=== design 1 ===
`config.mk`:
```
export PLATFORM = sky130hd
export DESIGN_NAME = alu_pipe
export DESIGN_NICKNAME = d
export VERILOG_FILES = /design/src/rtl/alu_pipe.sv
export SDC_FILE = /design/constraint.sdc
export NUM_CORES = 1
export LEC_CHECK = 0
export ABC_AREA = 1
export CORE_ASPECT_RATIO = 0.7
export CORE_UTILIZATION = 50
export CTS_BUF_LIST = sky130_fd_sc_hd__clkbuf_4 sky130_fd_sc_hd__clkbuf_8
export CTS_CLUSTER_SIZE = 16
export DETAILED_ROUTE_END_ITERATION = 8
export HOLD_SLACK_MARGIN = 0.02
export PLACE_DENSITY = 0.69
export SYNTH_ARGS = -nofsm -noshare
export SYNTH_HDL_FRONTEND = slang
export SYNTH_SLANG_ARGS = --single-unit
```
`constraint.sdc`:
```
create_clock -name clk -period 6.65 [get_ports clk]
set_input_delay 1.33 -clock clk [delete_from_list [all_inputs] [get_ports clk]]
set_output_delay 1.33 -clock clk [all_outputs]
set_load 0.01 [all_outputs]
```
`src/rtl/alu_pipe.sv`:
```
// rtl/alu_pipe.sv - WIDTH-bit pipelined ALU: single-cycle logic/arith ops plus iterative MUL/DIVU/REMU behind valid/ready.
module alu_pipe #(
    parameter int WIDTH = 16,
    parameter int SHW   = $clog2(WIDTH)
) (
    input  logic             clk,
    input  logic             rst_n,
    input  logic             in_valid,
    output logic             in_ready,
    input  logic [WIDTH-1:0] A,
    input  logic [WIDTH-1:0] B,
    input  logic [3:0]       sel,
    output logic             out_valid,
    input  logic             out_ready,
    output logic [WIDTH-1:0] result,
    output logic             zero,
    output logic             carry,
    output logic             ovf,
    output logic             dz
);

    typedef enum logic [1:0] {IDLE, BUSY, DONE} state_t;

    localparam logic [3:0] OP_ADD  = 4'd0,  OP_SUB  = 4'd1,  OP_AND  = 4'd2,  OP_OR   = 4'd3;
    localparam logic [3:0] OP_XOR  = 4'd4,  OP_NOR  = 4'd5,  OP_SLL  = 4'd6,  OP_SRL  = 4'd7;
    localparam logic [3:0] OP_SRA  = 4'd8,  OP_SLT  = 4'd9,  OP_SLTU = 4'd10, OP_PASS = 4'd11;
    localparam logic [3:0] OP_NOTA = 4'd12, OP_MUL  = 4'd13, OP_DIVU = 4'd14, OP_REMU = 4'd15;
    localparam logic [SHW-1:0] LAST = SHW'(WIDTH - 1);

    state_t           state;
    logic [SHW-1:0]   cnt;
    logic [3:0]       op;
    logic             dz_pend;
    // MUL: acc=partial product, x=multiplicand, y=multiplier.
    // DIV: acc=partial remainder, x=divisor, y=dividend shifting out / quotient shifting in.
    logic [WIDTH-1:0] acc, x, y;

    logic [WIDTH:0]   sum, diff;
    logic [WIDTH-1:0] alu_res;
    logic             alu_c, alu_v;
    logic [WIDTH-1:0] mul_acc_n, div_acc_n, div_quo_n, fin_res;
    logic [WIDTH:0]   div_r;
    logic             div_ge, take;

    assign in_ready = (state == IDLE) || ((state == DONE) && out_ready);
    assign take     = in_valid && in_ready;

    always_comb begin
        sum     = {1'b0, A} + {1'b0, B};
        diff    = {1'b0, A} - {1'b0, B};
        alu_res = '0;
        alu_c   = 1'b0;
        alu_v   = 1'b0;
        case (sel)
            OP_ADD: begin
                alu_res = sum[WIDTH-1:0];
                alu_c   = sum[WIDTH];
                alu_v   = (A[WIDTH-1] == B[WIDTH-1]) && (sum[WIDTH-1] != A[WIDTH-1]);
            end
            OP_SUB: begin
                alu_res = diff[WIDTH-1:0];
                alu_c   = diff[WIDTH];
                alu_v   = (A[WIDTH-1] != B[WIDTH-1]) && (diff[WIDTH-1] != A[WIDTH-1]);
            end
            OP_AND:  alu_res = A & B;
            OP_OR:   alu_res = A | B;
            OP_XOR:  alu_res = A ^ B;
            OP_NOR:  alu_res = ~(A | B);
            OP_SLL:  alu_res = A << B[SHW-1:0];
            OP_SRL:  alu_res = A >> B[SHW-1:0];
            OP_SRA:  alu_res = $signed(A) >>> B[SHW-1:0];
            OP_SLT:  alu_res = {{(WIDTH-1){1'b0}}, $signed(A) < $signed(B)};
            OP_SLTU: alu_res = {{(WIDTH-1){1'b0}}, A < B};
            OP_PASS: alu_res = A;
            OP_NOTA: alu_res = ~A;
            default: alu_res = '0;
        endcase
    end

    always_comb begin
        mul_acc_n = acc + (y[0] ? x : '0);
        div_r     = {acc, y[WIDTH-1]};
        div_ge    = div_r >= {1'b0, x};
        div_acc_n = div_ge ? (div_r[WIDTH-1:0] - x) : div_r[WIDTH-1:0];
        div_quo_n = {y[WIDTH-2:0], div_ge};
        if (op == OP_MUL)       fin_res = mul_acc_n;
        else if (op == OP_DIVU) fin_res = div_quo_n;
        else                    fin_res = div_acc_n;
    end

    always_ff @(posedge clk or negedge rst_n) begin
        if (!rst_n) begin
            state     <= IDLE;
            cnt       <= '0;
            op        <= OP_ADD;
            dz_pend   <= 1'b0;
            acc       <= '0;
            x         <= '0;
            y         <= '0;
            out_valid <= 1'b0;
            result    <= '0;
            zero      <= 1'b0;
            carry     <= 1'b0;
            ovf       <= 1'b0;
            dz        <= 1'b0;
        end else if (take) begin
            if (sel == OP_MUL || sel == OP_DIVU || sel == OP_REMU) begin
                state     <= BUSY;
                out_valid <= 1'b0;
                cnt       <= '0;
                op        <= sel;
                acc       <= '0;
                x         <= (sel == OP_MUL) ? A : B;
                y         <= (sel == OP_MUL) ? B : A;
                dz_pend   <= (sel != OP_MUL) && (B == '0);
            end else begin
                state     <= DONE;
                out_valid <= 1'b1;
                result    <= alu_res;
                zero      <= (alu_res == '0);
                carry     <= alu_c;
                ovf       <= alu_v;
                dz        <= 1'b0;
            end
        end else begin
            case (state)
                BUSY: begin
                    cnt <= cnt + 1'b1;
                    if (op == OP_MUL) begin
                        acc <= mul_acc_n;
                        x   <= x << 1;
                        y   <= y >> 1;
                    end else begin
                        acc <= div_acc_n;
                        y   <= div_quo_n;
                    end
                    // Final step registers its own combinational result directly.
                    if (cnt == LAST) begin
                        state     <= DONE;
                        out_valid <= 1'b1;
                        result    <= fin_res;
                        zero      <= (fin_res == '0);
                        carry     <= 1'b0;
                        ovf       <= 1'b0;
                        dz        <= dz_pend;
                    end
                end
                DONE: begin
                    if (out_ready) begin
                        state     <= IDLE;
                        out_valid <= 1'b0;
                    end
                end
                default: state <= IDLE;
            endcase
        end
    end

endmodule

```
==> results.txt <==
Here are the numbers from the latest Yosys + OpenROAD run.

Per the hold report, the tightest min-delay path originates at op[3]. Looking at the VDD voltage map, the peak drop is approximately 0.26 mV. The via count of the first global-routing pass is about 12000. The clock insertion delay at the later pin of the skew report is approximately 0.39 ns.

The most numerous cell type found on the critical path is sky130_fd_sc_hd__nor2_1. The post-route clock period utilization came out at 0.716. The clock net sink count came out at about 80. The placed cell count is between 2000 and 2500. The number of synthesized register bits is roughly 80. The signal arrival time at the worst endpoint came out at a little over 5 ns.

The violation count after the first detailed-route iteration is approximately 2200. The maximum number of pins on one net before global-route repair is 59. The run finished with clean final reports. According to the timing report, the critical path is captured at zero.

The total power divided by cell area came out at ~350 nW/um^2. The horizontal extent of the die is 182 um. Yosys attributes the largest share of cell area to sky130_fd_sc_hd__nand2_1 (19%), sky130_fd_sc_hd__dfrtp_1 (18%), sky130_fd_sc_hd__ha_1 (9.7%).

Per the layout report, the design carries about 80 non-clock buffers. The number of standard cells in the final layout excluding fillers is approximately 2300.
-- cell families (layout without fill, tap and decap cells) --
| family | after synthesis | count (layout) | synth area share |
|---|---|---|---|
| buf+inv | 315 | 333 | 0.111 |
| compound gates | 418 | 418 | 0.208 |
| flops | 80 | 80 | 0.177 |
| fa+ha+maj | 91 | 91 | 0.104 |
| xor+xnor | 10 | 10 | 0.00777 |
| simple gates | 1038 | 1038 | 0.392 |
-- power breakdown --
part	leakage [nW]	switching (mW)	internal (mW)
Sequential	0.980	0.232	0.683
Combinational	5.24	1.99	0.973
Clock	0.100	0.205	0.180
Figure 1. PDN straps and rails (design 1).
(2 px per um) Pins as bars on the die edge.
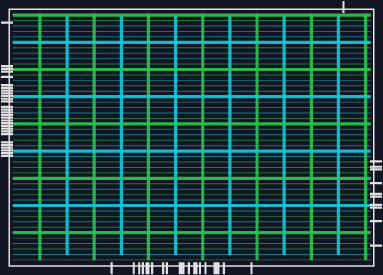
net	colour
VSS	green
VDD	cyan
met5 straps	9
rows	45
signal pins	62
met4 straps	13

Figure 2. Placement by cell class (design 1).
(1.5 px per um) Fill, decap, tap and diode cells in grey.
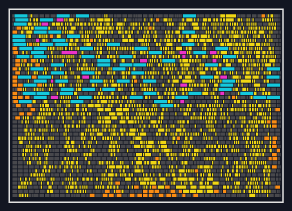
class	colour	cells
flip-flops	cyan	80
all other logic	yellow	1794
other buffers and delay cells	orange	80
clock drivers and dummy loads	magenta	16
register share of the cell area: 0.164
number of cell rows: 45
end-of-flow core utilization: 0.558

Figure 3. Clock wires, drivers and flops (design 1).
(3 px per um)
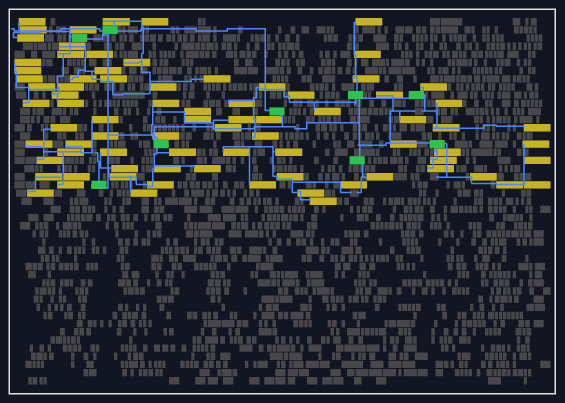
[flip-flops] yellow | count: 80
[cells driving clock nets] green | count: 9
[clock wires] blue | length: 1170 um
routed clock nets	10


=== design 2 ===
Figure 4. PDN straps and rails (design 2).
(1.5 px per um) Pins as bars on the die edge.
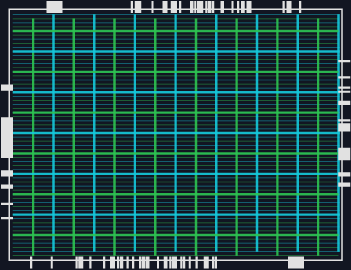
Figure 5. Placement by cell class (design 2).
(1 px per um) Fill, decap, tap and diode cells in grey.
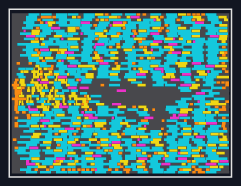
--- config.mk ---
export PLATFORM = sky130hd
export DESIGN_NAME = bus_drvr_endpoint_fifo
export DESIGN_NICKNAME = d
export VERILOG_FILES = /design/src/rtl/bus_drvr_endpoint_fifo.sv
export SDC_FILE = /design/constraint.sdc
export NUM_CORES = 1
export LEC_CHECK = 0
export CAP_MARGIN = 10
export CORE_ASPECT_RATIO = 0.75
export CORE_MARGIN = 1.5
export CORE_UTILIZATION = 58
export DETAILED_ROUTE_END_ITERATION = 10
export PLACE_DENSITY = 0.79
export SYNTH_ARGS = -nofsm -noshare
export SYNTH_HDL_FRONTEND = slang
export SYNTH_SLANG_ARGS = --single-unit
--- constraint.sdc ---
create_clock -name clk -period 6.15 [get_ports clk]
set_clock_uncertainty 0.2 [all_clocks]
set_input_delay 0.9225 -clock clk [delete_from_list [all_inputs] [get_ports clk]]
set_output_delay 0.9225 -clock clk [all_outputs]
set_load 0.1 [all_outputs]
--- src/rtl/bus_drvr_endpoint_fifo.sv ---
`default_nettype none
// ============================================================================
// Module  : bus_drvr_endpoint_fifo
// Purpose : Driver-side bus endpoint with a TX FIFO drained by the arbiter and
//           an RX FIFO filled by the bus, plus sticky error flags.
// Revision: 1.0
// ============================================================================
module bus_drvr_endpoint_fifo #(
  parameter int bits  = 32,
  parameter int depth = 8,
  parameter int cw    = $clog2(depth) + 1
) (
  input  logic            clk,
  input  logic            reset,
  input  logic            wr_en,
  input  logic [bits-1:0] wr_data,
  output logic            tx_full,
  output logic [cw-1:0]   tx_count,
  output logic            pndng,
  output logic [bits-1:0] D_pop,
  input  logic            pop,
  input  logic            push,
  input  logic [bits-1:0] D_push,
  input  logic            rd_en,
  output logic [bits-1:0] rd_data,
  output logic            rx_pndng,
  output logic [cw-1:0]   rx_count,
  input  logic            clr_err,
  output logic            tx_drop,
  output logic            rx_drop,
  output logic            pop_err
);

  localparam int          c_aw   = $clog2(depth);
  localparam logic [cw-1:0] c_full = cw'(depth);

  logic [bits-1:0] r_tx_mem [depth];
  logic [bits-1:0] r_rx_mem [depth];
  logic [c_aw-1:0] r_tx_rptr, r_tx_wptr, r_rx_rptr, r_rx_wptr;
  logic [cw-1:0]   r_tx_count, r_rx_count;
  logic            r_tx_drop, r_rx_drop, r_pop_err;

  logic w_tx_full, w_tx_empty, w_rx_full, w_rx_empty;
  logic w_tx_wr, w_tx_rd, w_rx_wr, w_rx_rd;

  // Full/empty come only from registered counts, so no strobe reaches an output.
  assign w_tx_full  = (r_tx_count == c_full);
  assign w_tx_empty = (r_tx_count == '0);
  assign w_rx_full  = (r_rx_count == c_full);
  assign w_rx_empty = (r_rx_count == '0);

  assign w_tx_wr = reset & wr_en & ~w_tx_full;
  assign w_tx_rd = reset & pop   & ~w_tx_empty;
  assign w_rx_wr = reset & push  & ~w_rx_full;
  assign w_rx_rd = reset & rd_en & ~w_rx_empty;

  always_ff @(posedge clk) begin
    if (w_tx_wr) r_tx_mem[r_tx_wptr] <= wr_data;
    if (w_rx_wr) r_rx_mem[r_rx_wptr] <= D_push;
  end

  always_ff @(posedge clk) begin
    if (!reset) begin
      r_tx_rptr  <= '0;
      r_tx_wptr  <= '0;
      r_tx_count <= '0;
      r_rx_rptr  <= '0;
      r_rx_wptr  <= '0;
      r_rx_count <= '0;
    end else begin
      if (w_tx_wr) r_tx_wptr <= r_tx_wptr + c_aw'(1);
      if (w_tx_rd) r_tx_rptr <= r_tx_rptr + c_aw'(1);
      if (w_rx_wr) r_rx_wptr <= r_rx_wptr + c_aw'(1);
      if (w_rx_rd) r_rx_rptr <= r_rx_rptr + c_aw'(1);
      case ({w_tx_wr, w_tx_rd})
        2'b10:   r_tx_count <= r_tx_count + cw'(1);
        2'b01:   r_tx_count <= r_tx_count - cw'(1);
        default: r_tx_count <= r_tx_count;
      endcase
      case ({w_rx_wr, w_rx_rd})
        2'b10:   r_rx_count <= r_rx_count + cw'(1);
        2'b01:   r_rx_count <= r_rx_count - cw'(1);
        default: r_rx_count <= r_rx_count;
      endcase
    end
  end

  // A new error in the same edge as clr_err leaves the flag set.
  always_ff @(posedge clk) begin
    if (!reset) begin
      r_tx_drop <= 1'b0;
      r_rx_drop <= 1'b0;
      r_pop_err <= 1'b0;
    end else begin
      r_tx_drop <= (wr_en & w_tx_full) | (r_tx_drop & ~clr_err);
      r_rx_drop <= (push & w_rx_full) | (r_rx_drop & ~clr_err);
      r_pop_err <= (pop & w_tx_empty) | (rd_en & w_rx_empty) | (r_pop_err & ~clr_err);
    end
  end

  assign tx_full  = w_tx_full;
  assign tx_count = r_tx_count;
  assign pndng    = ~w_tx_empty;
  assign D_pop    = r_tx_mem[r_tx_rptr];
  assign rd_data  = r_rx_mem[r_rx_rptr];
  assign rx_pndng = ~w_rx_empty;
  assign rx_count = r_rx_count;
  assign tx_drop  = r_tx_drop;
  assign rx_drop  = r_rx_drop;
  assign pop_err  = r_pop_err;

endmodule
`default_nettype wire

==> results.txt <==
Here are the numbers from the latest Yosys + OpenROAD run.

The run finished, with violations left. The checks that failed: design-rule violations. The count of boundary I/O pins is roughly 150. The number of antenna cells inserted came out at 1.

The number of antenna violations at the first check in global routing is 1. The largest registers in the layout are r_rx_mem x256, r_tx_mem x256. According to the hold report, the worst path is of the reg2reg type. The total via count after detailed routing came out at 9529. The logic gate share of total power came out at 0.146. The total of clock buffers placed in the layout is around 60. The finished design was reported to have a net count of 1167.

The most frequently used library cell after synthesis is sky130_fd_sc_hd__edfxtp_1. The clock-net power came out at between 2 and 3 mW. In the routed design, unresolved DRC markers number 6. The logic depth of the worst path, buffers included came out at 4. The area of placed instances came out at approximately 23000 sq um. The number of synthesized flops with an enable pin is roughly 510. The fraction of the mapped netlist area in compound gates came out at 0.00540. The power dissipated in sequential cells is approximately 4.2 mW. STA classifies the critical path endpoint as a primary output. The TritonCTS buffer count is about 49. The proportion of cell area spent on the clock network is 0.0615. The critical register-to-register path startpoint is rx_count[1].

Ranked by total area, the top cell class in this layout is registers.
Notes on Figure 4 above:
net	colour
VSS	green
VDD	cyan
met4 straps	16
rows	59
met5 straps	11
met1 rails	60
signal pins	149
worst IR drop on VDD: 0.265 mV
die width: 221 um
area of the core: 34800 sq um
die span in y: 166 um

Notes on Figure 5 above:
class	colour	cells
flip-flops	cyan	541
other buffers and delay cells	orange	172
clock drivers and dummy loads	magenta	88
all other logic	yellow	322

## kinds of logic (layout without fill, tap and decap cells)
family,after synthesis,count (layout)
AND/OR/NAND/NOR,77,77
XOR/XNOR,11,11
multiplexers,200,200
adder cells (fa/ha/maj),10,10
AND-OR/OR-AND,18,18
buffers and inverters,48,266
flip-flops,541,541
other,0,1
## routing by layer
metal  vias to the layer above  global-route usage
met1                      5022               0.330
met5                         -                   0
met4                         0              0.0590
li1                       4152                   -
met3                        54              0.0361
met2                       301               0.349

=== design 3 ===
`src/rtl/alu_muldiv_seq.sv`:
```
// Sequencer for unsigned MULTU/DIVU, one shared-ALU iteration per clock.
// Shift-add multiply and restoring divide, 64-bit result in hi/lo.
module alu_muldiv_seq #(
    parameter int         WIDTH   = 32,
    parameter logic [3:0] ALU_ADD = 4'b0010,
    parameter logic [3:0] ALU_SUB = 4'b0110
) (
    input  logic             clk,
    input  logic             rst,
    input  logic             start,
    input  logic             op,
    input  logic [WIDTH-1:0] src_a,
    input  logic [WIDTH-1:0] src_b,
    input  logic [WIDTH-1:0] alu_result,
    output logic [WIDTH-1:0] alu_a,
    output logic [WIDTH-1:0] alu_b,
    output logic [3:0]       alu_opcode,
    output logic             alu_own,
    output logic             busy,
    output logic             done,
    output logic             div_by_zero,
    output logic [WIDTH-1:0] hi,
    output logic [WIDTH-1:0] lo
);

    localparam int CW = $clog2(WIDTH);
    localparam logic [CW-1:0] LAST = CW'(WIDTH - 1);

    typedef enum logic [1:0] {
        IDLE,
        MUL,
        DIV,
        FIN
    } state_t;

    state_t state, state_nx;

    logic [WIDTH-1:0] mcand, mcand_nx;
    logic [WIDTH-1:0] divisor, divisor_nx;
    logic [WIDTH-1:0] hi_nx, lo_nx, sh;
    logic [CW-1:0]    count, count_nx;
    logic             dbz_nx, carry, take;

    always_ff @(posedge clk) begin
        if (rst) begin
            state       <= IDLE;
            hi          <= '0;
            lo          <= '0;
            count       <= '0;
            mcand       <= '0;
            divisor     <= '0;
            div_by_zero <= 1'b0;
        end else begin
            state       <= state_nx;
            hi          <= hi_nx;
            lo          <= lo_nx;
            count       <= count_nx;
            mcand       <= mcand_nx;
            divisor     <= divisor_nx;
            div_by_zero <= dbz_nx;
        end
    end

    always_comb begin
        state_nx   = state;
        hi_nx      = hi;
        lo_nx      = lo;
        count_nx   = count;
        mcand_nx   = mcand;
        divisor_nx = divisor;
        dbz_nx     = div_by_zero;
        alu_a      = '0;
        alu_b      = '0;
        alu_opcode = ALU_ADD;
        sh         = {hi[WIDTH-2:0], lo[WIDTH-1]};
        carry      = 1'b0;
        take       = 1'b0;

        unique case (state)
            IDLE: begin
                if (start) begin
                    count_nx = '0;
                    dbz_nx   = 1'b0;
                    if (!op) begin
                        mcand_nx = src_a;
                        hi_nx    = '0;
                        lo_nx    = src_b;
                        state_nx = MUL;
                    end else if (src_b != '0) begin
                        divisor_nx = src_b;
                        hi_nx      = '0;
                        lo_nx      = src_a;
                        state_nx   = DIV;
                    end else begin
                        // Divide by zero resolves immediately, ALU untouched
                        hi_nx    = src_a;
                        lo_nx    = '1;
                        dbz_nx   = 1'b1;
                        state_nx = FIN;
                    end
                end
            end
            MUL: begin
                alu_opcode = ALU_ADD;
                alu_a      = hi;
                alu_b      = lo[0] ? mcand : '0;
                // Lost carry of the 32-bit add shows up as a wrapped sum
                carry      = lo[0] & (alu_result < hi);
                hi_nx      = {carry, alu_result[WIDTH-1:1]};
                lo_nx      = {alu_result[0], lo[WIDTH-1:1]};
                count_nx   = count + 1'b1;
                if (count == LAST) state_nx = FIN;
            end
            DIV: begin
                alu_opcode = ALU_SUB;
                alu_a      = sh;
                alu_b      = divisor;
                // hi[31] set means the shifted remainder is 33 bits wide
                take       = hi[WIDTH-1] | (sh >= divisor);
                hi_nx      = take ? alu_result : sh;
                lo_nx      = {lo[WIDTH-2:0], take};
                count_nx   = count + 1'b1;
                if (count == LAST) state_nx = FIN;
            end
            FIN: begin
                state_nx = IDLE;
            end
        endcase
    end

    assign alu_own = (state == MUL) || (state == DIV);
    assign busy    = (state != IDLE);
    assign done    = (state == FIN);

endmodule

```
`config.mk`:
```
export PLATFORM = sky130hd
export DESIGN_NAME = alu_muldiv_seq
export DESIGN_NICKNAME = d
export VERILOG_FILES = /design/src/rtl/alu_muldiv_seq.sv
export SDC_FILE = /design/constraint.sdc
export NUM_CORES = 1
export LEC_CHECK = 0
export CAP_MARGIN = 20
export CELL_PAD_IN_SITES_DETAIL_PLACEMENT = 1
export CELL_PAD_IN_SITES_GLOBAL_PLACEMENT = 1
export CORE_MARGIN = 4
export CORE_UTILIZATION = 29
export DETAILED_ROUTE_END_ITERATION = 8
export PLACE_DENSITY = 0.73
export SYNTH_ARGS = -nofsm -noshare
export SYNTH_HDL_FRONTEND = slang
export SYNTH_SLANG_ARGS = --single-unit
```
`constraint.sdc`:
```
create_clock -name clk -period 6.11 [get_ports clk]
set_input_delay 1.833 -clock clk [delete_from_list [all_inputs] [get_ports clk]]
set_output_delay 1.833 -clock clk [all_outputs]
set_load 0.01 [all_outputs]
```
Figure 6. PDN straps and rails (design 3).
(2 px per um) Pins as bars on the die edge.
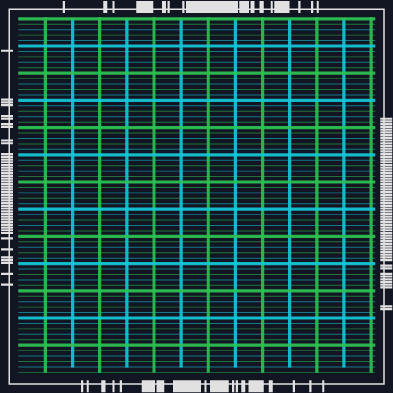
net	colour
VDD	cyan
VSS	green
signal pins	236
met1 rails	66
met4 straps	13
met5 straps	13
rows	65

Figure 7. Placement by cell class (design 3).
(1.5 px per um) Fill, decap, tap and diode cells in grey.
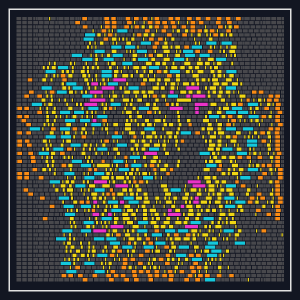
class	colour	cells
all other logic	yellow	934
other buffers and delay cells	orange	256
clock drivers and dummy loads	magenta	32
flip-flops	cyan	136
number of cell rows: 65
register share of the cell area: 0.219
finished layout cell area: 12400 sq um
area of the core: 31600 sq um

==> results.txt <==
Here are the numbers from the latest Yosys + OpenROAD run.

The flow ran to the end, and the final reports show no timing, DRC or antenna violations. The number of buffers and inverters on the critical path came out at 3. The critical path in the final layout is reported with a setup slack of 1.23 ns. After synthesis the cells add up to 9250 sq um. The fraction of the mapped netlist area in compound gates is 0.333.

The detailed-routing wirelength on met1 came out at 19100 um. The most frequently used cell type in the post-synthesis netlist is sky130_fd_sc_hd__nor2_1. The global route total overflow came out at 0.

The power dissipated in sequential cells is 1.49 mW. The violation count after the first detailed-route iteration came out at 858. The number of placed instances, taps included, is 1728. The xor/xnor cell area share of the yosys netlist is 0.

The worst hold-check slack is approximately 0.46 ns. The critical register-to-register path startpoint is lo[31]. The number of antenna violations at the first check in global routing came out at 5. The clock net sink count came out at roughly 140. The count of boundary I/O pins came out at 236. The routed design could run at a clock period as short as approximately 4.9 ns. Once placement finished, the instance area stood at 11900 sq um.

The power report lists cell-internal power as 3.25 mW. The script logs the ratio of routed vias to standard cells as 5.69. The total power divided by cell area came out at 499 nW/um^2. Looking at the cell usage after synthesis, the top flip-flop cell is sky130_fd_sc_hd__dfxtp_1. Per the STA report, the cell with the highest stage delay on the worst path is sky130_fd_sc_hd__clkdlybuf4s50_1. The yosys stat cell total came out at 1177.

The power report attributes to the sequential group a share of 0.239. In this run the power spent charging and discharging nets is just under 3 mW. The script logs the mean routed wire length per placed instance as between 20 and 25 um. The number of unique standard cell types used by synthesis is roughly 46. The total wire length came out at a little over 40000 um. The horizontal extent of the die is around 190 um. The actual transition at the worst max-transition pin came out at about 0.93 ns.
[worst min-delay path, stage by stage, from the launching register on]
cell                      delay, ns
sky130_fd_sc_hd__dfxtp_1       0.31
sky130_fd_sc_hd__nand2_1       0.05
sky130_fd_sc_hd__a21oi_1       0.05
[final cells by class]
type                    instances  area, sq um  area share
repair buffers                256         2500       0.201
clock inverters                13          135      0.0109
well taps                     402          503      0.0404
clock buffers                  19          453      0.0364
multi-input cells             865         5870       0.471
flip-flops and latches        136         2720       0.219
inverters                      69          259      0.0208
diodes                          3         7.51    0.000603

=== design 4 ===
Figure 8. PDN straps and rails (design 4).
(2 px per um) Pins as bars on the die edge.
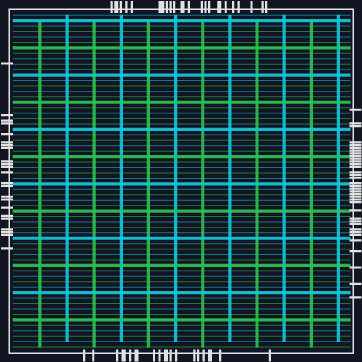
Figure 9. Placement by cell class (design 4).
(1.5 px per um) Fill, decap, tap and diode cells in grey.
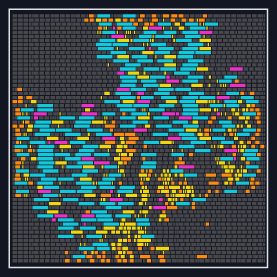
**src/rtl/regfile_write_controller_if.sv**
```systemverilog
// Result handshake from the execute / mul-div side and the write bus
// into the 16-bit register file.
//   res_valid/res_ready : result transfer handshake
//   res_rd/res_lo/res_hi/res_kind : destination, primary/secondary data, write kind
//   write_reg/write_data/r0/reg_write : register-file write port
interface regfile_write_controller_if;
  logic        res_valid;
  logic        res_ready;
  logic [3:0]  res_rd;
  logic [15:0] res_lo;
  logic [15:0] res_hi;
  logic [1:0]  res_kind;
  logic [3:0]  write_reg;
  logic [15:0] write_data;
  logic [15:0] r0;
  logic [1:0]  reg_write;

  modport master (
    output res_valid, res_rd, res_lo, res_hi, res_kind,
    input  res_ready, write_reg, write_data, r0, reg_write
  );

  modport slave (
    input  res_valid, res_rd, res_lo, res_hi, res_kind,
    output res_ready, write_reg, write_data, r0, reg_write
  );
endinterface

```
**src/rtl/regfile_write_controller.sv**
```systemverilog
// Write-back controller: buffers results in a DEPTH-entry FIFO and issues
// at most one register-file write per cycle, reporting pending writes.
//   clk, reset   : clock, asynchronous active-low reset
//   bus (slave)  : result handshake in, register-file write port out
//   wb_hold      : freeze issue
//   flush        : drop all queued entries (and any same-cycle accept)
//   qry_reg/qry_pending : pending-write query for hazard detection
//   wr_count     : issued-write counter (wraps)
//   fifo_count   : current occupancy
module regfile_write_controller #(
  parameter int unsigned DEPTH = 4,
  parameter int unsigned CNT_W = 16
) (
  input  logic                      clk,
  input  logic                      reset,
  regfile_write_controller_if.slave bus,
  input  logic                      wb_hold,
  input  logic                      flush,
  input  logic [3:0]                qry_reg,
  output logic                      qry_pending,
  output logic [CNT_W-1:0]          wr_count,
  output logic [$clog2(DEPTH):0]    fifo_count
);
  localparam int unsigned AW = $clog2(DEPTH);
  localparam logic [AW:0] FULL = (AW+1)'(DEPTH);

  logic [3:0]  rd_mem_q   [DEPTH];
  logic [15:0] lo_mem_q   [DEPTH];
  logic [15:0] hi_mem_q   [DEPTH];
  logic        dual_mem_q [DEPTH];

  logic [AW-1:0] rd_ptr_q, wr_ptr_q;
  logic [AW:0]   count_q, count_d;

  logic [3:0]       write_reg_q;
  logic [15:0]      write_data_q, r0_q;
  logic [1:0]       reg_write_q;
  logic [CNT_W-1:0] wr_count_q;

  logic          issue, accept, enq;
  logic          enq_dual;
  logic [15:0]   enq_lo;
  logic [AW-1:0] qoffs;

  assign issue         = (count_q != '0) && !wb_hold && !flush;
  assign bus.res_ready = (count_q < FULL) || issue;
  assign accept        = bus.res_valid && bus.res_ready;
  assign enq           = accept && !flush &&
                         ((bus.res_kind == 2'b01) || (bus.res_kind == 2'b10));

  // Dual write to R0 collapses to a single write carrying the R0 value.
  always_comb begin
    enq_dual = 1'b0;
    enq_lo   = bus.res_lo;
    if (bus.res_kind == 2'b10) begin
      if (bus.res_rd == 4'd0) enq_lo   = bus.res_hi;
      else                    enq_dual = 1'b1;
    end
  end

  always_comb begin
    count_d = count_q;
    if (flush) begin
      count_d = '0;
    end else begin
      if (enq && !issue)      count_d = count_q + 1'b1;
      else if (!enq && issue) count_d = count_q - 1'b1;
    end
  end

  // Storage needs no reset: occupancy alone decides which slots are live.
  always_ff @(posedge clk) begin
    if (enq) begin
      rd_mem_q[wr_ptr_q]   <= bus.res_rd;
      lo_mem_q[wr_ptr_q]   <= enq_lo;
      hi_mem_q[wr_ptr_q]   <= bus.res_hi;
      dual_mem_q[wr_ptr_q] <= enq_dual;
    end
  end

  always_ff @(posedge clk or negedge reset) begin
    if (!reset) begin
      rd_ptr_q     <= '0;
      wr_ptr_q     <= '0;
      count_q      <= '0;
      write_reg_q  <= '0;
      write_data_q <= '0;
      r0_q         <= '0;
      reg_write_q  <= '0;
      wr_count_q   <= '0;
    end else begin
      count_q     <= count_d;
      reg_write_q <= '0;
      if (flush) begin
        rd_ptr_q <= '0;
        wr_ptr_q <= '0;
      end else begin
        if (enq) wr_ptr_q <= wr_ptr_q + 1'b1;
        if (issue) begin
          rd_ptr_q     <= rd_ptr_q + 1'b1;
          write_reg_q  <= rd_mem_q[rd_ptr_q];
          write_data_q <= lo_mem_q[rd_ptr_q];
          r0_q         <= dual_mem_q[rd_ptr_q] ? hi_mem_q[rd_ptr_q] : '0;
          reg_write_q  <= dual_mem_q[rd_ptr_q] ? 2'b10 : 2'b01;
          wr_count_q   <= wr_count_q + 1'b1;
        end
      end
    end
  end

  // A physical slot is live when its distance from the head is below occupancy.
  always_comb begin
    qry_pending = 1'b0;
    qoffs       = '0;
    for (int unsigned i = 0; i < DEPTH; i++) begin
      qoffs = AW'(i) - rd_ptr_q;
      if (({1'b0, qoffs} < count_q) &&
          ((rd_mem_q[i] == qry_reg) || ((qry_reg == 4'd0) && dual_mem_q[i])))
        qry_pending = 1'b1;
    end
  end

  assign bus.write_reg  = write_reg_q;
  assign bus.write_data = write_data_q;
  assign bus.r0         = r0_q;
  assign bus.reg_write  = reg_write_q;
  assign wr_count       = wr_count_q;
  assign fifo_count     = count_q;
endmodule

```
**src/flat_wrapper.sv**
```systemverilog
// flat-port wrapper written by rule: the top's interface ports become plain ports
module regfile_write_controller_flat 
#(
  parameter int unsigned DEPTH = 4,
  parameter int unsigned CNT_W = 16
)
  (clk, reset, wb_hold, flush, qry_reg, qry_pending, wr_count, fifo_count, bus_res_valid, bus_res_rd, bus_res_lo, bus_res_hi, bus_res_kind, bus_res_ready, bus_write_reg, bus_write_data, bus_r0, bus_reg_write);
  regfile_write_controller_if bus_i ();
  input  logic clk;
  input  logic reset;
  input  logic wb_hold;
  input  logic flush;
  input  logic [3:0] qry_reg;
  output logic qry_pending;
  output logic [CNT_W-1:0] wr_count;
  output logic [$clog2(DEPTH):0] fifo_count;
  input wire logic [$bits(bus_i.res_valid)-1:0] bus_res_valid;
  input wire logic [$bits(bus_i.res_rd)-1:0] bus_res_rd;
  input wire logic [$bits(bus_i.res_lo)-1:0] bus_res_lo;
  input wire logic [$bits(bus_i.res_hi)-1:0] bus_res_hi;
  input wire logic [$bits(bus_i.res_kind)-1:0] bus_res_kind;
  output wire logic [$bits(bus_i.res_ready)-1:0] bus_res_ready;
  output wire logic [$bits(bus_i.write_reg)-1:0] bus_write_reg;
  output wire logic [$bits(bus_i.write_data)-1:0] bus_write_data;
  output wire logic [$bits(bus_i.r0)-1:0] bus_r0;
  output wire logic [$bits(bus_i.reg_write)-1:0] bus_reg_write;
  assign bus_i.res_valid = bus_res_valid;
  assign bus_i.res_rd = bus_res_rd;
  assign bus_i.res_lo = bus_res_lo;
  assign bus_i.res_hi = bus_res_hi;
  assign bus_i.res_kind = bus_res_kind;
  assign bus_res_ready = bus_i.res_ready;
  assign bus_write_reg = bus_i.write_reg;
  assign bus_write_data = bus_i.write_data;
  assign bus_r0 = bus_i.r0;
  assign bus_reg_write = bus_i.reg_write;
  regfile_write_controller #(.DEPTH(DEPTH), .CNT_W(CNT_W)) u_core (.clk(clk), .reset(reset), .bus(bus_i), .wb_hold(wb_hold), .flush(flush), .qry_reg(qry_reg), .qry_pending(qry_pending), .wr_count(wr_count), .fifo_count(fifo_count));
endmodule
```
**config.mk**
```make
export PLATFORM = sky130hd
export DESIGN_NAME = regfile_write_controller_flat
export DESIGN_NICKNAME = d
export VERILOG_FILES = /design/src/rtl/regfile_write_controller_if.sv /design/src/rtl/regfile_write_controller.sv /design/src/flat_wrapper.sv
export SDC_FILE = /design/constraint.sdc
export NUM_CORES = 1
export LEC_CHECK = 0
export ABC_AREA = 0
export CAP_MARGIN = 20
export CORE_UTILIZATION = 30
export CTS_BUF_LIST = sky130_fd_sc_hd__clkbuf_4 sky130_fd_sc_hd__clkbuf_8 sky130_fd_sc_hd__clkbuf_16
export CTS_CLUSTER_SIZE = 40
export DETAILED_ROUTE_END_ITERATION = 8
export PLACE_DENSITY = 0.62
export SLEW_MARGIN = 20
export SYNTH_ARGS = -nofsm -noshare
export SYNTH_HDL_FRONTEND = slang
export SYNTH_SLANG_ARGS = --single-unit
```
**constraint.sdc**
```tcl
create_clock -name clk -period 2.4 [get_ports clk]
set_input_delay 0.72 -clock clk [delete_from_list [all_inputs] [get_ports clk]]
set_output_delay 0.72 -clock clk [all_outputs]
set_load 0.05 [all_outputs]
```
==> results.txt <==
Here are the numbers from the latest Yosys + OpenROAD run.

The flow ran to the end, but the final reports show violations. Once routing completed, OpenROAD measured the worst setup slack at -0.390 ns. In the global route stage, overall resource usage came out at 0.133.

The clock-pin slew on the worst setup and hold paths is around 0.060 ns. The via density per instance came out at roughly 4.5. By area, registers come first. The share of final-layout standard cells stronger than drive strength 1 came out at 0.255. The number of nets with antenna violations after routing is 0. The area of placed instances came out at between 10000 and 15000 sq um. The via count of the first global-routing pass is between 5000 and 6000. The number of antenna cells inserted is 0.

The switching fraction of total power is 0.341. Setup violations remaining at the end of the flow were counted as 1. The maximum fanout along the worst path is 5. Endpoints failing hold in the final report were tallied at 0. Per the timing report, the most critical flop-to-flop path finishes at u_core.bus.r0[0].

The share of async-settable or async-resettable flops after synthesis came out at 0.292. The overall power after layout came out at 12.0 mW. The tool warning count is 33.

The checks that failed: negative setup slack. The synthesized cell area is approximately 8600 sq um. The adder and majority gate portion of the synthesized area is 0.0169. The area figure in the yosys stat output is about 8600 sq um. The buffering overhead came out at 0.137.
About Figure 8:
net	colour
VDD	cyan
VSS	green
met4 straps	12
met5 straps	12
signal pins	106
met1 rails	62
rows	61
die span in y: 171 um
worst IR drop on VDD: 0.639 mV
area of the core: 28000 sq um

About Figure 9:
class	colour	cells
clock drivers and dummy loads	magenta	41
all other logic	yellow	313
other buffers and delay cells	orange	152
flip-flops	cyan	209

-- routing by layer --
metal / vias up / part of all wire
met5: - / 0
met4: 0 / 0.020
met3: 26 / 0.047
met2: 134 / 0.48
met1: 2488 / 0.46
li1: 2325 / -
-- repair_timing --
| item | CTS | global route |
|---|---|---|
| buffers inserted | 0 | 3 |
| hold buffers | 0 | 0 |
| gates resized | 50 | 14 |
| endpoints found under the setup margin | 39 | 15 |
| pin swaps | 6 | 5 |

=== design 5 ===
Figure 10. Metal layers overlaid (design 5).
(3 px per um) Two of the layers only.
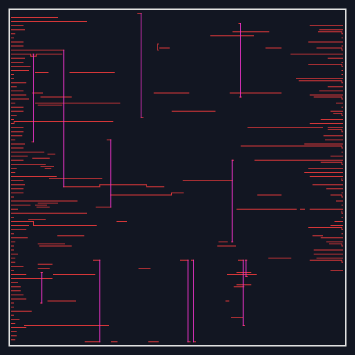
Figure 11. Clock wires, drivers and flops (design 5).
(4 px per um)
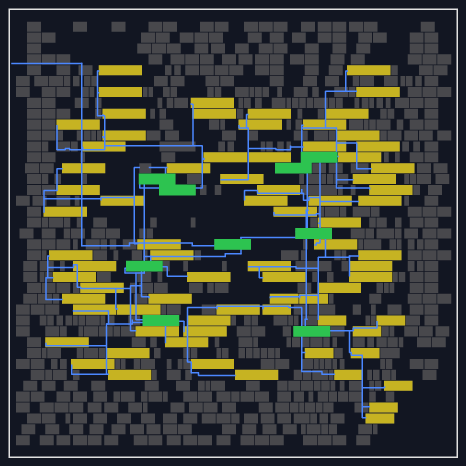
$ cat src/rtl/lt_compare_scheduler.sv
// lt_compare_scheduler: one digit-serial unsigned a<b engine shared round-robin by NREQ clients.
// Operands are scanned MSB-first, DIGIT bits per cycle, stopping at the first unequal digit.
module lt_compare_scheduler #(
   parameter int WIDTH = 32,
   parameter int DIGIT = 4,
   parameter int NREQ  = 4,
   parameter int ID_W  = (NREQ > 1) ? $clog2(NREQ) : 1
) (
   input  logic                  clk,
   input  logic                  rst_n,
   input  logic [NREQ-1:0]       req_valid,
   output logic [NREQ-1:0]       req_ready,
   input  logic [NREQ*WIDTH-1:0] req_a,
   input  logic [NREQ*WIDTH-1:0] req_b,
   output logic                  rsp_valid,
   input  logic                  rsp_ready,
   output logic                  rsp_lt,
   output logic [ID_W-1:0]       rsp_id,
   output logic                  busy
);
   localparam int NDIG = WIDTH / DIGIT;
   localparam int K_W  = (NDIG > 1) ? $clog2(NDIG) : 1;
   localparam logic [K_W-1:0] K_LAST = K_W'(NDIG - 1);

   typedef enum logic [1:0] {
      IDLE = 2'd0,
      SCAN = 2'd1,
      RESP = 2'd2
   } state_t;

   state_t           state_r;
   logic [ID_W-1:0]  last_grant_r;
   logic [K_W-1:0]   k_r;
   logic [WIDTH-1:0] a_r;
   logic [WIDTH-1:0] b_r;

   logic [ID_W-1:0]  grant_s;
   logic             found_s;
   logic [NREQ-1:0]  grant_oh_s;
   logic [WIDTH-1:0] sel_a_s;
   logic [WIDTH-1:0] sel_b_s;
   logic [DIGIT-1:0] a_dig_s;
   logic [DIGIT-1:0] b_dig_s;

   function automatic logic [NREQ-1:0] to_onehot(input logic [ID_W-1:0] idx);
      logic [NREQ-1:0] oh;
      oh = {NREQ{1'b0}};
      oh[idx] = 1'b1;
      return oh;
   endfunction

   // Round-robin search starting just after the last served requester.
   always_comb begin
      int sum;
      sum     = 0;
      found_s = 1'b0;
      grant_s = {ID_W{1'b0}};
      for (int off = 1; off <= NREQ; off++) begin
         sum = (int'(last_grant_r) + off) % NREQ;
         if (!found_s && req_valid[ID_W'(sum)]) begin
            found_s = 1'b1;
            grant_s = ID_W'(sum);
         end else begin
            found_s = found_s;
         end
      end
   end

   // Grant decode, ready generation and operand selection for the winning requester.
   always_comb begin
      grant_oh_s = found_s ? to_onehot(grant_s) : {NREQ{1'b0}};
      if (state_r == IDLE) begin
         req_ready = grant_oh_s;
      end else begin
         req_ready = {NREQ{1'b0}};
      end
      sel_a_s = {WIDTH{1'b0}};
      sel_b_s = {WIDTH{1'b0}};
      for (int i = 0; i < NREQ; i++) begin
         sel_a_s = sel_a_s | ({WIDTH{grant_oh_s[i]}} & req_a[i*WIDTH +: WIDTH]);
         sel_b_s = sel_b_s | ({WIDTH{grant_oh_s[i]}} & req_b[i*WIDTH +: WIDTH]);
      end
   end

   // The operand registers shift left each step, so the current digit is always on top.
   assign a_dig_s = a_r[WIDTH-1 -: DIGIT];
   assign b_dig_s = b_r[WIDTH-1 -: DIGIT];

   // Control FSM: accept, digit scan with early exit, response hold until handshake.
   always_ff @(posedge clk) begin
      if (!rst_n) begin
         state_r      <= IDLE;
         rsp_valid    <= 1'b0;
         rsp_lt       <= 1'b0;
         rsp_id       <= {ID_W{1'b0}};
         last_grant_r <= ID_W'(NREQ - 1);
         k_r          <= {K_W{1'b0}};
         busy         <= 1'b0;
      end else begin
         case (state_r)
            IDLE: begin
               if (found_s) begin
                  a_r          <= sel_a_s;
                  b_r          <= sel_b_s;
                  rsp_id       <= grant_s;
                  last_grant_r <= grant_s;
                  k_r          <= {K_W{1'b0}};
                  busy         <= 1'b1;
                  state_r      <= SCAN;
               end
            end
            SCAN: begin
               if (a_dig_s != b_dig_s) begin
                  rsp_lt    <= (a_dig_s < b_dig_s);
                  rsp_valid <= 1'b1;
                  state_r   <= RESP;
               end else if (k_r == K_LAST) begin
                  rsp_lt    <= 1'b0;
                  rsp_valid <= 1'b1;
                  state_r   <= RESP;
               end else begin
                  k_r <= k_r + K_W'(1);
                  a_r <= a_r << DIGIT;
                  b_r <= b_r << DIGIT;
               end
            end
            RESP: begin
               if (rsp_ready) begin
                  rsp_valid <= 1'b0;
                  busy      <= 1'b0;
                  state_r   <= IDLE;
               end
            end
            default: begin
               rsp_valid <= 1'b0;
               busy      <= 1'b0;
               state_r   <= IDLE;
            end
         endcase
      end
   end

   lt_compare_scheduler_checker #(
      .NREQ (NREQ),
      .ID_W (ID_W)
   ) u_checker (
      .clk       (clk),
      .rst_n     (rst_n),
      .req_valid (req_valid),
      .req_ready (req_ready),
      .rsp_valid (rsp_valid),
      .rsp_ready (rsp_ready),
      .rsp_lt    (rsp_lt),
      .rsp_id    (rsp_id),
      .busy      (busy)
   );
endmodule

// Protocol properties of the scheduler interface; no logic is driven from here.
module lt_compare_scheduler_checker #(
   parameter int NREQ = 4,
   parameter int ID_W = 2
) (
   input logic            clk,
   input logic            rst_n,
   input logic [NREQ-1:0] req_valid,
   input logic [NREQ-1:0] req_ready,
   input logic            rsp_valid,
   input logic            rsp_ready,
   input logic            rsp_lt,
   input logic [ID_W-1:0] rsp_id,
   input logic            busy
);
   a_ready_onehot: assert property (@(posedge clk) disable iff (!rst_n)
      $onehot0(req_ready));
   a_ready_has_valid: assert property (@(posedge clk) disable iff (!rst_n)
      (req_ready & ~req_valid) == {NREQ{1'b0}});
   a_no_ready_busy: assert property (@(posedge clk) disable iff (!rst_n)
      busy |-> (req_ready == {NREQ{1'b0}}));
   a_rsp_in_busy: assert property (@(posedge clk) disable iff (!rst_n)
      rsp_valid |-> busy);
   a_rsp_hold: assert property (@(posedge clk) disable iff (!rst_n)
      (rsp_valid && !rsp_ready) |=> (rsp_valid && $stable(rsp_lt) && $stable(rsp_id)));
endmodule

$ cat config.mk
export PLATFORM = sky130hd
export DESIGN_NAME = lt_compare_scheduler
export DESIGN_NICKNAME = d
export VERILOG_FILES = /design/src/rtl/lt_compare_scheduler.sv
export SDC_FILE = /design/constraint.sdc
export NUM_CORES = 1
export LEC_CHECK = 0
export CAP_MARGIN = 0
export CORE_UTILIZATION = 38
export DETAILED_ROUTE_END_ITERATION = 10
export GPL_ROUTABILITY_DRIVEN = 0
export MAX_ROUTING_LAYER = met4
export PLACE_DENSITY = 0.81
export SYNTH_ARGS = -nofsm -noshare
export SYNTH_HDL_FRONTEND = slang
export SYNTH_SLANG_ARGS = --single-unit
$ cat constraint.sdc
create_clock -name clk -period 6.8 [get_ports clk]
set_clock_uncertainty 0.2 [all_clocks]
set_input_delay 0.68 -clock clk [delete_from_list [all_inputs] [get_ports clk]]
set_output_delay 0.68 -clock clk [all_outputs]
set_load 0.01 [all_outputs]
==> results.txt <==
Here are the numbers from the latest Yosys + OpenROAD run.

The clock-pin slew on the worst setup and hold paths is ~0.070 ns. The count of input and output buffers is 271. The violation count after the first detailed-route iteration is 486. The number of nets with antenna violations after routing came out at 0. For reference, the placement row count at floorplan is 39. Counting cells, the worst reg-to-reg path comes to 6. The startpoint identified for the worst hold timing path is rsp_id[1]. The number of unique standard cell types used by synthesis came out at 39. The launch point of the critical path was reported as req_valid[1]. The count of boundary I/O pins is between 200 and 300. For this run, the detailed router's first-pass iteration total came to 11. In this run the worst hold path is classified as reg2reg. The run finished, with violations left. The global route total overflow is 0. The via count of the first global-routing pass came out at 5007.

The largest registers in the layout are a_r x32, b_r x32, k_r x3. The final reports fail on design-rule violations. The type of element capturing the critical path is a primary output. The vertical die dimension is ~110 um. The synthesized cell area is 4570 sq um. Based on the critical path, the design can be clocked at up to ~0.23 GHz. The script parses the final routing iteration and logs DRC violations as 18.
About Figure 10:
layer	colour	wire length
met4	magenta	303 um
met3	red	1370 um
routed via count: 4970
overall global routing resource usage: 0.263
average wire per cell in the routed design: 19.0 um

About Figure 11:
[flip-flops] yellow | count: 76
[clock wires] blue | length: 992 um
[cells driving clock nets] green | count: 9
routed clock nets	10
clock network fraction of design power: 0.273
Clock net power: 0.504 mW
clk latency late pin: 0.33 ns

-- power by group --
part           leakage [nW]  internal (mW)  switching [mW]
clock network         0.162          0.316           0.189
logic                  1.78          0.322           0.332
registers             0.708          0.650          0.0414
-- worst max-delay path, cell delays in order --
cell,delay (ns)
sky130_fd_sc_hd__clkdlybuf4s50_1,0.58
sky130_fd_sc_hd__nor2b_2,0.25
sky130_fd_sc_hd__nor2_2,0.09
sky130_fd_sc_hd__o221a_2,0.64
sky130_fd_sc_hd__buf_4,0.46
sky130_fd_sc_hd__and2_1,0.19
sky130_fd_sc_hd__clkdlybuf4s50_1,0.53

=== design 6 ===
File: src/rtl/fpu_pkg.sv
// Shared binary32 FPU definitions: rounding-mode encodings, field geometry
// and the exception flag pair used by the conversion and arithmetic units.
package fpu_pkg;

  localparam logic [1:0] RM_RNE = 2'b00;
  localparam logic [1:0] RM_RTZ = 2'b01;
  localparam logic [1:0] RM_RDN = 2'b10;
  localparam logic [1:0] RM_RUP = 2'b11;

  localparam int BIAS  = 127;
  localparam int EXP_W = 8;
  localparam int MAN_W = 23;

  typedef struct packed {
    logic nv;
    logic nx;
  } fpu_flags_t;

endpackage

File: src/rtl/fpu_round_inc.sv
// Round-increment decision from lsb/guard/sticky, operand sign and rounding
// mode; shared by every FPU path that rounds a truncated magnitude.
module fpu_round_inc
  import fpu_pkg::*;
(
  input  logic       i_lsb,
  input  logic       i_guard,
  input  logic       i_sticky,
  input  logic       i_sign,
  input  logic [1:0] i_rm,
  output logic       o_inc
);

  // Increment selection per rounding mode
  always_comb begin
    o_inc = 1'b0;
    case (i_rm)
      RM_RNE:  o_inc = i_guard & (i_sticky | i_lsb);
      RM_RTZ:  o_inc = 1'b0;
      RM_RDN:  o_inc = i_sign & (i_guard | i_sticky);
      RM_RUP:  o_inc = ~i_sign & (i_guard | i_sticky);
      default: o_inc = 1'b0;
    endcase
  end

endmodule

File: src/rtl/fpu_ftoi_pipe.sv
// Two-stage binary32 -> OUT_W-bit integer converter with rounding, saturation
// and nv/nx flags; valid/ready on both sides, one op per cycle when unstalled.
module fpu_ftoi_pipe
  import fpu_pkg::*;
#(
  parameter int OUT_W     = 32,
  parameter bit FLUSH_SUB = 1'b1
) (
  input  logic             clk,
  input  logic             rstn,
  input  logic             in_valid,
  output logic             in_ready,
  input  logic [31:0]      x,
  input  logic [1:0]       rm,
  input  logic             uns,
  output logic             out_valid,
  input  logic             out_ready,
  output logic [OUT_W-1:0] y,
  output logic             flag_nv,
  output logic             flag_nx
);

  // Aligned value keeps MAN_W+1 fraction bits: enough to hold the whole
  // significand for the smallest exponent that still reaches the guard bit.
  localparam int               WIDE_W  = OUT_W + MAN_W + 1;
  localparam logic [EXP_W:0]   OVF_EXP = (EXP_W + 1)'(BIAS + OUT_W);
  localparam logic [EXP_W-1:0] HALF_EXP = EXP_W'(BIAS - 1);
  localparam logic [OUT_W-1:0] SMAX = {1'b0, {(OUT_W-1){1'b1}}};
  localparam logic [OUT_W-1:0] SMIN = {1'b1, {(OUT_W-1){1'b0}}};
  localparam logic [OUT_W-1:0] UMAX = {OUT_W{1'b1}};

  logic             r_s1_valid, r_s1_sign, r_s1_nan, r_s1_ovf;
  logic             r_s1_g, r_s1_s, r_s1_uns;
  logic [1:0]       r_s1_rm;
  logic [OUT_W-1:0] r_s1_int;
  logic             r_out_valid;
  logic [OUT_W-1:0] r_y;
  fpu_flags_t       r_flags;

  logic             w_s1_adv;
  logic [EXP_W-1:0] w_exp;
  logic [MAN_W-1:0] w_man;
  logic [EXP_W-1:0] w_sh;
  logic [WIDE_W-1:0] w_wide;
  logic             w_nan, w_inf, w_nz;
  logic [OUT_W-1:0] w_int;
  logic             w_g, w_s, w_ovf;
  logic             w_inc, w_inexact, w_pos_ovf, w_neg_ovf;
  logic [OUT_W:0]   w_mag;
  logic [OUT_W-1:0] w_neg;
  logic [OUT_W-1:0] w_y;
  fpu_flags_t       w_flags;

  assign w_s1_adv  = ~r_out_valid | out_ready;
  assign in_ready  = ~r_s1_valid | w_s1_adv;
  assign out_valid = r_out_valid;
  assign y         = r_y;
  assign flag_nv   = r_flags.nv;
  assign flag_nx   = r_flags.nx;

  assign w_exp  = x[MAN_W +: EXP_W];
  assign w_man  = x[MAN_W-1:0];
  assign w_sh   = w_exp - HALF_EXP;
  assign w_wide = {{OUT_W{1'b0}}, 1'b1, w_man} << w_sh;
  assign w_nan  = (w_exp == {EXP_W{1'b1}}) & (w_man != {MAN_W{1'b0}});
  assign w_inf  = (w_exp == {EXP_W{1'b1}}) & (w_man == {MAN_W{1'b0}});
  assign w_nz   = (w_exp != {EXP_W{1'b0}}) | ((w_man != {MAN_W{1'b0}}) & ~FLUSH_SUB);

  // Stage-1 decode/align: integer part, guard, sticky and overflow tag
  always_comb begin
    w_int = '0;
    w_g   = 1'b0;
    w_s   = 1'b0;
    w_ovf = 1'b0;
    if (w_nan | w_inf) begin
      w_ovf = w_inf;
    end else if (w_exp < HALF_EXP) begin
      w_s = w_nz;
    end else if ({1'b0, w_exp} >= OVF_EXP) begin
      w_ovf = 1'b1;
    end else begin
      w_int = w_wide[WIDE_W-1:MAN_W+1];
      w_g   = w_wide[MAN_W];
      w_s   = |w_wide[MAN_W-1:0];
    end
  end

  // Stage-1 register: loads whenever the slot is free or draining
  always_ff @(posedge clk or negedge rstn) begin
    if (!rstn) begin
      r_s1_valid <= 1'b0;
      r_s1_sign  <= 1'b0;
      r_s1_nan   <= 1'b0;
      r_s1_ovf   <= 1'b0;
      r_s1_g     <= 1'b0;
      r_s1_s     <= 1'b0;
      r_s1_uns   <= 1'b0;
      r_s1_rm    <= 2'b00;
      r_s1_int   <= '0;
    end else if (in_ready) begin
      r_s1_valid <= in_valid;
      if (in_valid) begin
        r_s1_sign <= x[31];
        r_s1_nan  <= w_nan;
        r_s1_ovf  <= w_ovf;
        r_s1_g    <= w_g;
        r_s1_s    <= w_s;
        r_s1_uns  <= uns;
        r_s1_rm   <= rm;
        r_s1_int  <= w_int;
      end
    end
  end

  fpu_round_inc u_round_inc (
    .i_lsb    (r_s1_int[0]),
    .i_guard  (r_s1_g),
    .i_sticky (r_s1_s),
    .i_sign   (r_s1_sign),
    .i_rm     (r_s1_rm),
    .o_inc    (w_inc)
  );

  assign w_inexact = r_s1_g | r_s1_s;
  assign w_mag     = {1'b0, r_s1_int} + {{OUT_W{1'b0}}, w_inc};
  assign w_neg     = ~w_mag[OUT_W-1:0] + {{(OUT_W-1){1'b0}}, 1'b1};
  assign w_pos_ovf = w_mag[OUT_W] | w_mag[OUT_W-1];
  // -2^(OUT_W-1) itself is representable, so only magnitudes beyond it overflow
  assign w_neg_ovf = w_mag[OUT_W] | (w_mag[OUT_W-1] & (|w_mag[OUT_W-2:0]));

  // Stage-2 range check and saturation after rounding
  always_comb begin
    w_y     = '0;
    w_flags = '0;
    if (r_s1_nan) begin
      w_y        = r_s1_uns ? UMAX : SMAX;
      w_flags.nv = 1'b1;
    end else if (r_s1_ovf) begin
      w_flags.nv = 1'b1;
      if (r_s1_uns) begin
        w_y = r_s1_sign ? '0 : UMAX;
      end else begin
        w_y = r_s1_sign ? SMIN : SMAX;
      end
    end else if (r_s1_uns) begin
      if (r_s1_sign & (|w_mag)) begin
        w_flags.nv = 1'b1;
      end else if (r_s1_sign) begin
        w_flags.nx = w_inexact;
      end else if (w_mag[OUT_W]) begin
        w_y        = UMAX;
        w_flags.nv = 1'b1;
      end else begin
        w_y        = w_mag[OUT_W-1:0];
        w_flags.nx = w_inexact;
      end
    end else if (r_s1_sign) begin
      if (w_neg_ovf) begin
        w_y        = SMIN;
        w_flags.nv = 1'b1;
      end else begin
        w_y        = w_neg;
        w_flags.nx = w_inexact;
      end
    end else begin
      if (w_pos_ovf) begin
        w_y        = SMAX;
        w_flags.nv = 1'b1;
      end else begin
        w_y        = w_mag[OUT_W-1:0];
        w_flags.nx = w_inexact;
      end
    end
  end

  // Stage-2 output register: holds while the consumer stalls
  always_ff @(posedge clk or negedge rstn) begin
    if (!rstn) begin
      r_out_valid <= 1'b0;
      r_y         <= '0;
      r_flags     <= '0;
    end else if (w_s1_adv) begin
      r_out_valid <= r_s1_valid;
      if (r_s1_valid) begin
        r_y     <= w_y;
        r_flags <= w_flags;
      end
    end
  end

endmodule

File: config.mk
export PLATFORM = sky130hd
export DESIGN_NAME = fpu_ftoi_pipe
export DESIGN_NICKNAME = d
export VERILOG_FILES = /design/src/rtl/fpu_pkg.sv /design/src/rtl/fpu_round_inc.sv /design/src/rtl/fpu_ftoi_pipe.sv
export SDC_FILE = /design/constraint.sdc
export NUM_CORES = 1
export LEC_CHECK = 0
export ABC_AREA = 1
export CORE_MARGIN = 2
export CORE_UTILIZATION = 54
export CTS_CLUSTER_DIAMETER = 150
export CTS_CLUSTER_SIZE = 8
export DETAILED_ROUTE_END_ITERATION = 7
export GPL_ROUTABILITY_DRIVEN = 1
export PLACE_DENSITY = 0.75
export SYNTH_ARGS = -nofsm -noshare
export SYNTH_HDL_FRONTEND = slang
export SYNTH_HIERARCHICAL = 1
export SYNTH_SLANG_ARGS = --single-unit
File: constraint.sdc
create_clock -name clk -period 2.9 [get_ports clk]
set_clock_uncertainty 0.15 [all_clocks]
set_input_delay 0.58 -clock clk [delete_from_list [all_inputs] [get_ports clk]]
set_output_delay 0.58 -clock clk [all_outputs]
set_load 0.05 [all_outputs]
==> results.txt <==
Here are the numbers from the latest Yosys + OpenROAD run.

The post-synthesis net count is 1464. The number of sequential cells is 76. The checks that failed: negative setup slack. The worst ir drop on vdd is 0.443 mV.

The setup-violating endpoint count in the final report is 34. The run finished, with violations left. The multi-input combinational area share is 0.525. The number of standard cells in the final layout excluding fillers came out at about 1900. The kind of launch point of the worst setup path is a flip-flop.

The clock-pin slew on the worst setup and hold paths came out at approximately 0.070 ns. The detailed placer reported the number of placed instances as approximately 1900. In this run the static leakage power is between 5 and 6 nW. The final worst slack came out at -0.644 ns. The most common cell in the synthesized netlist is sky130_fd_sc_hd__nand2_1. The average routed wire per standard cell came out at 17.6 um. The clock insertion delay at the later pin of the skew report is approximately 0.36 ns. The net total in the final layout came out at around 1700.

The critical path required time came out at 3.04 ns. The main area contributors are sky130_fd_sc_hd__dfrtp_1 (22%), sky130_fd_sc_hd__nand2_1 (21%), sky130_fd_sc_hd__nand3_1 (10%). The inverter count of the layout excluding clock inverters came out at roughly 91.

The layout has 344 buffers outside the clock class. Per the detail_route report, DRC violations left total 0. For reference, the critical path is launched at r_s1_g.

The tool warning count is 30. At the worst endpoint, the arrival time is roughly 3.7 ns.
==> logic make-up after synthesis <==
kind of cell / Yosys count / synth area share
flops: 76 / 0.224
xor+xnor: 28 / 0.0288
simple gates: 921 / 0.492
fa+ha+maj: 6 / 0.00883
compound gates: 224 / 0.168
buf+inv: 164 / 0.0781
==> power breakdown <==
part | switching [mW] | internal, mW
registers | 0.160 | 1.30
clock network | 0.504 | 0.756
logic | 2.51 | 1.59
Figure 12. PDN straps and rails (design 6).
(3 px per um) Pins as bars on the die edge.
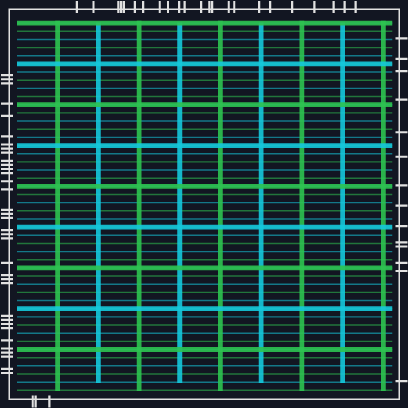
net	colour
VDD	cyan
VSS	green
met5 straps	9
met1 rails	46
met4 straps	9


=== design 7 ===
Figure 13. PDN straps and rails (design 7).
(1.5 px per um) Pins as bars on the die edge.
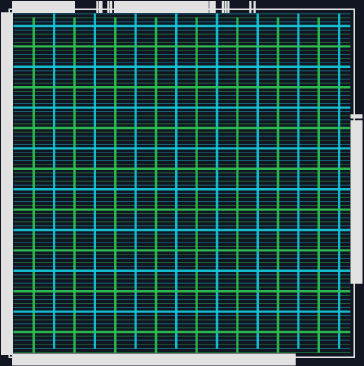
Figure 14. Placement by cell class (design 7).
(1 px per um) Fill, decap, tap and diode cells in grey.
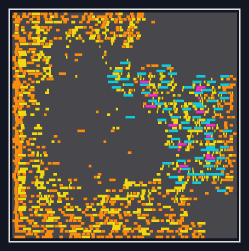
Figure 15. Clock wires, drivers and flops (design 7).
(2 px per um)
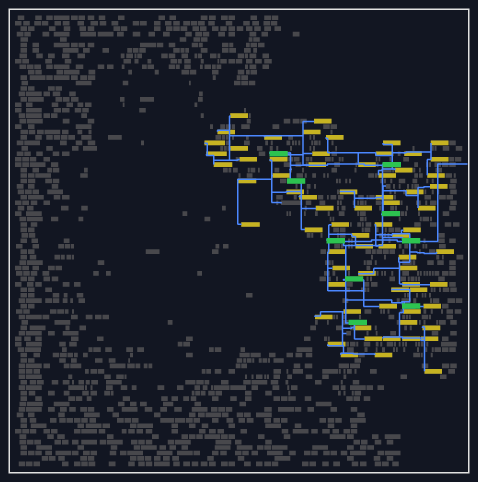
--- config.mk ---
export PLATFORM = sky130hd
export DESIGN_NAME = simon_dec_core_flat
export DESIGN_NICKNAME = d
export VERILOG_FILES = /design/src/rtl/simon_dec_if.sv /design/src/rtl/simon_dec_core.sv /design/src/flat_wrapper.sv
export SDC_FILE = /design/constraint.sdc
export NUM_CORES = 1
export LEC_CHECK = 0
export CAP_MARGIN = 20
export CORE_AREA = 2 2 227 229
export CTS_CLUSTER_SIZE = 40
export DETAILED_ROUTE_END_ITERATION = 7
export DIE_AREA = 0 0 229 231
export PLACE_DENSITY = 0.54
export SETUP_SLACK_MARGIN = 0.2
export SYNTH_ARGS = -nofsm -noshare
export SYNTH_HDL_FRONTEND = slang
export SYNTH_SLANG_ARGS = --single-unit
--- constraint.sdc ---
create_clock -name clk -period 3.45 [get_ports clk]
set_input_delay 0.69 -clock clk [delete_from_list [all_inputs] [get_ports clk]]
set_output_delay 0.69 -clock clk [all_outputs]
set_load 0.01 [all_outputs]
--- src/rtl/simon_dec_if.sv ---
// Handshake and data bundle between a Simon32/64 decrypt master and simon_dec_core.
interface simon_dec_if;
  logic [31:0][15:0] key;
  logic              key_ready;
  logic              start;
  logic [31:0]       ciphertext;
  logic              busy;
  logic              done;
  logic [31:0]       plaintext;

  modport master (
    output key, key_ready, start, ciphertext,
    input  busy, done, plaintext
  );

  modport slave (
    input  key, key_ready, start, ciphertext,
    output busy, done, plaintext
  );
endinterface

--- src/rtl/simon_dec_core.sv ---
// Iterative Simon32/64 decryption core: Feistel rounds in reverse key order, round 31 first.
// Define SIMON_DEC_TWO_ROUND_EN to run two cascaded rounds per clock (16-cycle latency).
module simon_dec_core (
  input  logic          clk,
  input  logic          rst,
  simon_dec_if.slave    bus
);

  typedef enum logic [1:0] {
    ST_IDLE = 2'd0,
    ST_RUN  = 2'd1,
    ST_DONE = 2'd2
  } state_t;

  state_t      state_q, state_d;
  logic [4:0]  rc_q, rc_d;
  logic [15:0] x_q, x_d;
  logic [15:0] y_q, y_d;
  logic [31:0] pt_q, pt_d;

  logic [15:0] r1_x, r1_y;
  logic [15:0] nx, ny;
  logic        last_step;
  logic [4:0]  rc_step;

  function automatic logic [15:0] simon_f(input logic [15:0] v);
    return ({v[14:0], v[15]} & {v[7:0], v[15:8]}) ^ {v[13:0], v[15:14]};
  endfunction

  // Decryption round: (x, y) -> (y, x ^ f(y) ^ k).
  always_comb begin
    r1_x = y_q;
    r1_y = x_q ^ simon_f(y_q) ^ bus.key[rc_q];
`ifdef SIMON_DEC_TWO_ROUND_EN
    nx        = r1_y;
    ny        = r1_x ^ simon_f(r1_y) ^ bus.key[rc_q - 5'd1];
    last_step = (rc_q == 5'd1);
    rc_step   = 5'd2;
`else
    nx        = r1_x;
    ny        = r1_y;
    last_step = (rc_q == 5'd0);
    rc_step   = 5'd1;
`endif
  end

  // NOTE: every signal assigned here gets a default first, so no path leaves one unassigned and infers a latch.
  always_comb begin
    state_d = state_q;
    rc_d    = rc_q;
    x_d     = x_q;
    y_d     = y_q;
    pt_d    = pt_q;
    unique case (state_q)
      ST_IDLE, ST_DONE: begin
        state_d = ST_IDLE;
        if (bus.start && bus.key_ready) begin
          state_d = ST_RUN;
          x_d     = bus.ciphertext[31:16];
          y_d     = bus.ciphertext[15:0];
          rc_d    = 5'd31;
        end
      end
      ST_RUN: begin
        x_d  = nx;
        y_d  = ny;
        rc_d = rc_q - rc_step;
        if (last_step) begin
          state_d = ST_DONE;
          pt_d    = {nx, ny};
          rc_d    = 5'd0;
        end
      end
      default: state_d = ST_IDLE;
    endcase
  end

  // NOTE: state registers use non-blocking assignments so every flop samples pre-edge values together.
  always_ff @(posedge clk or negedge rst) begin
    if (!rst) begin
      state_q <= ST_IDLE;
      rc_q    <= 5'd0;
      x_q     <= 16'h0;
      y_q     <= 16'h0;
      pt_q    <= 32'h0;
    end else begin
      state_q <= state_d;
      rc_q    <= rc_d;
      x_q     <= x_d;
      y_q     <= y_d;
      pt_q    <= pt_d;
    end
  end

  // Status decodes straight from state so an async reset clears them without waiting for a clock.
  assign bus.busy      = (state_q == ST_RUN);
  assign bus.done      = (state_q == ST_DONE);
  assign bus.plaintext = pt_q;

endmodule

--- src/flat_wrapper.sv ---
// flat-port wrapper written by rule: the top's interface ports become plain ports
module simon_dec_core_flat 
  (clk, rst, bus_key, bus_key_ready, bus_start, bus_ciphertext, bus_busy, bus_done, bus_plaintext);
  simon_dec_if bus_i ();
  input  logic clk;
  input  logic rst;
  input wire logic [$bits(bus_i.key)-1:0] bus_key;
  input wire logic [$bits(bus_i.key_ready)-1:0] bus_key_ready;
  input wire logic [$bits(bus_i.start)-1:0] bus_start;
  input wire logic [$bits(bus_i.ciphertext)-1:0] bus_ciphertext;
  output wire logic [$bits(bus_i.busy)-1:0] bus_busy;
  output wire logic [$bits(bus_i.done)-1:0] bus_done;
  output wire logic [$bits(bus_i.plaintext)-1:0] bus_plaintext;
  assign bus_i.key = bus_key;
  assign bus_i.key_ready = bus_key_ready;
  assign bus_i.start = bus_start;
  assign bus_i.ciphertext = bus_ciphertext;
  assign bus_busy = bus_i.busy;
  assign bus_done = bus_i.done;
  assign bus_plaintext = bus_i.plaintext;
  simon_dec_core u_core (.clk(clk), .rst(rst), .bus(bus_i));
endmodule
==> results.txt <==
Here are the numbers from the latest Yosys + OpenROAD run.

The run finished with clean final reports. The number of antenna violations at the first check in global routing came out at 26. Ranked by power, first place goes to combinational logic. The share of final-layout standard cells stronger than drive strength 1 came out at 0.150. The most critical setup path has its startpoint at u_core.rc_q[0]. By instance count after routing, the leading logic cell types are sky130_fd_sc_hd__clkdlybuf4s50_1 (580), sky130_fd_sc_hd__nand2_1 (201), sky130_fd_sc_hd__mux4_2 (87). CTS saw just over 70 sinks. The number of cells on the worst hold path is 2.

The total negative setup slack is 0 ns. The global route total overflow is 0. The fraction of synthesized cell area taken by the top area cell type came out at 0.249. The TritonCTS buffer count is 9.

The logic gate share of total power came out at 0.733. The area of placed instances came out at 14500 sq um. The count of hold buffers inserted by post-cts repair is 0. Measured in cells, the most critical reg-to-reg path has a length of 7. The global router reports that the layer with the highest usage is met2. The logic depth of the worst path, buffers included came out at 7.

In the Yosys stats the netlist draws on 51 distinct library cells. The count of buffers added on input and output ports is about 580. The critical path ends at u_core.nx[0]. TritonCTS built the clock tree. The sum of met3 wire segment lengths after detailed routing came out at 4110 um. The post-detailed-route DRC marker count is 0. In the finished design the tool counted flip-flops and latches totalling ~71. The register area came out at 1790 sq um. The signal arrival time at the worst endpoint is roughly 3.2 ns. The critical path class is reg2reg. The synthesized cell area came out at between 7000 and 8000 sq um.

Among all cell types in the netlist, the one instantiated most often is sky130_fd_sc_hd__nand2_1. The critical path's largest stage delay came out at 0.64 ns. The worst-case headroom to the max-slew limit is 0.337. The inverter count of the layout excluding clock inverters is 4.

The timing report attributes the biggest portion of critical-path delay to multiplexers. The main area contributors are sky130_fd_sc_hd__mux4_2 (25%), sky130_fd_sc_hd__dfrtp_1 (23%), sky130_fd_sc_hd__nand2_1 (9.6%). The highest layer touched by signal routing is met5. Of the total standard cell area in the layout, the multi-input combinational portion is 0.386. The clock insertion delay at the later pin of the skew report came out at approximately 0.35 ns. The violation count after the first detailed-route iteration is 538. Counting flops with a built-in enable in the synthesized netlist gives 0.

For this run, global-route usage on met1 was measured as 0.239. The switching fraction of total power is 0.462. The met2 wire length is 24600 um.
About Figure 13:
net	colour
VDD	cyan
VSS	green
rows	83
met1 rails	84
signal pins	582
met5 straps	16
die width: 229 um
die span in y: 231 um
area of the core: 50700 sq um
worst IR drop on VDD: 0.234 mV

About Figure 14:
class	colour	cells
clock drivers and dummy loads	magenta	16
flip-flops	cyan	71
other buffers and delay cells	orange	611
all other logic	yellow	658
register share of the cell area: 0.121
end-of-flow core utilization: 0.292
number of cell rows: 83
finished layout cell area: 14800 sq um

About Figure 15:
[flip-flops] yellow | count: 71
[cells driving clock nets] green | count: 9
[clock wires] blue | length: 1200 um
routed clock nets	10

==> kinds of logic after synthesis <==
logic type	synth area share
and+or+nand+nor	0.141
muxes	0.405
AOI/OAI and AO/OA	0.123
buffers and inverters	0.0510
DFF	0.225
xor gates and xnor gates	0.0533
adders and majority gates	0.00159
==> timing repair <==
action,CTS,global route
setup buffers,0,0
setup endpoints to repair,0,2
resized,0,1
==> flip-flops by register name, indices dropped and copies added (netlist names) <==
register	cells
u_core.bus.plaintext	32
u_core.nx	16
u_core.x_q	16
u_core.rc_q	5
u_core.state_q	2

=== design 8 ===
`src/rtl/hilo_muldiv_if.sv`:
```
// Request/response bundle between the EX-stage controller and the HI/LO multiply/divide unit.
// The master drives the request and cancel, and the slave returns busy and the HI/LO write port.
interface hilo_muldiv_if #(
   parameter int DATA_W = 32
);
   logic              start;
   logic [1:0]        op;
   logic [DATA_W-1:0] opA;
   logic [DATA_W-1:0] opB;
   logic              cancel;
   logic              busy;
   logic [DATA_W-1:0] wHiData;
   logic [DATA_W-1:0] wLoData;
   logic              whi;
   logic              wlo;

   modport master (
      output start, op, opA, opB, cancel,
      input  busy, wHiData, wLoData, whi, wlo
   );

   modport slave (
      input  start, op, opA, opB, cancel,
      output busy, wHiData, wLoData, whi, wlo
   );
endinterface

```
`src/rtl/hilo_muldiv.sv`:
```
// Iterative MULT/MULTU/DIV/DIVU unit feeding the HI/LO register pair.
// Multiply takes one cycle; divide is radix-2 restoring on magnitudes, followed by a sign fix-up cycle.
module hilo_muldiv #(
   parameter int DATA_W = 32
) (
   input logic          clk,
   input logic          rst,
   hilo_muldiv_if.slave bus
);
   localparam int CNT_W  = (DATA_W > 1) ? $clog2(DATA_W) : 1;
   localparam int PROD_W = 2 * DATA_W;

   typedef enum logic [2:0] {IDLE, MUL, DIV, FIX, DONE} state_t;

   state_t state, state_n;

   logic [1:0]        op_q;
   logic [DATA_W-1:0] a_q, b_q;
   logic [DATA_W-1:0] quo, rem, dvs;
   logic [DATA_W-1:0] hi_q, lo_q;
   logic [CNT_W-1:0]  cnt;

   logic                     accept;
   logic                     last_iter;
   logic signed [DATA_W:0]   mul_a, mul_b;
   logic signed [PROD_W-1:0] prod;
   logic [DATA_W:0]          rem_sh, diff;
   logic                     q_bit;
   logic [DATA_W-1:0]        rem_next;
   logic                     sign_a, sign_b, div_zero;

   function automatic logic [DATA_W-1:0] cond_neg(input logic [DATA_W-1:0] v, input logic neg);
      return neg ? (~v + DATA_W'(1)) : v;
   endfunction

   // Magnitude of the most negative value comes out as unsigned 2^(DATA_W-1).
   function automatic logic [DATA_W-1:0] magnitude(input logic [DATA_W-1:0] v, input logic is_signed);
      return cond_neg(v, is_signed & v[DATA_W-1]);
   endfunction

   // A 1-bit extension selects signed or unsigned, so one signed multiplier covers MULT and MULTU.
   assign mul_a = $signed({~op_q[0] & a_q[DATA_W-1], a_q});
   assign mul_b = $signed({~op_q[0] & b_q[DATA_W-1], b_q});
   assign prod  = PROD_W'(mul_a) * PROD_W'(mul_b);

   assign rem_sh   = {rem, quo[DATA_W-1]};
   assign diff     = rem_sh - {1'b0, dvs};
   assign q_bit    = ~diff[DATA_W];
   assign rem_next = q_bit ? diff[DATA_W-1:0] : rem_sh[DATA_W-1:0];

   assign sign_a    = ~op_q[0] & a_q[DATA_W-1];
   assign sign_b    = ~op_q[0] & b_q[DATA_W-1];
   assign div_zero  = (b_q == '0);
   assign last_iter = (cnt == CNT_W'(DATA_W - 1));

   always_ff @(posedge clk) begin
      if (!rst) state <= IDLE;
      else      state <= state_n;
   end

   always_comb begin
      state_n = state;
      accept  = 1'b0;
      case (state)
         IDLE: begin
            if (bus.start && !bus.cancel) begin
               accept  = 1'b1;
               state_n = bus.op[1] ? DIV : MUL;
            end
         end
         MUL:     state_n = bus.cancel ? IDLE : DONE;
         DIV: begin
            if (bus.cancel)     state_n = IDLE;
            else if (last_iter) state_n = FIX;
         end
         FIX:     state_n = bus.cancel ? IDLE : DONE;
         DONE:    state_n = IDLE;
         default: state_n = IDLE;
      endcase
   end

   always_ff @(posedge clk) begin
      if (!rst) begin
         op_q <= '0;
         a_q  <= '0;
         b_q  <= '0;
         quo  <= '0;
         rem  <= '0;
         dvs  <= '0;
         cnt  <= '0;
         hi_q <= '0;
         lo_q <= '0;
      end else begin
         if (accept) begin
            op_q <= bus.op;
            a_q  <= bus.opA;
            b_q  <= bus.opB;
            quo  <= magnitude(bus.opA, ~bus.op[0]);
            dvs  <= magnitude(bus.opB, ~bus.op[0]);
            rem  <= '0;
            cnt  <= '0;
         end
         case (state)
            MUL: begin
               if (!bus.cancel) {hi_q, lo_q} <= prod;
            end
            DIV: begin
               rem <= rem_next;
               quo <= {quo[DATA_W-2:0], q_bit};
               cnt <= cnt + CNT_W'(1);
            end
            FIX: begin
               if (!bus.cancel) begin
                  if (div_zero) begin
                     hi_q <= a_q;
                     lo_q <= '1;
                  end else begin
                     hi_q <= cond_neg(rem, sign_a);
                     lo_q <= cond_neg(quo, sign_a ^ sign_b);
                  end
               end
            end
            default: ;
         endcase
      end
   end

   assign bus.busy    = (state == MUL) || (state == DIV) || (state == FIX);
   assign bus.whi     = (state == DONE);
   assign bus.wlo     = (state == DONE);
   assign bus.wHiData = hi_q;
   assign bus.wLoData = lo_q;
endmodule

```
`src/flat_wrapper.sv`:
```
// flat-port wrapper written by rule: the top's interface ports become plain ports
module hilo_muldiv_flat 
#(
   parameter int DATA_W = 32
)
  (clk, rst, bus_start, bus_op, bus_opA, bus_opB, bus_cancel, bus_busy, bus_wHiData, bus_wLoData, bus_whi, bus_wlo);
  hilo_muldiv_if #(.DATA_W(DATA_W)) bus_i ();
  input logic clk;
  input logic rst;
  input wire logic [$bits(bus_i.start)-1:0] bus_start;
  input wire logic [$bits(bus_i.op)-1:0] bus_op;
  input wire logic [$bits(bus_i.opA)-1:0] bus_opA;
  input wire logic [$bits(bus_i.opB)-1:0] bus_opB;
  input wire logic [$bits(bus_i.cancel)-1:0] bus_cancel;
  output wire logic [$bits(bus_i.busy)-1:0] bus_busy;
  output wire logic [$bits(bus_i.wHiData)-1:0] bus_wHiData;
  output wire logic [$bits(bus_i.wLoData)-1:0] bus_wLoData;
  output wire logic [$bits(bus_i.whi)-1:0] bus_whi;
  output wire logic [$bits(bus_i.wlo)-1:0] bus_wlo;
  assign bus_i.start = bus_start;
  assign bus_i.op = bus_op;
  assign bus_i.opA = bus_opA;
  assign bus_i.opB = bus_opB;
  assign bus_i.cancel = bus_cancel;
  assign bus_busy = bus_i.busy;
  assign bus_wHiData = bus_i.wHiData;
  assign bus_wLoData = bus_i.wLoData;
  assign bus_whi = bus_i.whi;
  assign bus_wlo = bus_i.wlo;
  hilo_muldiv #(.DATA_W(DATA_W)) u_core (.clk(clk), .rst(rst), .bus(bus_i));
endmodule
```
`config.mk`:
```
export PLATFORM = sky130hd
export DESIGN_NAME = hilo_muldiv_flat
export DESIGN_NICKNAME = d
export VERILOG_FILES = /design/src/rtl/hilo_muldiv_if.sv /design/src/rtl/hilo_muldiv.sv /design/src/flat_wrapper.sv
export SDC_FILE = /design/constraint.sdc
export NUM_CORES = 2
export LEC_CHECK = 0
export CAP_MARGIN = 30
export CORE_ASPECT_RATIO = 0.5
export CORE_MARGIN = 1.5
export CORE_UTILIZATION = 40
export CTS_CLUSTER_SIZE = 14
export DETAILED_ROUTE_END_ITERATION = 8
export HOLD_SLACK_MARGIN = 0.15
export PLACE_DENSITY = 0.55
export SLEW_MARGIN = 40
export SYNTH_ARGS = -nofsm -noshare
export SYNTH_HDL_FRONTEND = slang
export SYNTH_SLANG_ARGS = --single-unit
```
`constraint.sdc`:
```
create_clock -name clk -period 10.7 [get_ports clk]
set_clock_uncertainty 0.05 [all_clocks]
set_input_delay 1.605 -clock clk [delete_from_list [all_inputs] [get_ports clk]]
set_output_delay 1.605 -clock clk [all_outputs]
set_load 0.01 [all_outputs]
```
==> results.txt <==
Here are the numbers from the latest Yosys + OpenROAD run.

The critical path required time came out at about 11 ns. The global router reports that the layer with the highest usage is met1. The flow ran to the end, and the final reports show no timing, DRC or antenna violations. The yosys synthesis warning count came out at 0.

The signal arrival time at the worst endpoint is a little under 10 ns. The fraction of the mapped netlist area in compound gates is 0.0974. The horizontal extent of the die came out at 513 um. Looking at the clock tree report, the H-tree level count equals 1. Of the total synthesized cell area, the portion taken by XOR and XNOR cells is 0.0360.

The slowest stage cell on the critical path is sky130_fd_sc_hd__fa_1. The count of final hold-check violations is 0. In this run, placement finished with an instance count of around 7500. The post-route clock period utilization came out at 0.878.

By area the synthesized netlist is led by sky130_fd_sc_hd__fa_1 (43%), sky130_fd_sc_hd__dfxtp_1 (8.9%), sky130_fd_sc_hd__inv_1 (8.4%). Measured on the final layout, the clock distribution area share stands at 0.0163. The cell type that accounts for the most area after synthesis is sky130_fd_sc_hd__fa_1. The number of antenna cells inserted is 4.

The via density per instance is approximately 5.3. The average routed wire per standard cell came out at between 20 and 25 um. The minimum period implied by the final worst setup slack came out at about 9.4 ns. The number of ordinary and repair buffers in the finished layout came out at roughly 240. Walking the critical path from launch to capture passes 26 cell instances. The total wire length came out at roughly 170000 um.

Across all setup checks in the final design, the least slack found is 1.31 ns. The final core utilization came out at 0.434. The worst ir drop on vdd is 0.115 mV. The net total in the final layout came out at between 7000 and 8000. The setup-violating endpoint count in the final report came out at 0. The static leakage power came out at 26.1 nW. The number of cells on the worst hold path came out at 2.

The number of max-capacitance violations reported is 0. The critical path endpoint is u_core.bus.wHiData[24]. The chip occupies approximately 130000 sq um. The final-layout fill cell count is ~13000. Setup repair after global routing left no endpoint under its margin. For reference, the most critical setup path is categorized as reg2reg. The post-synthesis net count came out at ~7400. The actual transition at the worst max-transition pin came out at about 0.88 ns. The kind of launch point of the worst setup path is a flip-flop. Of the total standard cell area in the layout, the sequential portion is 0.0836.
==> registers in the layout, indices dropped and copies added (netlist names) <==
| register | flops |
|---|---|
| u_core.a_q | 32 |
| u_core.b_q | 31 |
| u_core.bus.wHiData | 32 |
| u_core.bus.wLoData | 32 |
| u_core.cnt | 5 |
| u_core.dvs | 32 |
| u_core.op_q | 1 |
| u_core.quo | 32 |
| u_core.rem | 32 |
| u_core.state | 3 |
==> report_power, final <==
group	total (mW)	switching (mW)	internal, mW
logic	1.49	0.975	0.512
registers	0.978	0.0787	0.899
clock network	0.997	0.458	0.540
Figure 16. Clock wires, drivers and flops (design 8).
(1.5 px per um)
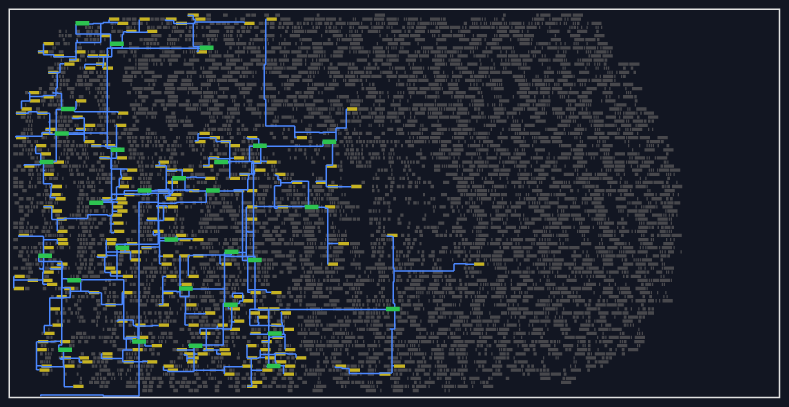
[cells driving clock nets] green | count: 29
[flip-flops] yellow | count: 232
[clock wires] blue | length: 4470 um
routed clock nets	30
clock network fraction of design power: 0.288
clk latency late pin: 0.62 ns

Figure 17. Placement by cell class (design 8).
(1 px per um) Fill, decap, tap and diode cells in grey.
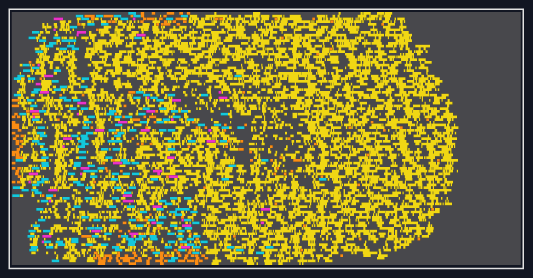
class	colour	cells
flip-flops	cyan	232
all other logic	yellow	5349
other buffers and delay cells	orange	241
clock drivers and dummy loads	magenta	52
area of the core: 129000 sq um
number of cell rows: 93
finished layout cell area: 55800 sq um


=== design 9 ===
## src/rtl/pipe_pkg.sv

```systemverilog
// Shared pipeline definitions for the MIPS decoder and hazard control.
package pipe_pkg;

   typedef enum logic [1:0] {
      RUN  = 2'd0,
      WAIT = 2'd1,
      ERR  = 2'd2
   } hz_state_t;

   localparam logic [5:0] OP_R   = 6'b000000;
   localparam logic [5:0] OP_LW  = 6'b100011;
   localparam logic [5:0] OP_SW  = 6'b101011;
   localparam logic [5:0] OP_BEQ = 6'b000100;
   localparam logic [5:0] OP_J   = 6'b000010;

   localparam logic [1:0] ALUOP_ADD   = 2'b00;
   localparam logic [1:0] ALUOP_SUB   = 2'b01;
   localparam logic [1:0] ALUOP_FUNCT = 2'b10;

endpackage

```

## src/rtl/sat_counter.sv

```systemverilog
// Event counter that sticks at all-ones instead of wrapping.
module sat_counter #(
   parameter int CW = 16
) (
   input  logic          clk,
   input  logic          reset,
   input  logic          inc,
   output logic [CW-1:0] count
);

   always_ff @(posedge clk) begin
      if (reset)
         count <= '0;
      else if (inc && count != '1)
         count <= count + 1'b1;
   end

endmodule

```

## src/rtl/hazard_unit.sv

```systemverilog
// Pipeline stall/flush control with memory-wait watchdog.
module hazard_unit
   import pipe_pkg::*;
#(
   parameter int MEM_TIMEOUT = 64,
   parameter int CW          = 16
) (
   input  logic          clk,
   input  logic          reset,
   input  logic [4:0]    id_rs,
   input  logic [4:0]    id_rt,
   input  logic          id_uses_rs,
   input  logic          id_uses_rt,
   input  logic          id_jump,
   input  logic          ex_memread,
   input  logic [4:0]    ex_rt,
   input  logic          mem_branch_taken,
   input  logic          mem_req,
   input  logic          mem_ready,
   output logic          pc_write,
   output logic          ifid_write,
   output logic          idex_write,
   output logic          exmem_write,
   output logic          memwb_write,
   output logic          ctrl_enable,
   output logic          ifid_flush,
   output logic          idex_flush,
   output logic          exmem_flush,
   output logic          mem_timeout,
   output logic [CW-1:0] stall_count,
   output logic [CW-1:0] flush_count
);

   localparam int WW = $clog2(MEM_TIMEOUT + 1);
   localparam logic [WW-1:0] LIMIT = WW'(MEM_TIMEOUT);

   hz_state_t     state, state_nx;
   logic [WW-1:0] wcnt, wcnt_nx, wcnt_inc;
   logic          timeout_nx;
   logic          freeze, load_use;
   logic          stall_inc, flush_inc;

   assign freeze   = mem_req & ~mem_ready;
   assign wcnt_inc = wcnt + 1'b1;
   assign load_use = ex_memread && ex_rt != 5'd0 &&
                     ((id_uses_rs && ex_rt == id_rs) ||
                      (id_uses_rt && ex_rt == id_rt));

   always_comb begin
      pc_write    = 1'b1;
      ifid_write  = 1'b1;
      idex_write  = 1'b1;
      exmem_write = 1'b1;
      memwb_write = 1'b1;
      ctrl_enable = 1'b1;
      ifid_flush  = 1'b0;
      idex_flush  = 1'b0;
      exmem_flush = 1'b0;
      state_nx    = state;
      wcnt_nx     = wcnt;
      timeout_nx  = mem_timeout;
      stall_inc   = 1'b0;
      flush_inc   = 1'b0;
      if (reset) begin
         {pc_write, ifid_write, idex_write} = 3'b000;
         {exmem_write, memwb_write}         = 2'b00;
         ctrl_enable                        = 1'b0;
         {ifid_flush, idex_flush}           = 2'b11;
         exmem_flush                        = 1'b1;
      end else if (state == ERR) begin
         {pc_write, ifid_write, idex_write} = 3'b000;
         {exmem_write, memwb_write}         = 2'b00;
         ctrl_enable                        = 1'b0;
      end else if (freeze) begin
         {pc_write, ifid_write, idex_write} = 3'b000;
         {exmem_write, memwb_write}         = 2'b00;
         stall_inc                          = 1'b1;
         // wcnt is 0 in RUN, so one increment covers both entry and waiting
         if (wcnt_inc == LIMIT) begin
            state_nx   = ERR;
            timeout_nx = 1'b1;
         end else begin
            state_nx = WAIT;
            wcnt_nx  = wcnt_inc;
         end
      end else begin
         state_nx = RUN;
         wcnt_nx  = '0;
         if (mem_branch_taken) begin
            ifid_flush  = 1'b1;
            idex_flush  = 1'b1;
            exmem_flush = 1'b1;
            flush_inc   = 1'b1;
         end else if (id_jump) begin
            ifid_flush = 1'b1;
            flush_inc  = 1'b1;
         end else if (load_use) begin
            pc_write    = 1'b0;
            ifid_write  = 1'b0;
            ctrl_enable = 1'b0;
            stall_inc   = 1'b1;
         end
      end
   end

   always_ff @(posedge clk) begin
      if (reset) begin
         state       <= RUN;
         wcnt        <= '0;
         mem_timeout <= 1'b0;
      end else begin
         state       <= state_nx;
         wcnt        <= wcnt_nx;
         mem_timeout <= timeout_nx;
      end
   end

   sat_counter #(.CW(CW)) u_stall_cnt (
      .clk   (clk),
      .reset (reset),
      .inc   (stall_inc),
      .count (stall_count)
   );

   sat_counter #(.CW(CW)) u_flush_cnt (
      .clk   (clk),
      .reset (reset),
      .inc   (flush_inc),
      .count (flush_count)
   );

endmodule

```

## config.mk

```make
export PLATFORM = sky130hd
export DESIGN_NAME = hazard_unit
export DESIGN_NICKNAME = d
export VERILOG_FILES = /design/src/rtl/pipe_pkg.sv /design/src/rtl/sat_counter.sv /design/src/rtl/hazard_unit.sv
export SDC_FILE = /design/constraint.sdc
export NUM_CORES = 1
export LEC_CHECK = 0
export CAP_MARGIN = 5
export CORE_ASPECT_RATIO = 1.2
export CORE_MARGIN = 10
export CORE_UTILIZATION = 53
export CTS_CLUSTER_SIZE = 20
export DETAILED_ROUTE_END_ITERATION = 8
export GPL_TIMING_DRIVEN = 0
export PLACE_DENSITY = 0.86
export SLEW_MARGIN = 20
export SYNTH_ARGS = -nofsm -noshare
export SYNTH_HDL_FRONTEND = slang
export SYNTH_HIERARCHICAL = 1
export SYNTH_SLANG_ARGS = --single-unit
export TNS_END_PERCENT = 10
```

## constraint.sdc

```tcl
create_clock -name clk -period 6.5 [get_ports clk]
set_input_delay 1.3 -clock clk [delete_from_list [all_inputs] [get_ports clk]]
set_output_delay 1.3 -clock clk [all_outputs]
set_load 0.01 [all_outputs]
```

Figure 18. PDN straps and rails (design 9).
(4 px per um) Pins as bars on the die edge.
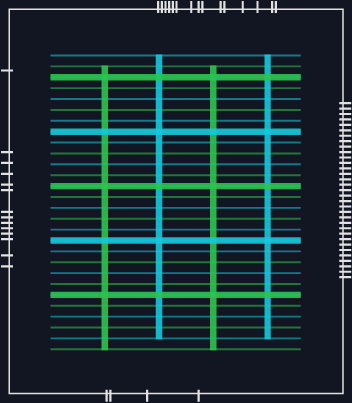
net	colour
VSS	green
VDD	cyan
signal pins	66
met1 rails	28

Figure 19. Placement by cell class (design 9).
(3 px per um) Fill, decap, tap and diode cells in grey.
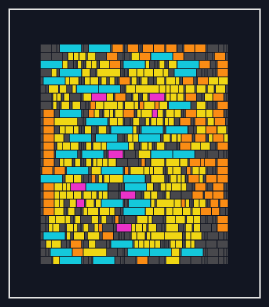
class	colour	cells
flip-flops	cyan	42
other buffers and delay cells	orange	81
all other logic	yellow	242
clock drivers and dummy loads	magenta	8
finished layout cell area: 3360 sq um
area of the core: 4590 sq um
register share of the cell area: 0.251
end-of-flow core utilization: 0.730

==> results.txt <==
Here are the numbers from the latest Yosys + OpenROAD run.

Per the detail_route log, met3 wirelength is 456 um. The via count of the first global-routing pass came out at ~2500. The main flop type after synthesis is sky130_fd_sc_hd__dfxtp_1. The script computed the net switching share of total power as 0.238. The top routing layer in use is met4.

The critical path runs through a total of 6 cells. The number of max-capacitance violations reported is 0. The master cell of the clock root buffer is sky130_fd_sc_hd__clkbuf_8. The synthesis stats list as the most numerous cell sky130_fd_sc_hd__dfxtp_1. The worst setup skew after layout came out at about 0.0053 ns. The register area is around 840 sq um. In this run the layout overhead on the synthesized area is reported as 32.6%. The share of async-settable or async-resettable flops after synthesis is 0.

Hold timing on the final database bottoms out at a slack of between 0.4 and 0.5 ns. Per report_power, the Clock row totals about 0.18 mW. The number of setup buffers added after CTS is 0. The count of input and output buffers is between 60 and 70. The minimum period implied by the final worst setup slack came out at around 4.8 ns. The power group with the largest share is sequential cells.

The power dissipated in sequential cells is 0.261 mW. The final layout report lists a clock buffer count of 6. The flow ran to the end, and the final reports show no timing, DRC or antenna violations. The minimum setup slack among reg-to-reg paths came out at about 3.7 ns. Measured on the final layout, buffering overhead outside the clock network stands at 0.217. For this design, the CTS-stage hold fixing added 0 buffers. Of the available clock period, the critical path in the final layout requires 0.735. In the setup report, the worst path falls into the class in2out. The tool warning count came out at 26.
Figure 20. Clock wires, drivers and flops (design 9).
(6 px per um)
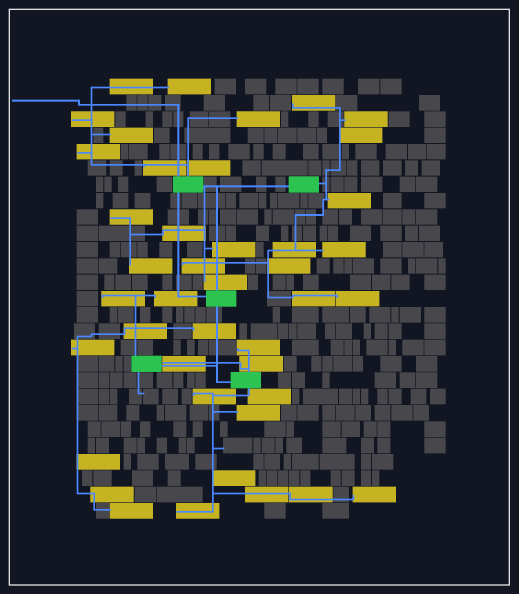
[clock wires] blue | length: 517 um
[cells driving clock nets] green | count: 5
[flip-flops] yellow | count: 42
routed clock nets	6

==> cells by family (layout without fill, tap and decap cells) <==
group / count (synthesis) / count (layout) / share of synthesized area
simple gates: 136 / 136 / 0.335
mux: 5 / 5 / 0.0208
compound gates: 76 / 76 / 0.204
flops: 42 / 42 / 0.332
fa+ha+maj: 3 / 3 / 0.0148
buf+inv: 23 / 96 / 0.0410
xor+xnor: 15 / 15 / 0.0519

=== design 10 ===
Figure 21. PDN straps and rails (design 10).
(3 px per um) Pins as bars on the die edge.
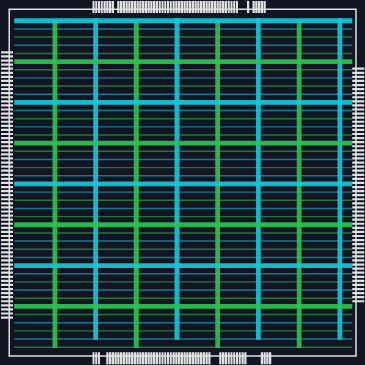
Figure 22. Placement by cell class (design 10).
(2 px per um) Fill, decap, tap and diode cells in grey.
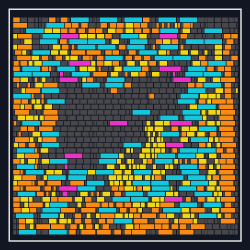
--- src/rtl/mem_access_seq.sv ---
// Multicycle load/store sequencer feeding the size handler: reads the memory word,
// then returns the handler result as load data or writes it back (RMW for SB/SH).
module mem_access_seq #(
  parameter int MEM_LAT = 1
) (
  input  logic        clk,
  input  logic        reset,
  input  logic        start,
  input  logic [2:0]  op,
  input  logic [31:0] addr,
  output logic [31:0] mem_addr,
  output logic        mem_wr,
  output logic [31:0] mem_wdata,
  input  logic [31:0] mem_rdata,
  output logic [2:0]  hdl_sel,
  output logic [31:0] hdl_mem,
  input  logic [31:0] hdl_out,
  output logic [31:0] load_data,
  output logic        busy,
  output logic        done,
  output logic        err
);

  typedef enum logic [2:0] {IDLE, READ, LATCH, WRITE, FINISH} state_t;

  localparam logic [2:0] OP_SB = 3'd0;
  localparam logic [2:0] OP_SW = 3'd1;
  localparam logic [2:0] OP_SH = 3'd2;
  localparam logic [2:0] OP_LB = 3'd3;
  localparam logic [2:0] OP_LW = 3'd4;
  localparam logic [2:0] OP_LH = 3'd5;
  localparam logic [2:0] LAT_INIT = 3'(MEM_LAT - 1);

  state_t      state, state_nx;
  logic [2:0]  op_q;
  logic [31:0] addr_q;
  logic [2:0]  cnt;
  logic        err_q;
  logic        req_bad;
  logic        op_is_load;

  // Request screening uses the raw inputs since it is only consulted in IDLE.
  always_comb begin
    req_bad = 1'b0;
    case (op)
      OP_SW, OP_LW: req_bad = (addr[1:0] != 2'b00);
      OP_SH, OP_LH: req_bad = addr[0];
      OP_SB, OP_LB: req_bad = 1'b0;
      default:      req_bad = 1'b1;
    endcase
  end

  assign op_is_load = (op_q == OP_LB) || (op_q == OP_LW) || (op_q == OP_LH);

  always_ff @(posedge clk or posedge reset) begin
    if (reset) state <= IDLE;
    else       state <= state_nx;
  end

  always_comb begin
    state_nx  = state;
    busy      = 1'b1;
    mem_addr  = 32'd0;
    mem_wr    = 1'b0;
    mem_wdata = 32'd0;
    hdl_sel   = op_q;
    done      = 1'b0;
    err       = 1'b0;
    case (state)
      IDLE: begin
        busy    = 1'b0;
        hdl_sel = 3'b000;
        if (start) begin
          if (req_bad)          state_nx = FINISH;
          else if (op == OP_SW) state_nx = WRITE;
          else                  state_nx = READ;
        end
      end
      READ: begin
        mem_addr = addr_q;
        if (cnt == 3'd0) state_nx = LATCH;
      end
      LATCH: begin
        mem_addr = addr_q;
        state_nx = op_is_load ? FINISH : WRITE;
      end
      WRITE: begin
        mem_addr  = addr_q;
        mem_wr    = 1'b1;
        mem_wdata = hdl_out;
        state_nx  = FINISH;
      end
      FINISH: begin
        done     = 1'b1;
        err      = err_q;
        state_nx = IDLE;
      end
      default: state_nx = IDLE;
    endcase
  end

  // hdl_mem is loaded on the last READ edge so hdl_out has settled through LATCH,
  // which lets load_data sample it on the FINISH entry edge.
  always_ff @(posedge clk or posedge reset) begin
    if (reset) begin
      op_q      <= 3'b000;
      addr_q    <= 32'd0;
      cnt       <= 3'd0;
      err_q     <= 1'b0;
      hdl_mem   <= 32'd0;
      load_data <= 32'd0;
    end else begin
      case (state)
        IDLE: begin
          if (start) begin
            op_q   <= op;
            addr_q <= {addr[31:2], 2'b00};
            err_q  <= req_bad;
            cnt    <= LAT_INIT;
          end
        end
        READ: begin
          if (cnt == 3'd0) hdl_mem <= mem_rdata;
          else             cnt     <= cnt - 3'd1;
        end
        LATCH: begin
          if (op_is_load) load_data <= hdl_out;
        end
        default: ;
      endcase
    end
  end

endmodule
--- config.mk ---
export PLATFORM = sky130hd
export DESIGN_NAME = mem_access_seq
export DESIGN_NICKNAME = d
export VERILOG_FILES = /design/src/rtl/mem_access_seq.sv
export SDC_FILE = /design/constraint.sdc
export NUM_CORES = 1
export LEC_CHECK = 0
export CAP_MARGIN = 10
export CORE_MARGIN = 1
export CORE_UTILIZATION = 36
export DETAILED_ROUTE_END_ITERATION = 8
export HOLD_SLACK_MARGIN = 0.02
export PLACE_DENSITY = 0.84
export RECOVER_POWER = 50
export SYNTH_ARGS = -nofsm -noshare
export SYNTH_HDL_FRONTEND = slang
export SYNTH_SLANG_ARGS = --single-unit
--- constraint.sdc ---
create_clock -name clk -period 3.52 [get_ports clk]
set_clock_uncertainty 0.1 [all_clocks]
set_input_delay 0.704 -clock clk [delete_from_list [all_inputs] [get_ports clk]]
set_output_delay 0.704 -clock clk [all_outputs]
set_load 0.1 [all_outputs]
==> results.txt <==
Here are the numbers from the latest Yosys + OpenROAD run.

The run finished with clean final reports. The count of TritonRoute iterations in the first routing pass is 4. The overall track demand over capacity in global routing is 0.184.

The count of boundary I/O pins came out at around 240. The number of standard cells in the final layout excluding fillers is approximately 750. The met2 track demand over resource is 0.320. The portion of the post-synthesis area used by sequential elements came out at 0.565. The setup-violating endpoint count in the final report came out at 0.

Per the Yosys statistics, synthesis produced ~340 cells. For the worst reg-to-reg path, the endpoint reported by OpenROAD is addr_q[21]. The number of synthesized register bits came out at around 100. In this run, CTS created clock tree buffers numbering 9. The logic depth of the worst path, buffers included came out at 5. The count of nets left with antenna violations once routing finished came out at 0. STA classifies the critical path startpoint as a flip-flop. The minimum setup slack among reg-to-reg paths came out at ~0.74 ns. The global-route wire length before repair is 18600 um.

Broken down by cell family, the worst path's largest delay share belongs to simple AND/OR/NAND/NOR gates. The area of the die came out at around 13000 sq um. The mapped netlist covers 4610 sq um. The number of synthesized flops with an enable pin is 0. The total negative setup slack came out at 0 ns. The count of input and output buffers came out at approximately 230. Checking hold timing, the worst path is listed with class reg2reg. The worst slack at placement came out at 0.808 ns. The global route stage reports its total congestion overflow as 0.

The area of placed instances came out at roughly 7600 sq um. The via density per instance came out at around 4.7. For the finished layout, the period the worst path requires is 3.02 ns. Global route summary, busiest routing layer listed as met2. Summed over all instances, the cell type with the most area after synthesis is sky130_fd_sc_hd__dfrtp_1. The tool warning count came out at 27. The total via count after detailed routing came out at between 3000 and 4000.
Notes on Figure 21 above:
net	colour
VSS	green
VDD	cyan
met1 rails	41
signal pins	237
die span in y: 115 um
die width: 115 um
area of the core: 12300 sq um

Notes on Figure 22 above:
class	colour	cells
flip-flops	cyan	104
all other logic	yellow	216
clock drivers and dummy loads	magenta	16
other buffers and delay cells	orange	241
finished layout cell area: 7810 sq um
number of cell rows: 40
end-of-flow core utilization: 0.637
register share of the cell area: 0.333

-- final cells by class --
class                      count  area, sq um
timing repair buffer         241         2800
clock buffer                  10          229
inverter                       5         20.0
fill                         955         4450
sequential                   104         2600
clock inverter                 6          108
multi-input combinational    211         1840
tap                          168          210
-- cells by family (layout without fill, tap and decap cells) --
logic type	Yosys count	in the layout	synth area share
compound gates	16	16	0.0242
fa+ha+maj	2	2	0.00543
buf+inv	27	262	0.0348
flops	104	104	0.565
mux	99	99	0.242
other cells	1	2	0.000814
simple gates	92	92	0.128

=== design 11 ===
Figure 23. PDN straps and rails (design 11).
(3 px per um) Pins as bars on the die edge.
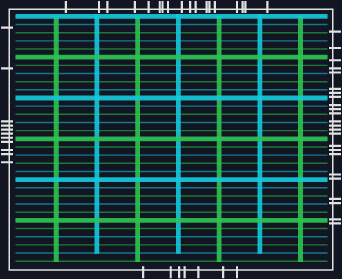
Figure 24. Placement by cell class (design 11).
(2 px per um) Fill, decap, tap and diode cells in grey.
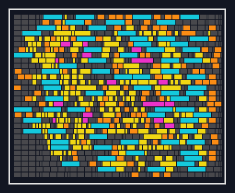
Figure 25. Clock wires, drivers and flops (design 11).
(6 px per um)
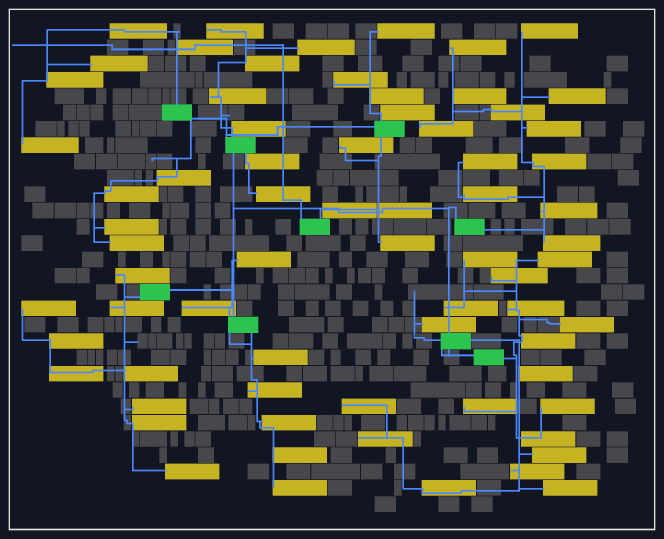
[src/rtl/seg7_pkg.sv]
// -----------------------------------------------------------------------------
// seg7_pkg
// Shared constants for the eight-digit seven-segment scanner.
//   SEG_BLANK : all segments dark (active-low, {g,f,e,d,c,b,a})
//   AN_OFF    : all digit anodes off (active-low)
//   SEG_TABLE : hex 0..F to active-low glyph, index = nibble value
// -----------------------------------------------------------------------------
package seg7_pkg;

  localparam logic [6:0] SEG_BLANK = 7'h7F;
  localparam logic [7:0] AN_OFF    = 8'hFF;
  localparam int         NUM_DIGITS = 8;

  // Standard hex glyphs; lower case b and d keep them distinct from 8 and 0.
  localparam logic [6:0] SEG_TABLE [16] = '{
    7'h40, // 0
    7'h79, // 1
    7'h24, // 2
    7'h30, // 3
    7'h19, // 4
    7'h12, // 5
    7'h02, // 6
    7'h78, // 7
    7'h00, // 8
    7'h10, // 9
    7'h08, // A
    7'h03, // b
    7'h46, // C
    7'h21, // d
    7'h06, // E
    7'h0E  // F
  };

endpackage

[src/rtl/hex_to_seg7.sv]
// -----------------------------------------------------------------------------
// hex_to_seg7
// Combinational hex nibble to active-low seven-segment glyph.
//   hex[3:0]   : nibble value
//   seg_n[6:0] : {g,f,e,d,c,b,a}, 0 = segment lit
// -----------------------------------------------------------------------------
module hex_to_seg7
  import seg7_pkg::*;
(
  input  logic [3:0] hex,
  output logic [6:0] seg_n
);

  assign seg_n = SEG_TABLE[hex];

endmodule

[src/rtl/seg7_scanner.sv]
// -----------------------------------------------------------------------------
// seg7_scanner
// Time-multiplexes a 32-bit word onto eight seven-segment digits.
// Each digit owns a slot of PRESCALE cycles; the first GUARD cycles of a slot
// are blanked so the previous digit's glyph does not ghost onto the next one.
// data/dp are snapshotted once per frame (end of digit 7) and only the
// snapshot is displayed, so one frame never mixes two words.
//   clk            : clock, rising edge
//   reset          : asynchronous, active-high
//   data[31:0]     : word to show, nibble i on digit i
//   dp[7:0]        : decimal point request per digit, 1 = lit
//   en             : display enable (blanks outputs only; scanning continues)
//   an[7:0]        : digit anodes, active-low
//   seg[6:0]       : segments {g,f,e,d,c,b,a}, active-low
//   dp_n           : decimal point segment, active-low
//   frame          : one-cycle pulse in the snapshot cycle
// -----------------------------------------------------------------------------
module seg7_scanner
  import seg7_pkg::*;
#(
  parameter int PRESCALE = 1000,
  parameter int GUARD    = 4
) (
  input  logic        clk,
  input  logic        reset,
  input  logic [31:0] data,
  input  logic [7:0]  dp,
  input  logic        en,
  output logic [7:0]  an,
  output logic [6:0]  seg,
  output logic        dp_n,
  output logic        frame
);

  generate
    if (PRESCALE < 2 || GUARD < 0 || GUARD >= PRESCALE) begin : g_bad_params
      $error("seg7_scanner: illegal parameters PRESCALE=%0d GUARD=%0d", PRESCALE, GUARD);
    end
  endgenerate

  localparam int            CW       = (PRESCALE > 1) ? $clog2(PRESCALE) : 1;
  localparam logic [CW-1:0] CNT_LAST = CW'(PRESCALE - 1);
  localparam logic [CW-1:0] GUARD_C  = CW'(GUARD);

  logic [CW-1:0] cnt_q,         cnt_d;
  logic [2:0]    digit_q,       digit_d;
  logic [31:0]   shadow_data_q, shadow_data_d;
  logic [7:0]    shadow_dp_q,   shadow_dp_d;
  logic [7:0]    an_q,          an_d;
  logic [6:0]    seg_q,         seg_d;
  logic          dp_n_q,        dp_n_d;
  logic          frame_q,       frame_d;

  logic          wrap;
  logic          snap;
  logic          show;
  logic [3:0]    nibble_d;
  logic [6:0]    glyph_d;

  // Single decoder, fed with the nibble the next cycle will display.
  hex_to_seg7 u_dec (
    .hex   (nibble_d),
    .seg_n (glyph_d)
  );

  // Outputs are registered from next-state values, so in any cycle the
  // registered an/seg/dp_n belong to the cnt/digit held in that same cycle.
  always_comb begin
    wrap          = (cnt_q == CNT_LAST);
    snap          = wrap && (digit_q == 3'd7);

    cnt_d         = wrap ? '0 : cnt_q + CW'(1);
    digit_d       = wrap ? digit_q + 3'd1 : digit_q;

    shadow_data_d = snap ? data : shadow_data_q;
    shadow_dp_d   = snap ? dp   : shadow_dp_q;

    // frame marks the snapshot cycle itself, i.e. the last cycle of digit 7.
    frame_d       = (cnt_d == CNT_LAST) && (digit_d == 3'd7);

    nibble_d      = 4'(shadow_data_d >> {digit_d, 2'b00});

    // en is sampled live: raising it mid-slot shows the digit next cycle.
    show          = en && (cnt_d >= GUARD_C);

    an_d          = AN_OFF;
    seg_d         = SEG_BLANK;
    dp_n_d        = 1'b1;
    if (show) begin
      an_d   = ~(8'd1 << digit_d);
      seg_d  = glyph_d;
      dp_n_d = ~shadow_dp_d[digit_d];
    end
  end

  always_ff @(posedge clk or posedge reset) begin
    if (reset) begin
      cnt_q         <= '0;
      digit_q       <= 3'd0;
      shadow_data_q <= 32'd0;
      shadow_dp_q   <= 8'd0;
      an_q          <= AN_OFF;
      seg_q         <= SEG_BLANK;
      dp_n_q        <= 1'b1;
      frame_q       <= 1'b0;
    end else begin
      cnt_q         <= cnt_d;
      digit_q       <= digit_d;
      shadow_data_q <= shadow_data_d;
      shadow_dp_q   <= shadow_dp_d;
      an_q          <= an_d;
      seg_q         <= seg_d;
      dp_n_q        <= dp_n_d;
      frame_q       <= frame_d;
    end
  end

  assign an    = an_q;
  assign seg   = seg_q;
  assign dp_n  = dp_n_q;
  assign frame = frame_q;

endmodule

[config.mk]
export PLATFORM = sky130hd
export DESIGN_NAME = seg7_scanner
export DESIGN_NICKNAME = d
export VERILOG_FILES = /design/src/rtl/seg7_pkg.sv /design/src/rtl/hex_to_seg7.sv /design/src/rtl/seg7_scanner.sv
export SDC_FILE = /design/constraint.sdc
export NUM_CORES = 1
export LEC_CHECK = 0
export CAP_MARGIN = 30
export CORE_ASPECT_RATIO = 0.8
export CORE_MARGIN = 1.5
export CORE_UTILIZATION = 42
export DETAILED_ROUTE_END_ITERATION = 8
export PLACE_DENSITY_LB_ADDON = 0.08
export SLEW_MARGIN = 0
export SYNTH_ARGS = -nofsm -noshare
export SYNTH_HDL_FRONTEND = slang
export SYNTH_SLANG_ARGS = --single-unit
[constraint.sdc]
create_clock -name clk -period 3.25 [get_ports clk]
set_input_delay 0.4875 -clock clk [delete_from_list [all_inputs] [get_ports clk]]
set_output_delay 0.4875 -clock clk [all_outputs]
set_load 0.02 [all_outputs]
==> results.txt <==
Here are the numbers from the latest Yosys + OpenROAD run.

Per the OpenROAD power report, leakage power amounts to 2.19 nW. The area of the die came out at 9280 sq um. The sum of met3 wire segment lengths after detailed routing is about 650 um. STA classifies the critical path startpoint as a flip-flop. For this block, wires on met1 add up to ~4600 um. In the power breakdown, the internal column shows about 1.4 mW. The placed cell count came out at 512. The checks that failed: negative setup slack. The top routing layer in use is met4. The setup-violating endpoint count in the final report came out at 1. The worst hold-check slack came out at roughly 0.50 ns. The post-route clock period utilization is 1.00. The final worst slack is -0.0101 ns.

The count of TritonRoute iterations in the first routing pass is 4. The flow ran to the end, but the final reports show violations. Of the total synthesized cell area, the portion taken by XOR and XNOR cells is 0.0144.

The most frequent standard cell in the layout excluding fill and tap cells is sky130_fd_sc_hd__clkdlybuf4s50_1. The number of antenna cells inserted is 1. The number of cells on the worst hold path came out at 1.

The inverter count of the layout excluding clock inverters is 16. The routed design shows a wire length per standard cell of 17.3 um. The number of cells produced by synthesis is between 300 and 400.
About Figure 23:
net	colour
VDD	cyan
VSS	green
met5 straps	6
rows	30

About Figure 24:
class	colour	cells
other buffers and delay cells	orange	115
clock drivers and dummy loads	magenta	16
flip-flops	cyan	70
all other logic	yellow	228

About Figure 25:
[cells driving clock nets] green | count: 9
[flip-flops] yellow | count: 70
[clock wires] blue | length: 939 um
flops lie	all over the die
Worst Skew: 0.0112 ns
Clock net power: 0.787 mW
clock network fraction of design power: 0.446

[worst max-delay path by stage]
stage	endpoint	slack, ns	cells past startpoint
CTS	seg[3]	0.0009	13
detailed placement	seg[3]	-0.11	14
finish	seg[3]	-0.01	15
floorplan	seg[3]	-0.22	15
global route	seg[3]	-0.13	14
global placement	seg[3]	-0.03	14
[timing repair]
item	CTS	global route
pin swaps	3	7
endpoints found under the setup margin	1	3
resized	9	16
gates cloned	0	0
setup buffers	7	8
[registers in the layout (all words and copies together), names as in the netlist]
name and count:
frame 1, cnt_q 10, seg 7, shadow_data_q 32
dp_n 1, an 8, shadow_dp_q 8, digit_q 3

=== design 12 ===
Figure 26. Placement view (design 12).
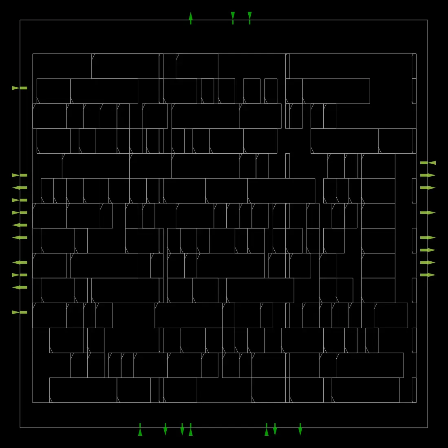
Figure 27. Placement by cell class (design 12).
(6 px per um) Fill, decap, tap and diode cells in grey.
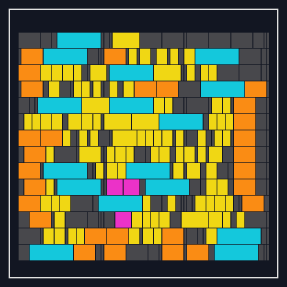
### src/rtl/control_unit_if.sv
// control_unit_if -- bundle of the control unit's fetch/ALU/status signals.
//   run        : fetch permit (environment -> control unit)
//   imem_addr  : instruction memory address (control unit -> memory)
//   imem_data  : instruction word, valid one cycle after imem_addr
//   alu_func   : ALU function select (00 clr, 01 q+1, 10 q+p, 11 q-1)
//   alu_z      : ALU zero flag for the current function/operands
//   reg_sel    : destination / q-source register index
//   reg_we     : one-cycle register write strobe
//   pc, zflag, halted : architectural status
// The master modport is the control unit's view; slave is the environment's.
interface control_unit_if;
  logic       run;
  logic [4:0] imem_addr;
  logic [7:0] imem_data;
  logic [1:0] alu_func;
  logic       alu_z;
  logic [1:0] reg_sel;
  logic       reg_we;
  logic [4:0] pc;
  logic       zflag;
  logic       halted;

  modport master (
    input  run, imem_data, alu_z,
    output imem_addr, alu_func, reg_sel, reg_we, pc, zflag, halted
  );

  modport slave (
    output run, imem_data, alu_z,
    input  imem_addr, alu_func, reg_sel, reg_we, pc, zflag, halted
  );
endinterface

### src/rtl/control_unit.sv
// control_unit -- tiny FETCH/DECODE/EXEC sequencer for a 4-register
// accumulator datapath with JMP, BNZ, NOP and HALT.
//   clk : clock, all state changes on its rising edge
//   rst : synchronous active-high reset
//   bus : control_unit_if.master (see interface file for signal list)
// Instruction word: ir[7:5] opcode, ir[4:0] jump target, ir[1:0] register.
module control_unit #(
  parameter logic [4:0] RESET_PC = 5'd0
) (
  input  logic           clk,
  input  logic           rst,
  control_unit_if.master bus
);

  typedef enum logic [1:0] {
    FETCH  = 2'd0,
    DECODE = 2'd1,
    EXEC   = 2'd2,
    HALT   = 2'd3
  } state_t;

  state_t     r_state;
  state_t     w_next_state;
  logic [4:0] r_pc;
  logic [4:0] w_next_pc;
  logic [7:0] r_ir;
  logic [7:0] w_next_ir;
  logic       r_zflag;
  logic       w_next_zflag;
  logic [1:0] w_alu_func;
  logic [1:0] w_reg_sel;
  logic       w_reg_we;
  logic [2:0] w_opcode;

  assign w_opcode = r_ir[7:5];

  // Next-state, next-architectural-state and EXEC-cycle datapath controls.
  always_comb begin
    w_next_state = r_state;
    w_next_pc    = r_pc;
    w_next_ir    = r_ir;
    w_next_zflag = r_zflag;
    w_alu_func   = 2'b00;
    w_reg_sel    = 2'b00;
    w_reg_we     = 1'b0;
    case (r_state)
      FETCH: begin
        // run is only looked at here, so a drop mid-instruction stalls next FETCH
        if (bus.run) begin
          w_next_state = DECODE;
        end else begin
          w_next_state = FETCH;
        end
      end
      DECODE: begin
        w_next_ir    = bus.imem_data;
        w_next_pc    = r_pc + 5'd1;  // 5-bit add wraps 31 -> 0
        w_next_state = EXEC;
      end
      EXEC: begin
        w_next_state = FETCH;
        case (w_opcode)
          3'b000, 3'b001, 3'b010, 3'b011: begin
            w_alu_func   = w_opcode[1:0];
            w_reg_sel    = r_ir[1:0];
            w_reg_we     = 1'b1;
            w_next_zflag = bus.alu_z;
          end
          3'b100: begin
            w_next_pc = r_ir[4:0];
          end
          3'b101: begin
            if (!r_zflag) begin
              w_next_pc = r_ir[4:0];
            end else begin
              w_next_pc = r_pc;
            end
          end
          3'b110: begin
            w_next_state = FETCH;
          end
          3'b111: begin
            w_next_state = HALT;
          end
          default: begin
            w_next_state = FETCH;
          end
        endcase
      end
      HALT: begin
        w_next_state = HALT;
      end
      default: begin
        w_next_state = FETCH;
      end
    endcase
  end

  // State and architectural registers; reset wins over every transition.
  always_ff @(posedge clk) begin
    if (rst) begin
      r_state <= FETCH;
      r_pc    <= RESET_PC;
      r_ir    <= 8'h00;
      r_zflag <= 1'b0;
    end else begin
      r_state <= w_next_state;
      r_pc    <= w_next_pc;
      r_ir    <= w_next_ir;
      r_zflag <= w_next_zflag;
    end
  end

  assign bus.imem_addr = r_pc;
  assign bus.pc        = r_pc;
  assign bus.zflag     = r_zflag;
  assign bus.halted    = (r_state == HALT);
  assign bus.alu_func  = w_alu_func;
  assign bus.reg_sel   = w_reg_sel;
  assign bus.reg_we    = w_reg_we;

endmodule

### src/flat_wrapper.sv
// flat-port wrapper written by rule: the top's interface ports become plain ports
module control_unit_flat 
#(
  parameter logic [4:0] RESET_PC = 5'd0
)
  (clk, rst, bus_run, bus_imem_data, bus_alu_z, bus_imem_addr, bus_alu_func, bus_reg_sel, bus_reg_we, bus_pc, bus_zflag, bus_halted);
  control_unit_if bus_i ();
  input  logic clk;
  input  logic rst;
  input wire logic [$bits(bus_i.run)-1:0] bus_run;
  input wire logic [$bits(bus_i.imem_data)-1:0] bus_imem_data;
  input wire logic [$bits(bus_i.alu_z)-1:0] bus_alu_z;
  output wire logic [$bits(bus_i.imem_addr)-1:0] bus_imem_addr;
  output wire logic [$bits(bus_i.alu_func)-1:0] bus_alu_func;
  output wire logic [$bits(bus_i.reg_sel)-1:0] bus_reg_sel;
  output wire logic [$bits(bus_i.reg_we)-1:0] bus_reg_we;
  output wire logic [$bits(bus_i.pc)-1:0] bus_pc;
  output wire logic [$bits(bus_i.zflag)-1:0] bus_zflag;
  output wire logic [$bits(bus_i.halted)-1:0] bus_halted;
  assign bus_i.run = bus_run;
  assign bus_i.imem_data = bus_imem_data;
  assign bus_i.alu_z = bus_alu_z;
  assign bus_imem_addr = bus_i.imem_addr;
  assign bus_alu_func = bus_i.alu_func;
  assign bus_reg_sel = bus_i.reg_sel;
  assign bus_reg_we = bus_i.reg_we;
  assign bus_pc = bus_i.pc;
  assign bus_zflag = bus_i.zflag;
  assign bus_halted = bus_i.halted;
  control_unit #(.RESET_PC(RESET_PC)) u_core (.clk(clk), .rst(rst), .bus(bus_i));
endmodule
### config.mk
export PLATFORM = sky130hd
export DESIGN_NAME = control_unit_flat
export DESIGN_NICKNAME = d
export VERILOG_FILES = /design/src/rtl/control_unit_if.sv /design/src/rtl/control_unit.sv /design/src/flat_wrapper.sv
export SDC_FILE = /design/constraint.sdc
export NUM_CORES = 1
export LEC_CHECK = 0
export ABC_AREA = 1
export CAP_MARGIN = 40
export CORE_MARGIN = 1
export CORE_UTILIZATION = 47
export CTS_CLUSTER_SIZE = 24
export DETAILED_ROUTE_END_ITERATION = 6
export HOLD_SLACK_MARGIN = 0.03
export PLACE_DENSITY = 0.78
export SLEW_MARGIN = 20
export SYNTH_ARGS = -nofsm -noshare
export SYNTH_HDL_FRONTEND = slang
export SYNTH_SLANG_ARGS = --single-unit
### constraint.sdc
create_clock -name clk -period 4 [get_ports clk]
set_input_delay 1 -clock clk [delete_from_list [all_inputs] [get_ports clk]]
set_output_delay 1 -clock clk [all_outputs]
set_load 0.01 [all_outputs]
==> results.txt <==
Here are the numbers from the latest Yosys + OpenROAD run.

The flow ran to the end, and the final reports show no timing, DRC or antenna violations. The critical path in this run is classified as reg2out. The stat command in Yosys gives a chip area of about 850 sq um. The number of antenna cells inserted is 0. The static leakage power is between 0.4 and 0.5 nW.

The logic gate share of total power is 0.382. The master cell of the clock root buffer is sky130_fd_sc_hd__clkbuf_4. The minimum setup slack among reg-to-reg paths is 2.46 ns. The half-perimeter wire length after placement came out at 1240 um. In the layout the commonest cells are sky130_fd_sc_hd__clkdlybuf4s50_1 (28), sky130_fd_sc_hd__inv_1 (19), sky130_fd_sc_hd__o21ai_0 (19).

Among all flip-flop cells after synthesis, the most frequent one is sky130_fd_sc_hd__dfxtp_1. The logic depth of the worst path, buffers included came out at 5. According to the I/O placement log, the pin count is 29. The count of final hold-check violations came out at 0.

The synthesized cell area came out at 848 sq um. The launch point of the critical path is u_core.r_state[0]. The number of standard cells in the final layout excluding fillers is between 150 and 200. The area growth from synthesis to layout is 33.9%. The final route contains between 800 and 900 vias. The path type of the worst min-delay path is reg2reg. The clock tree from TritonCTS is yes. Pins over their slew limit in the final report were tallied at 0. The cell-internal power is 0.312 mW.

The slowest stage cell on the critical path is sky130_fd_sc_hd__clkdlybuf4s50_1.
About Figure 26:
end-of-flow core utilization: 0.713
number of cell rows: 14
area of the core: 1590 sq um
tally of filler cells in the layout: 130

About Figure 27:
class	colour	cells
all other logic	yellow	96
other buffers and delay cells	orange	28
flip-flops	cyan	16
cells driving clock nets	magenta	3

## state kept, by name, summed over array words and instances (netlist names)
signal                flops
u_core.r_state            2
u_core.bus.zflag          1
u_core.r_ir               8
u_core.bus.imem_addr      5
## area by class of cell
type | count | area (sq um) | area share
Inverter | 20 | 75.1 | 0.0661
Multi-Input combinational cell | 76 | 408 | 0.359
Sequential cell | 16 | 320 | 0.282
Timing Repair Buffer | 28 | 280 | 0.247
Tap cell | 24 | 30.0 | 0.0264
Clock buffer | 3 | 22.5 | 0.0198


==> notes/layouts.md <==
Pictures saved along the way, in no particular order.

PDN straps and rails.
image #1
(3 px per um) Pins as bars on the die edge.
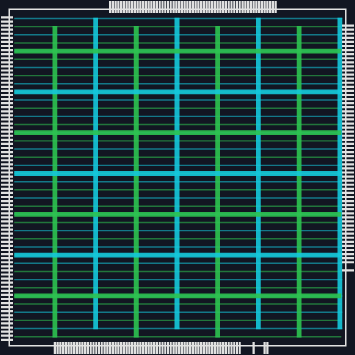
image #2
(1 px per um) Pins as bars on the die edge.
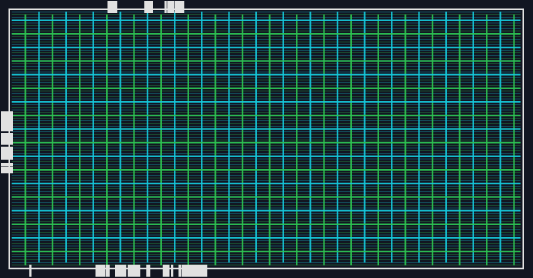
image #3
(8 px per um) Pins as bars on the die edge.
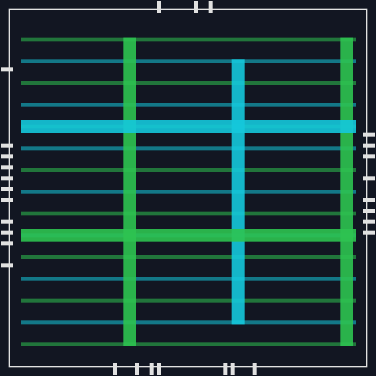
| from | picture |
|---|---|
| design 12 | image #3 |
| design 8 | image #2 |
| design 5 | image #1 |

Key to image #1:
net	colour
VSS	green
VDD	cyan
met4 straps	8
rows	39


## Gallery

Placement view.
Plate I
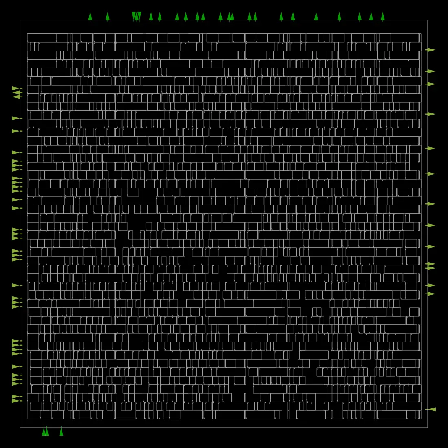
Plate II
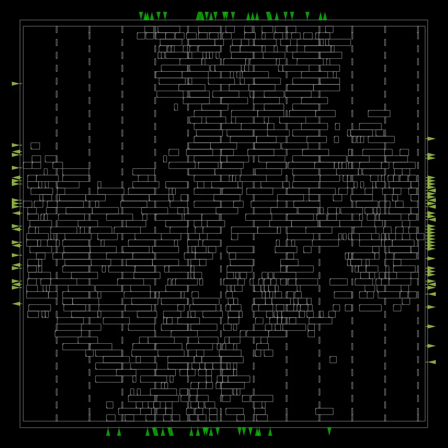
Plate III
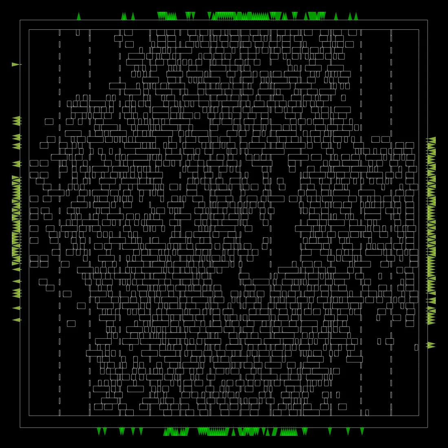
Plate IV
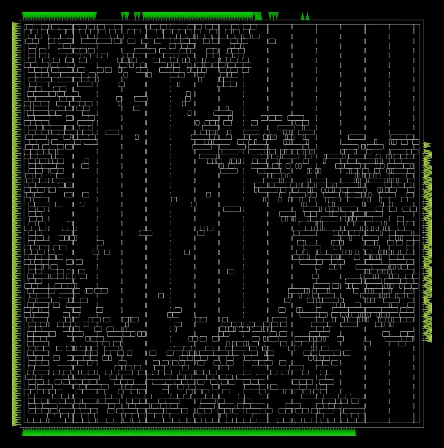
Plate V
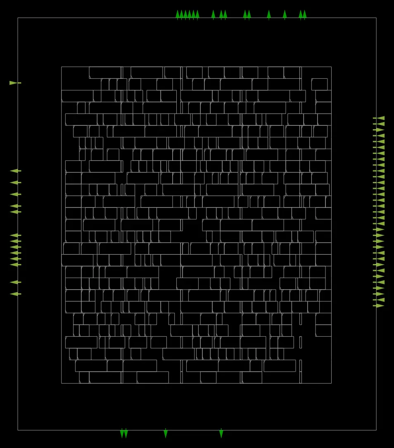
Plate VI
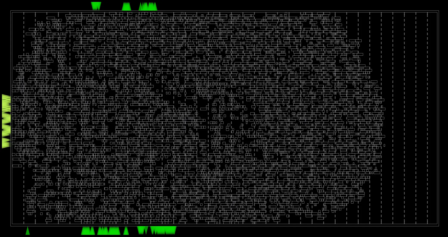
For design 4, see Plate II.
For design 6, see Plate I.
For design 8, see Plate VI.
For design 9, see Plate V.
For design 3, see Plate III.
For design 7, see Plate IV.

Power figures rest on the tool's default switching activity, not on a simulated workload.
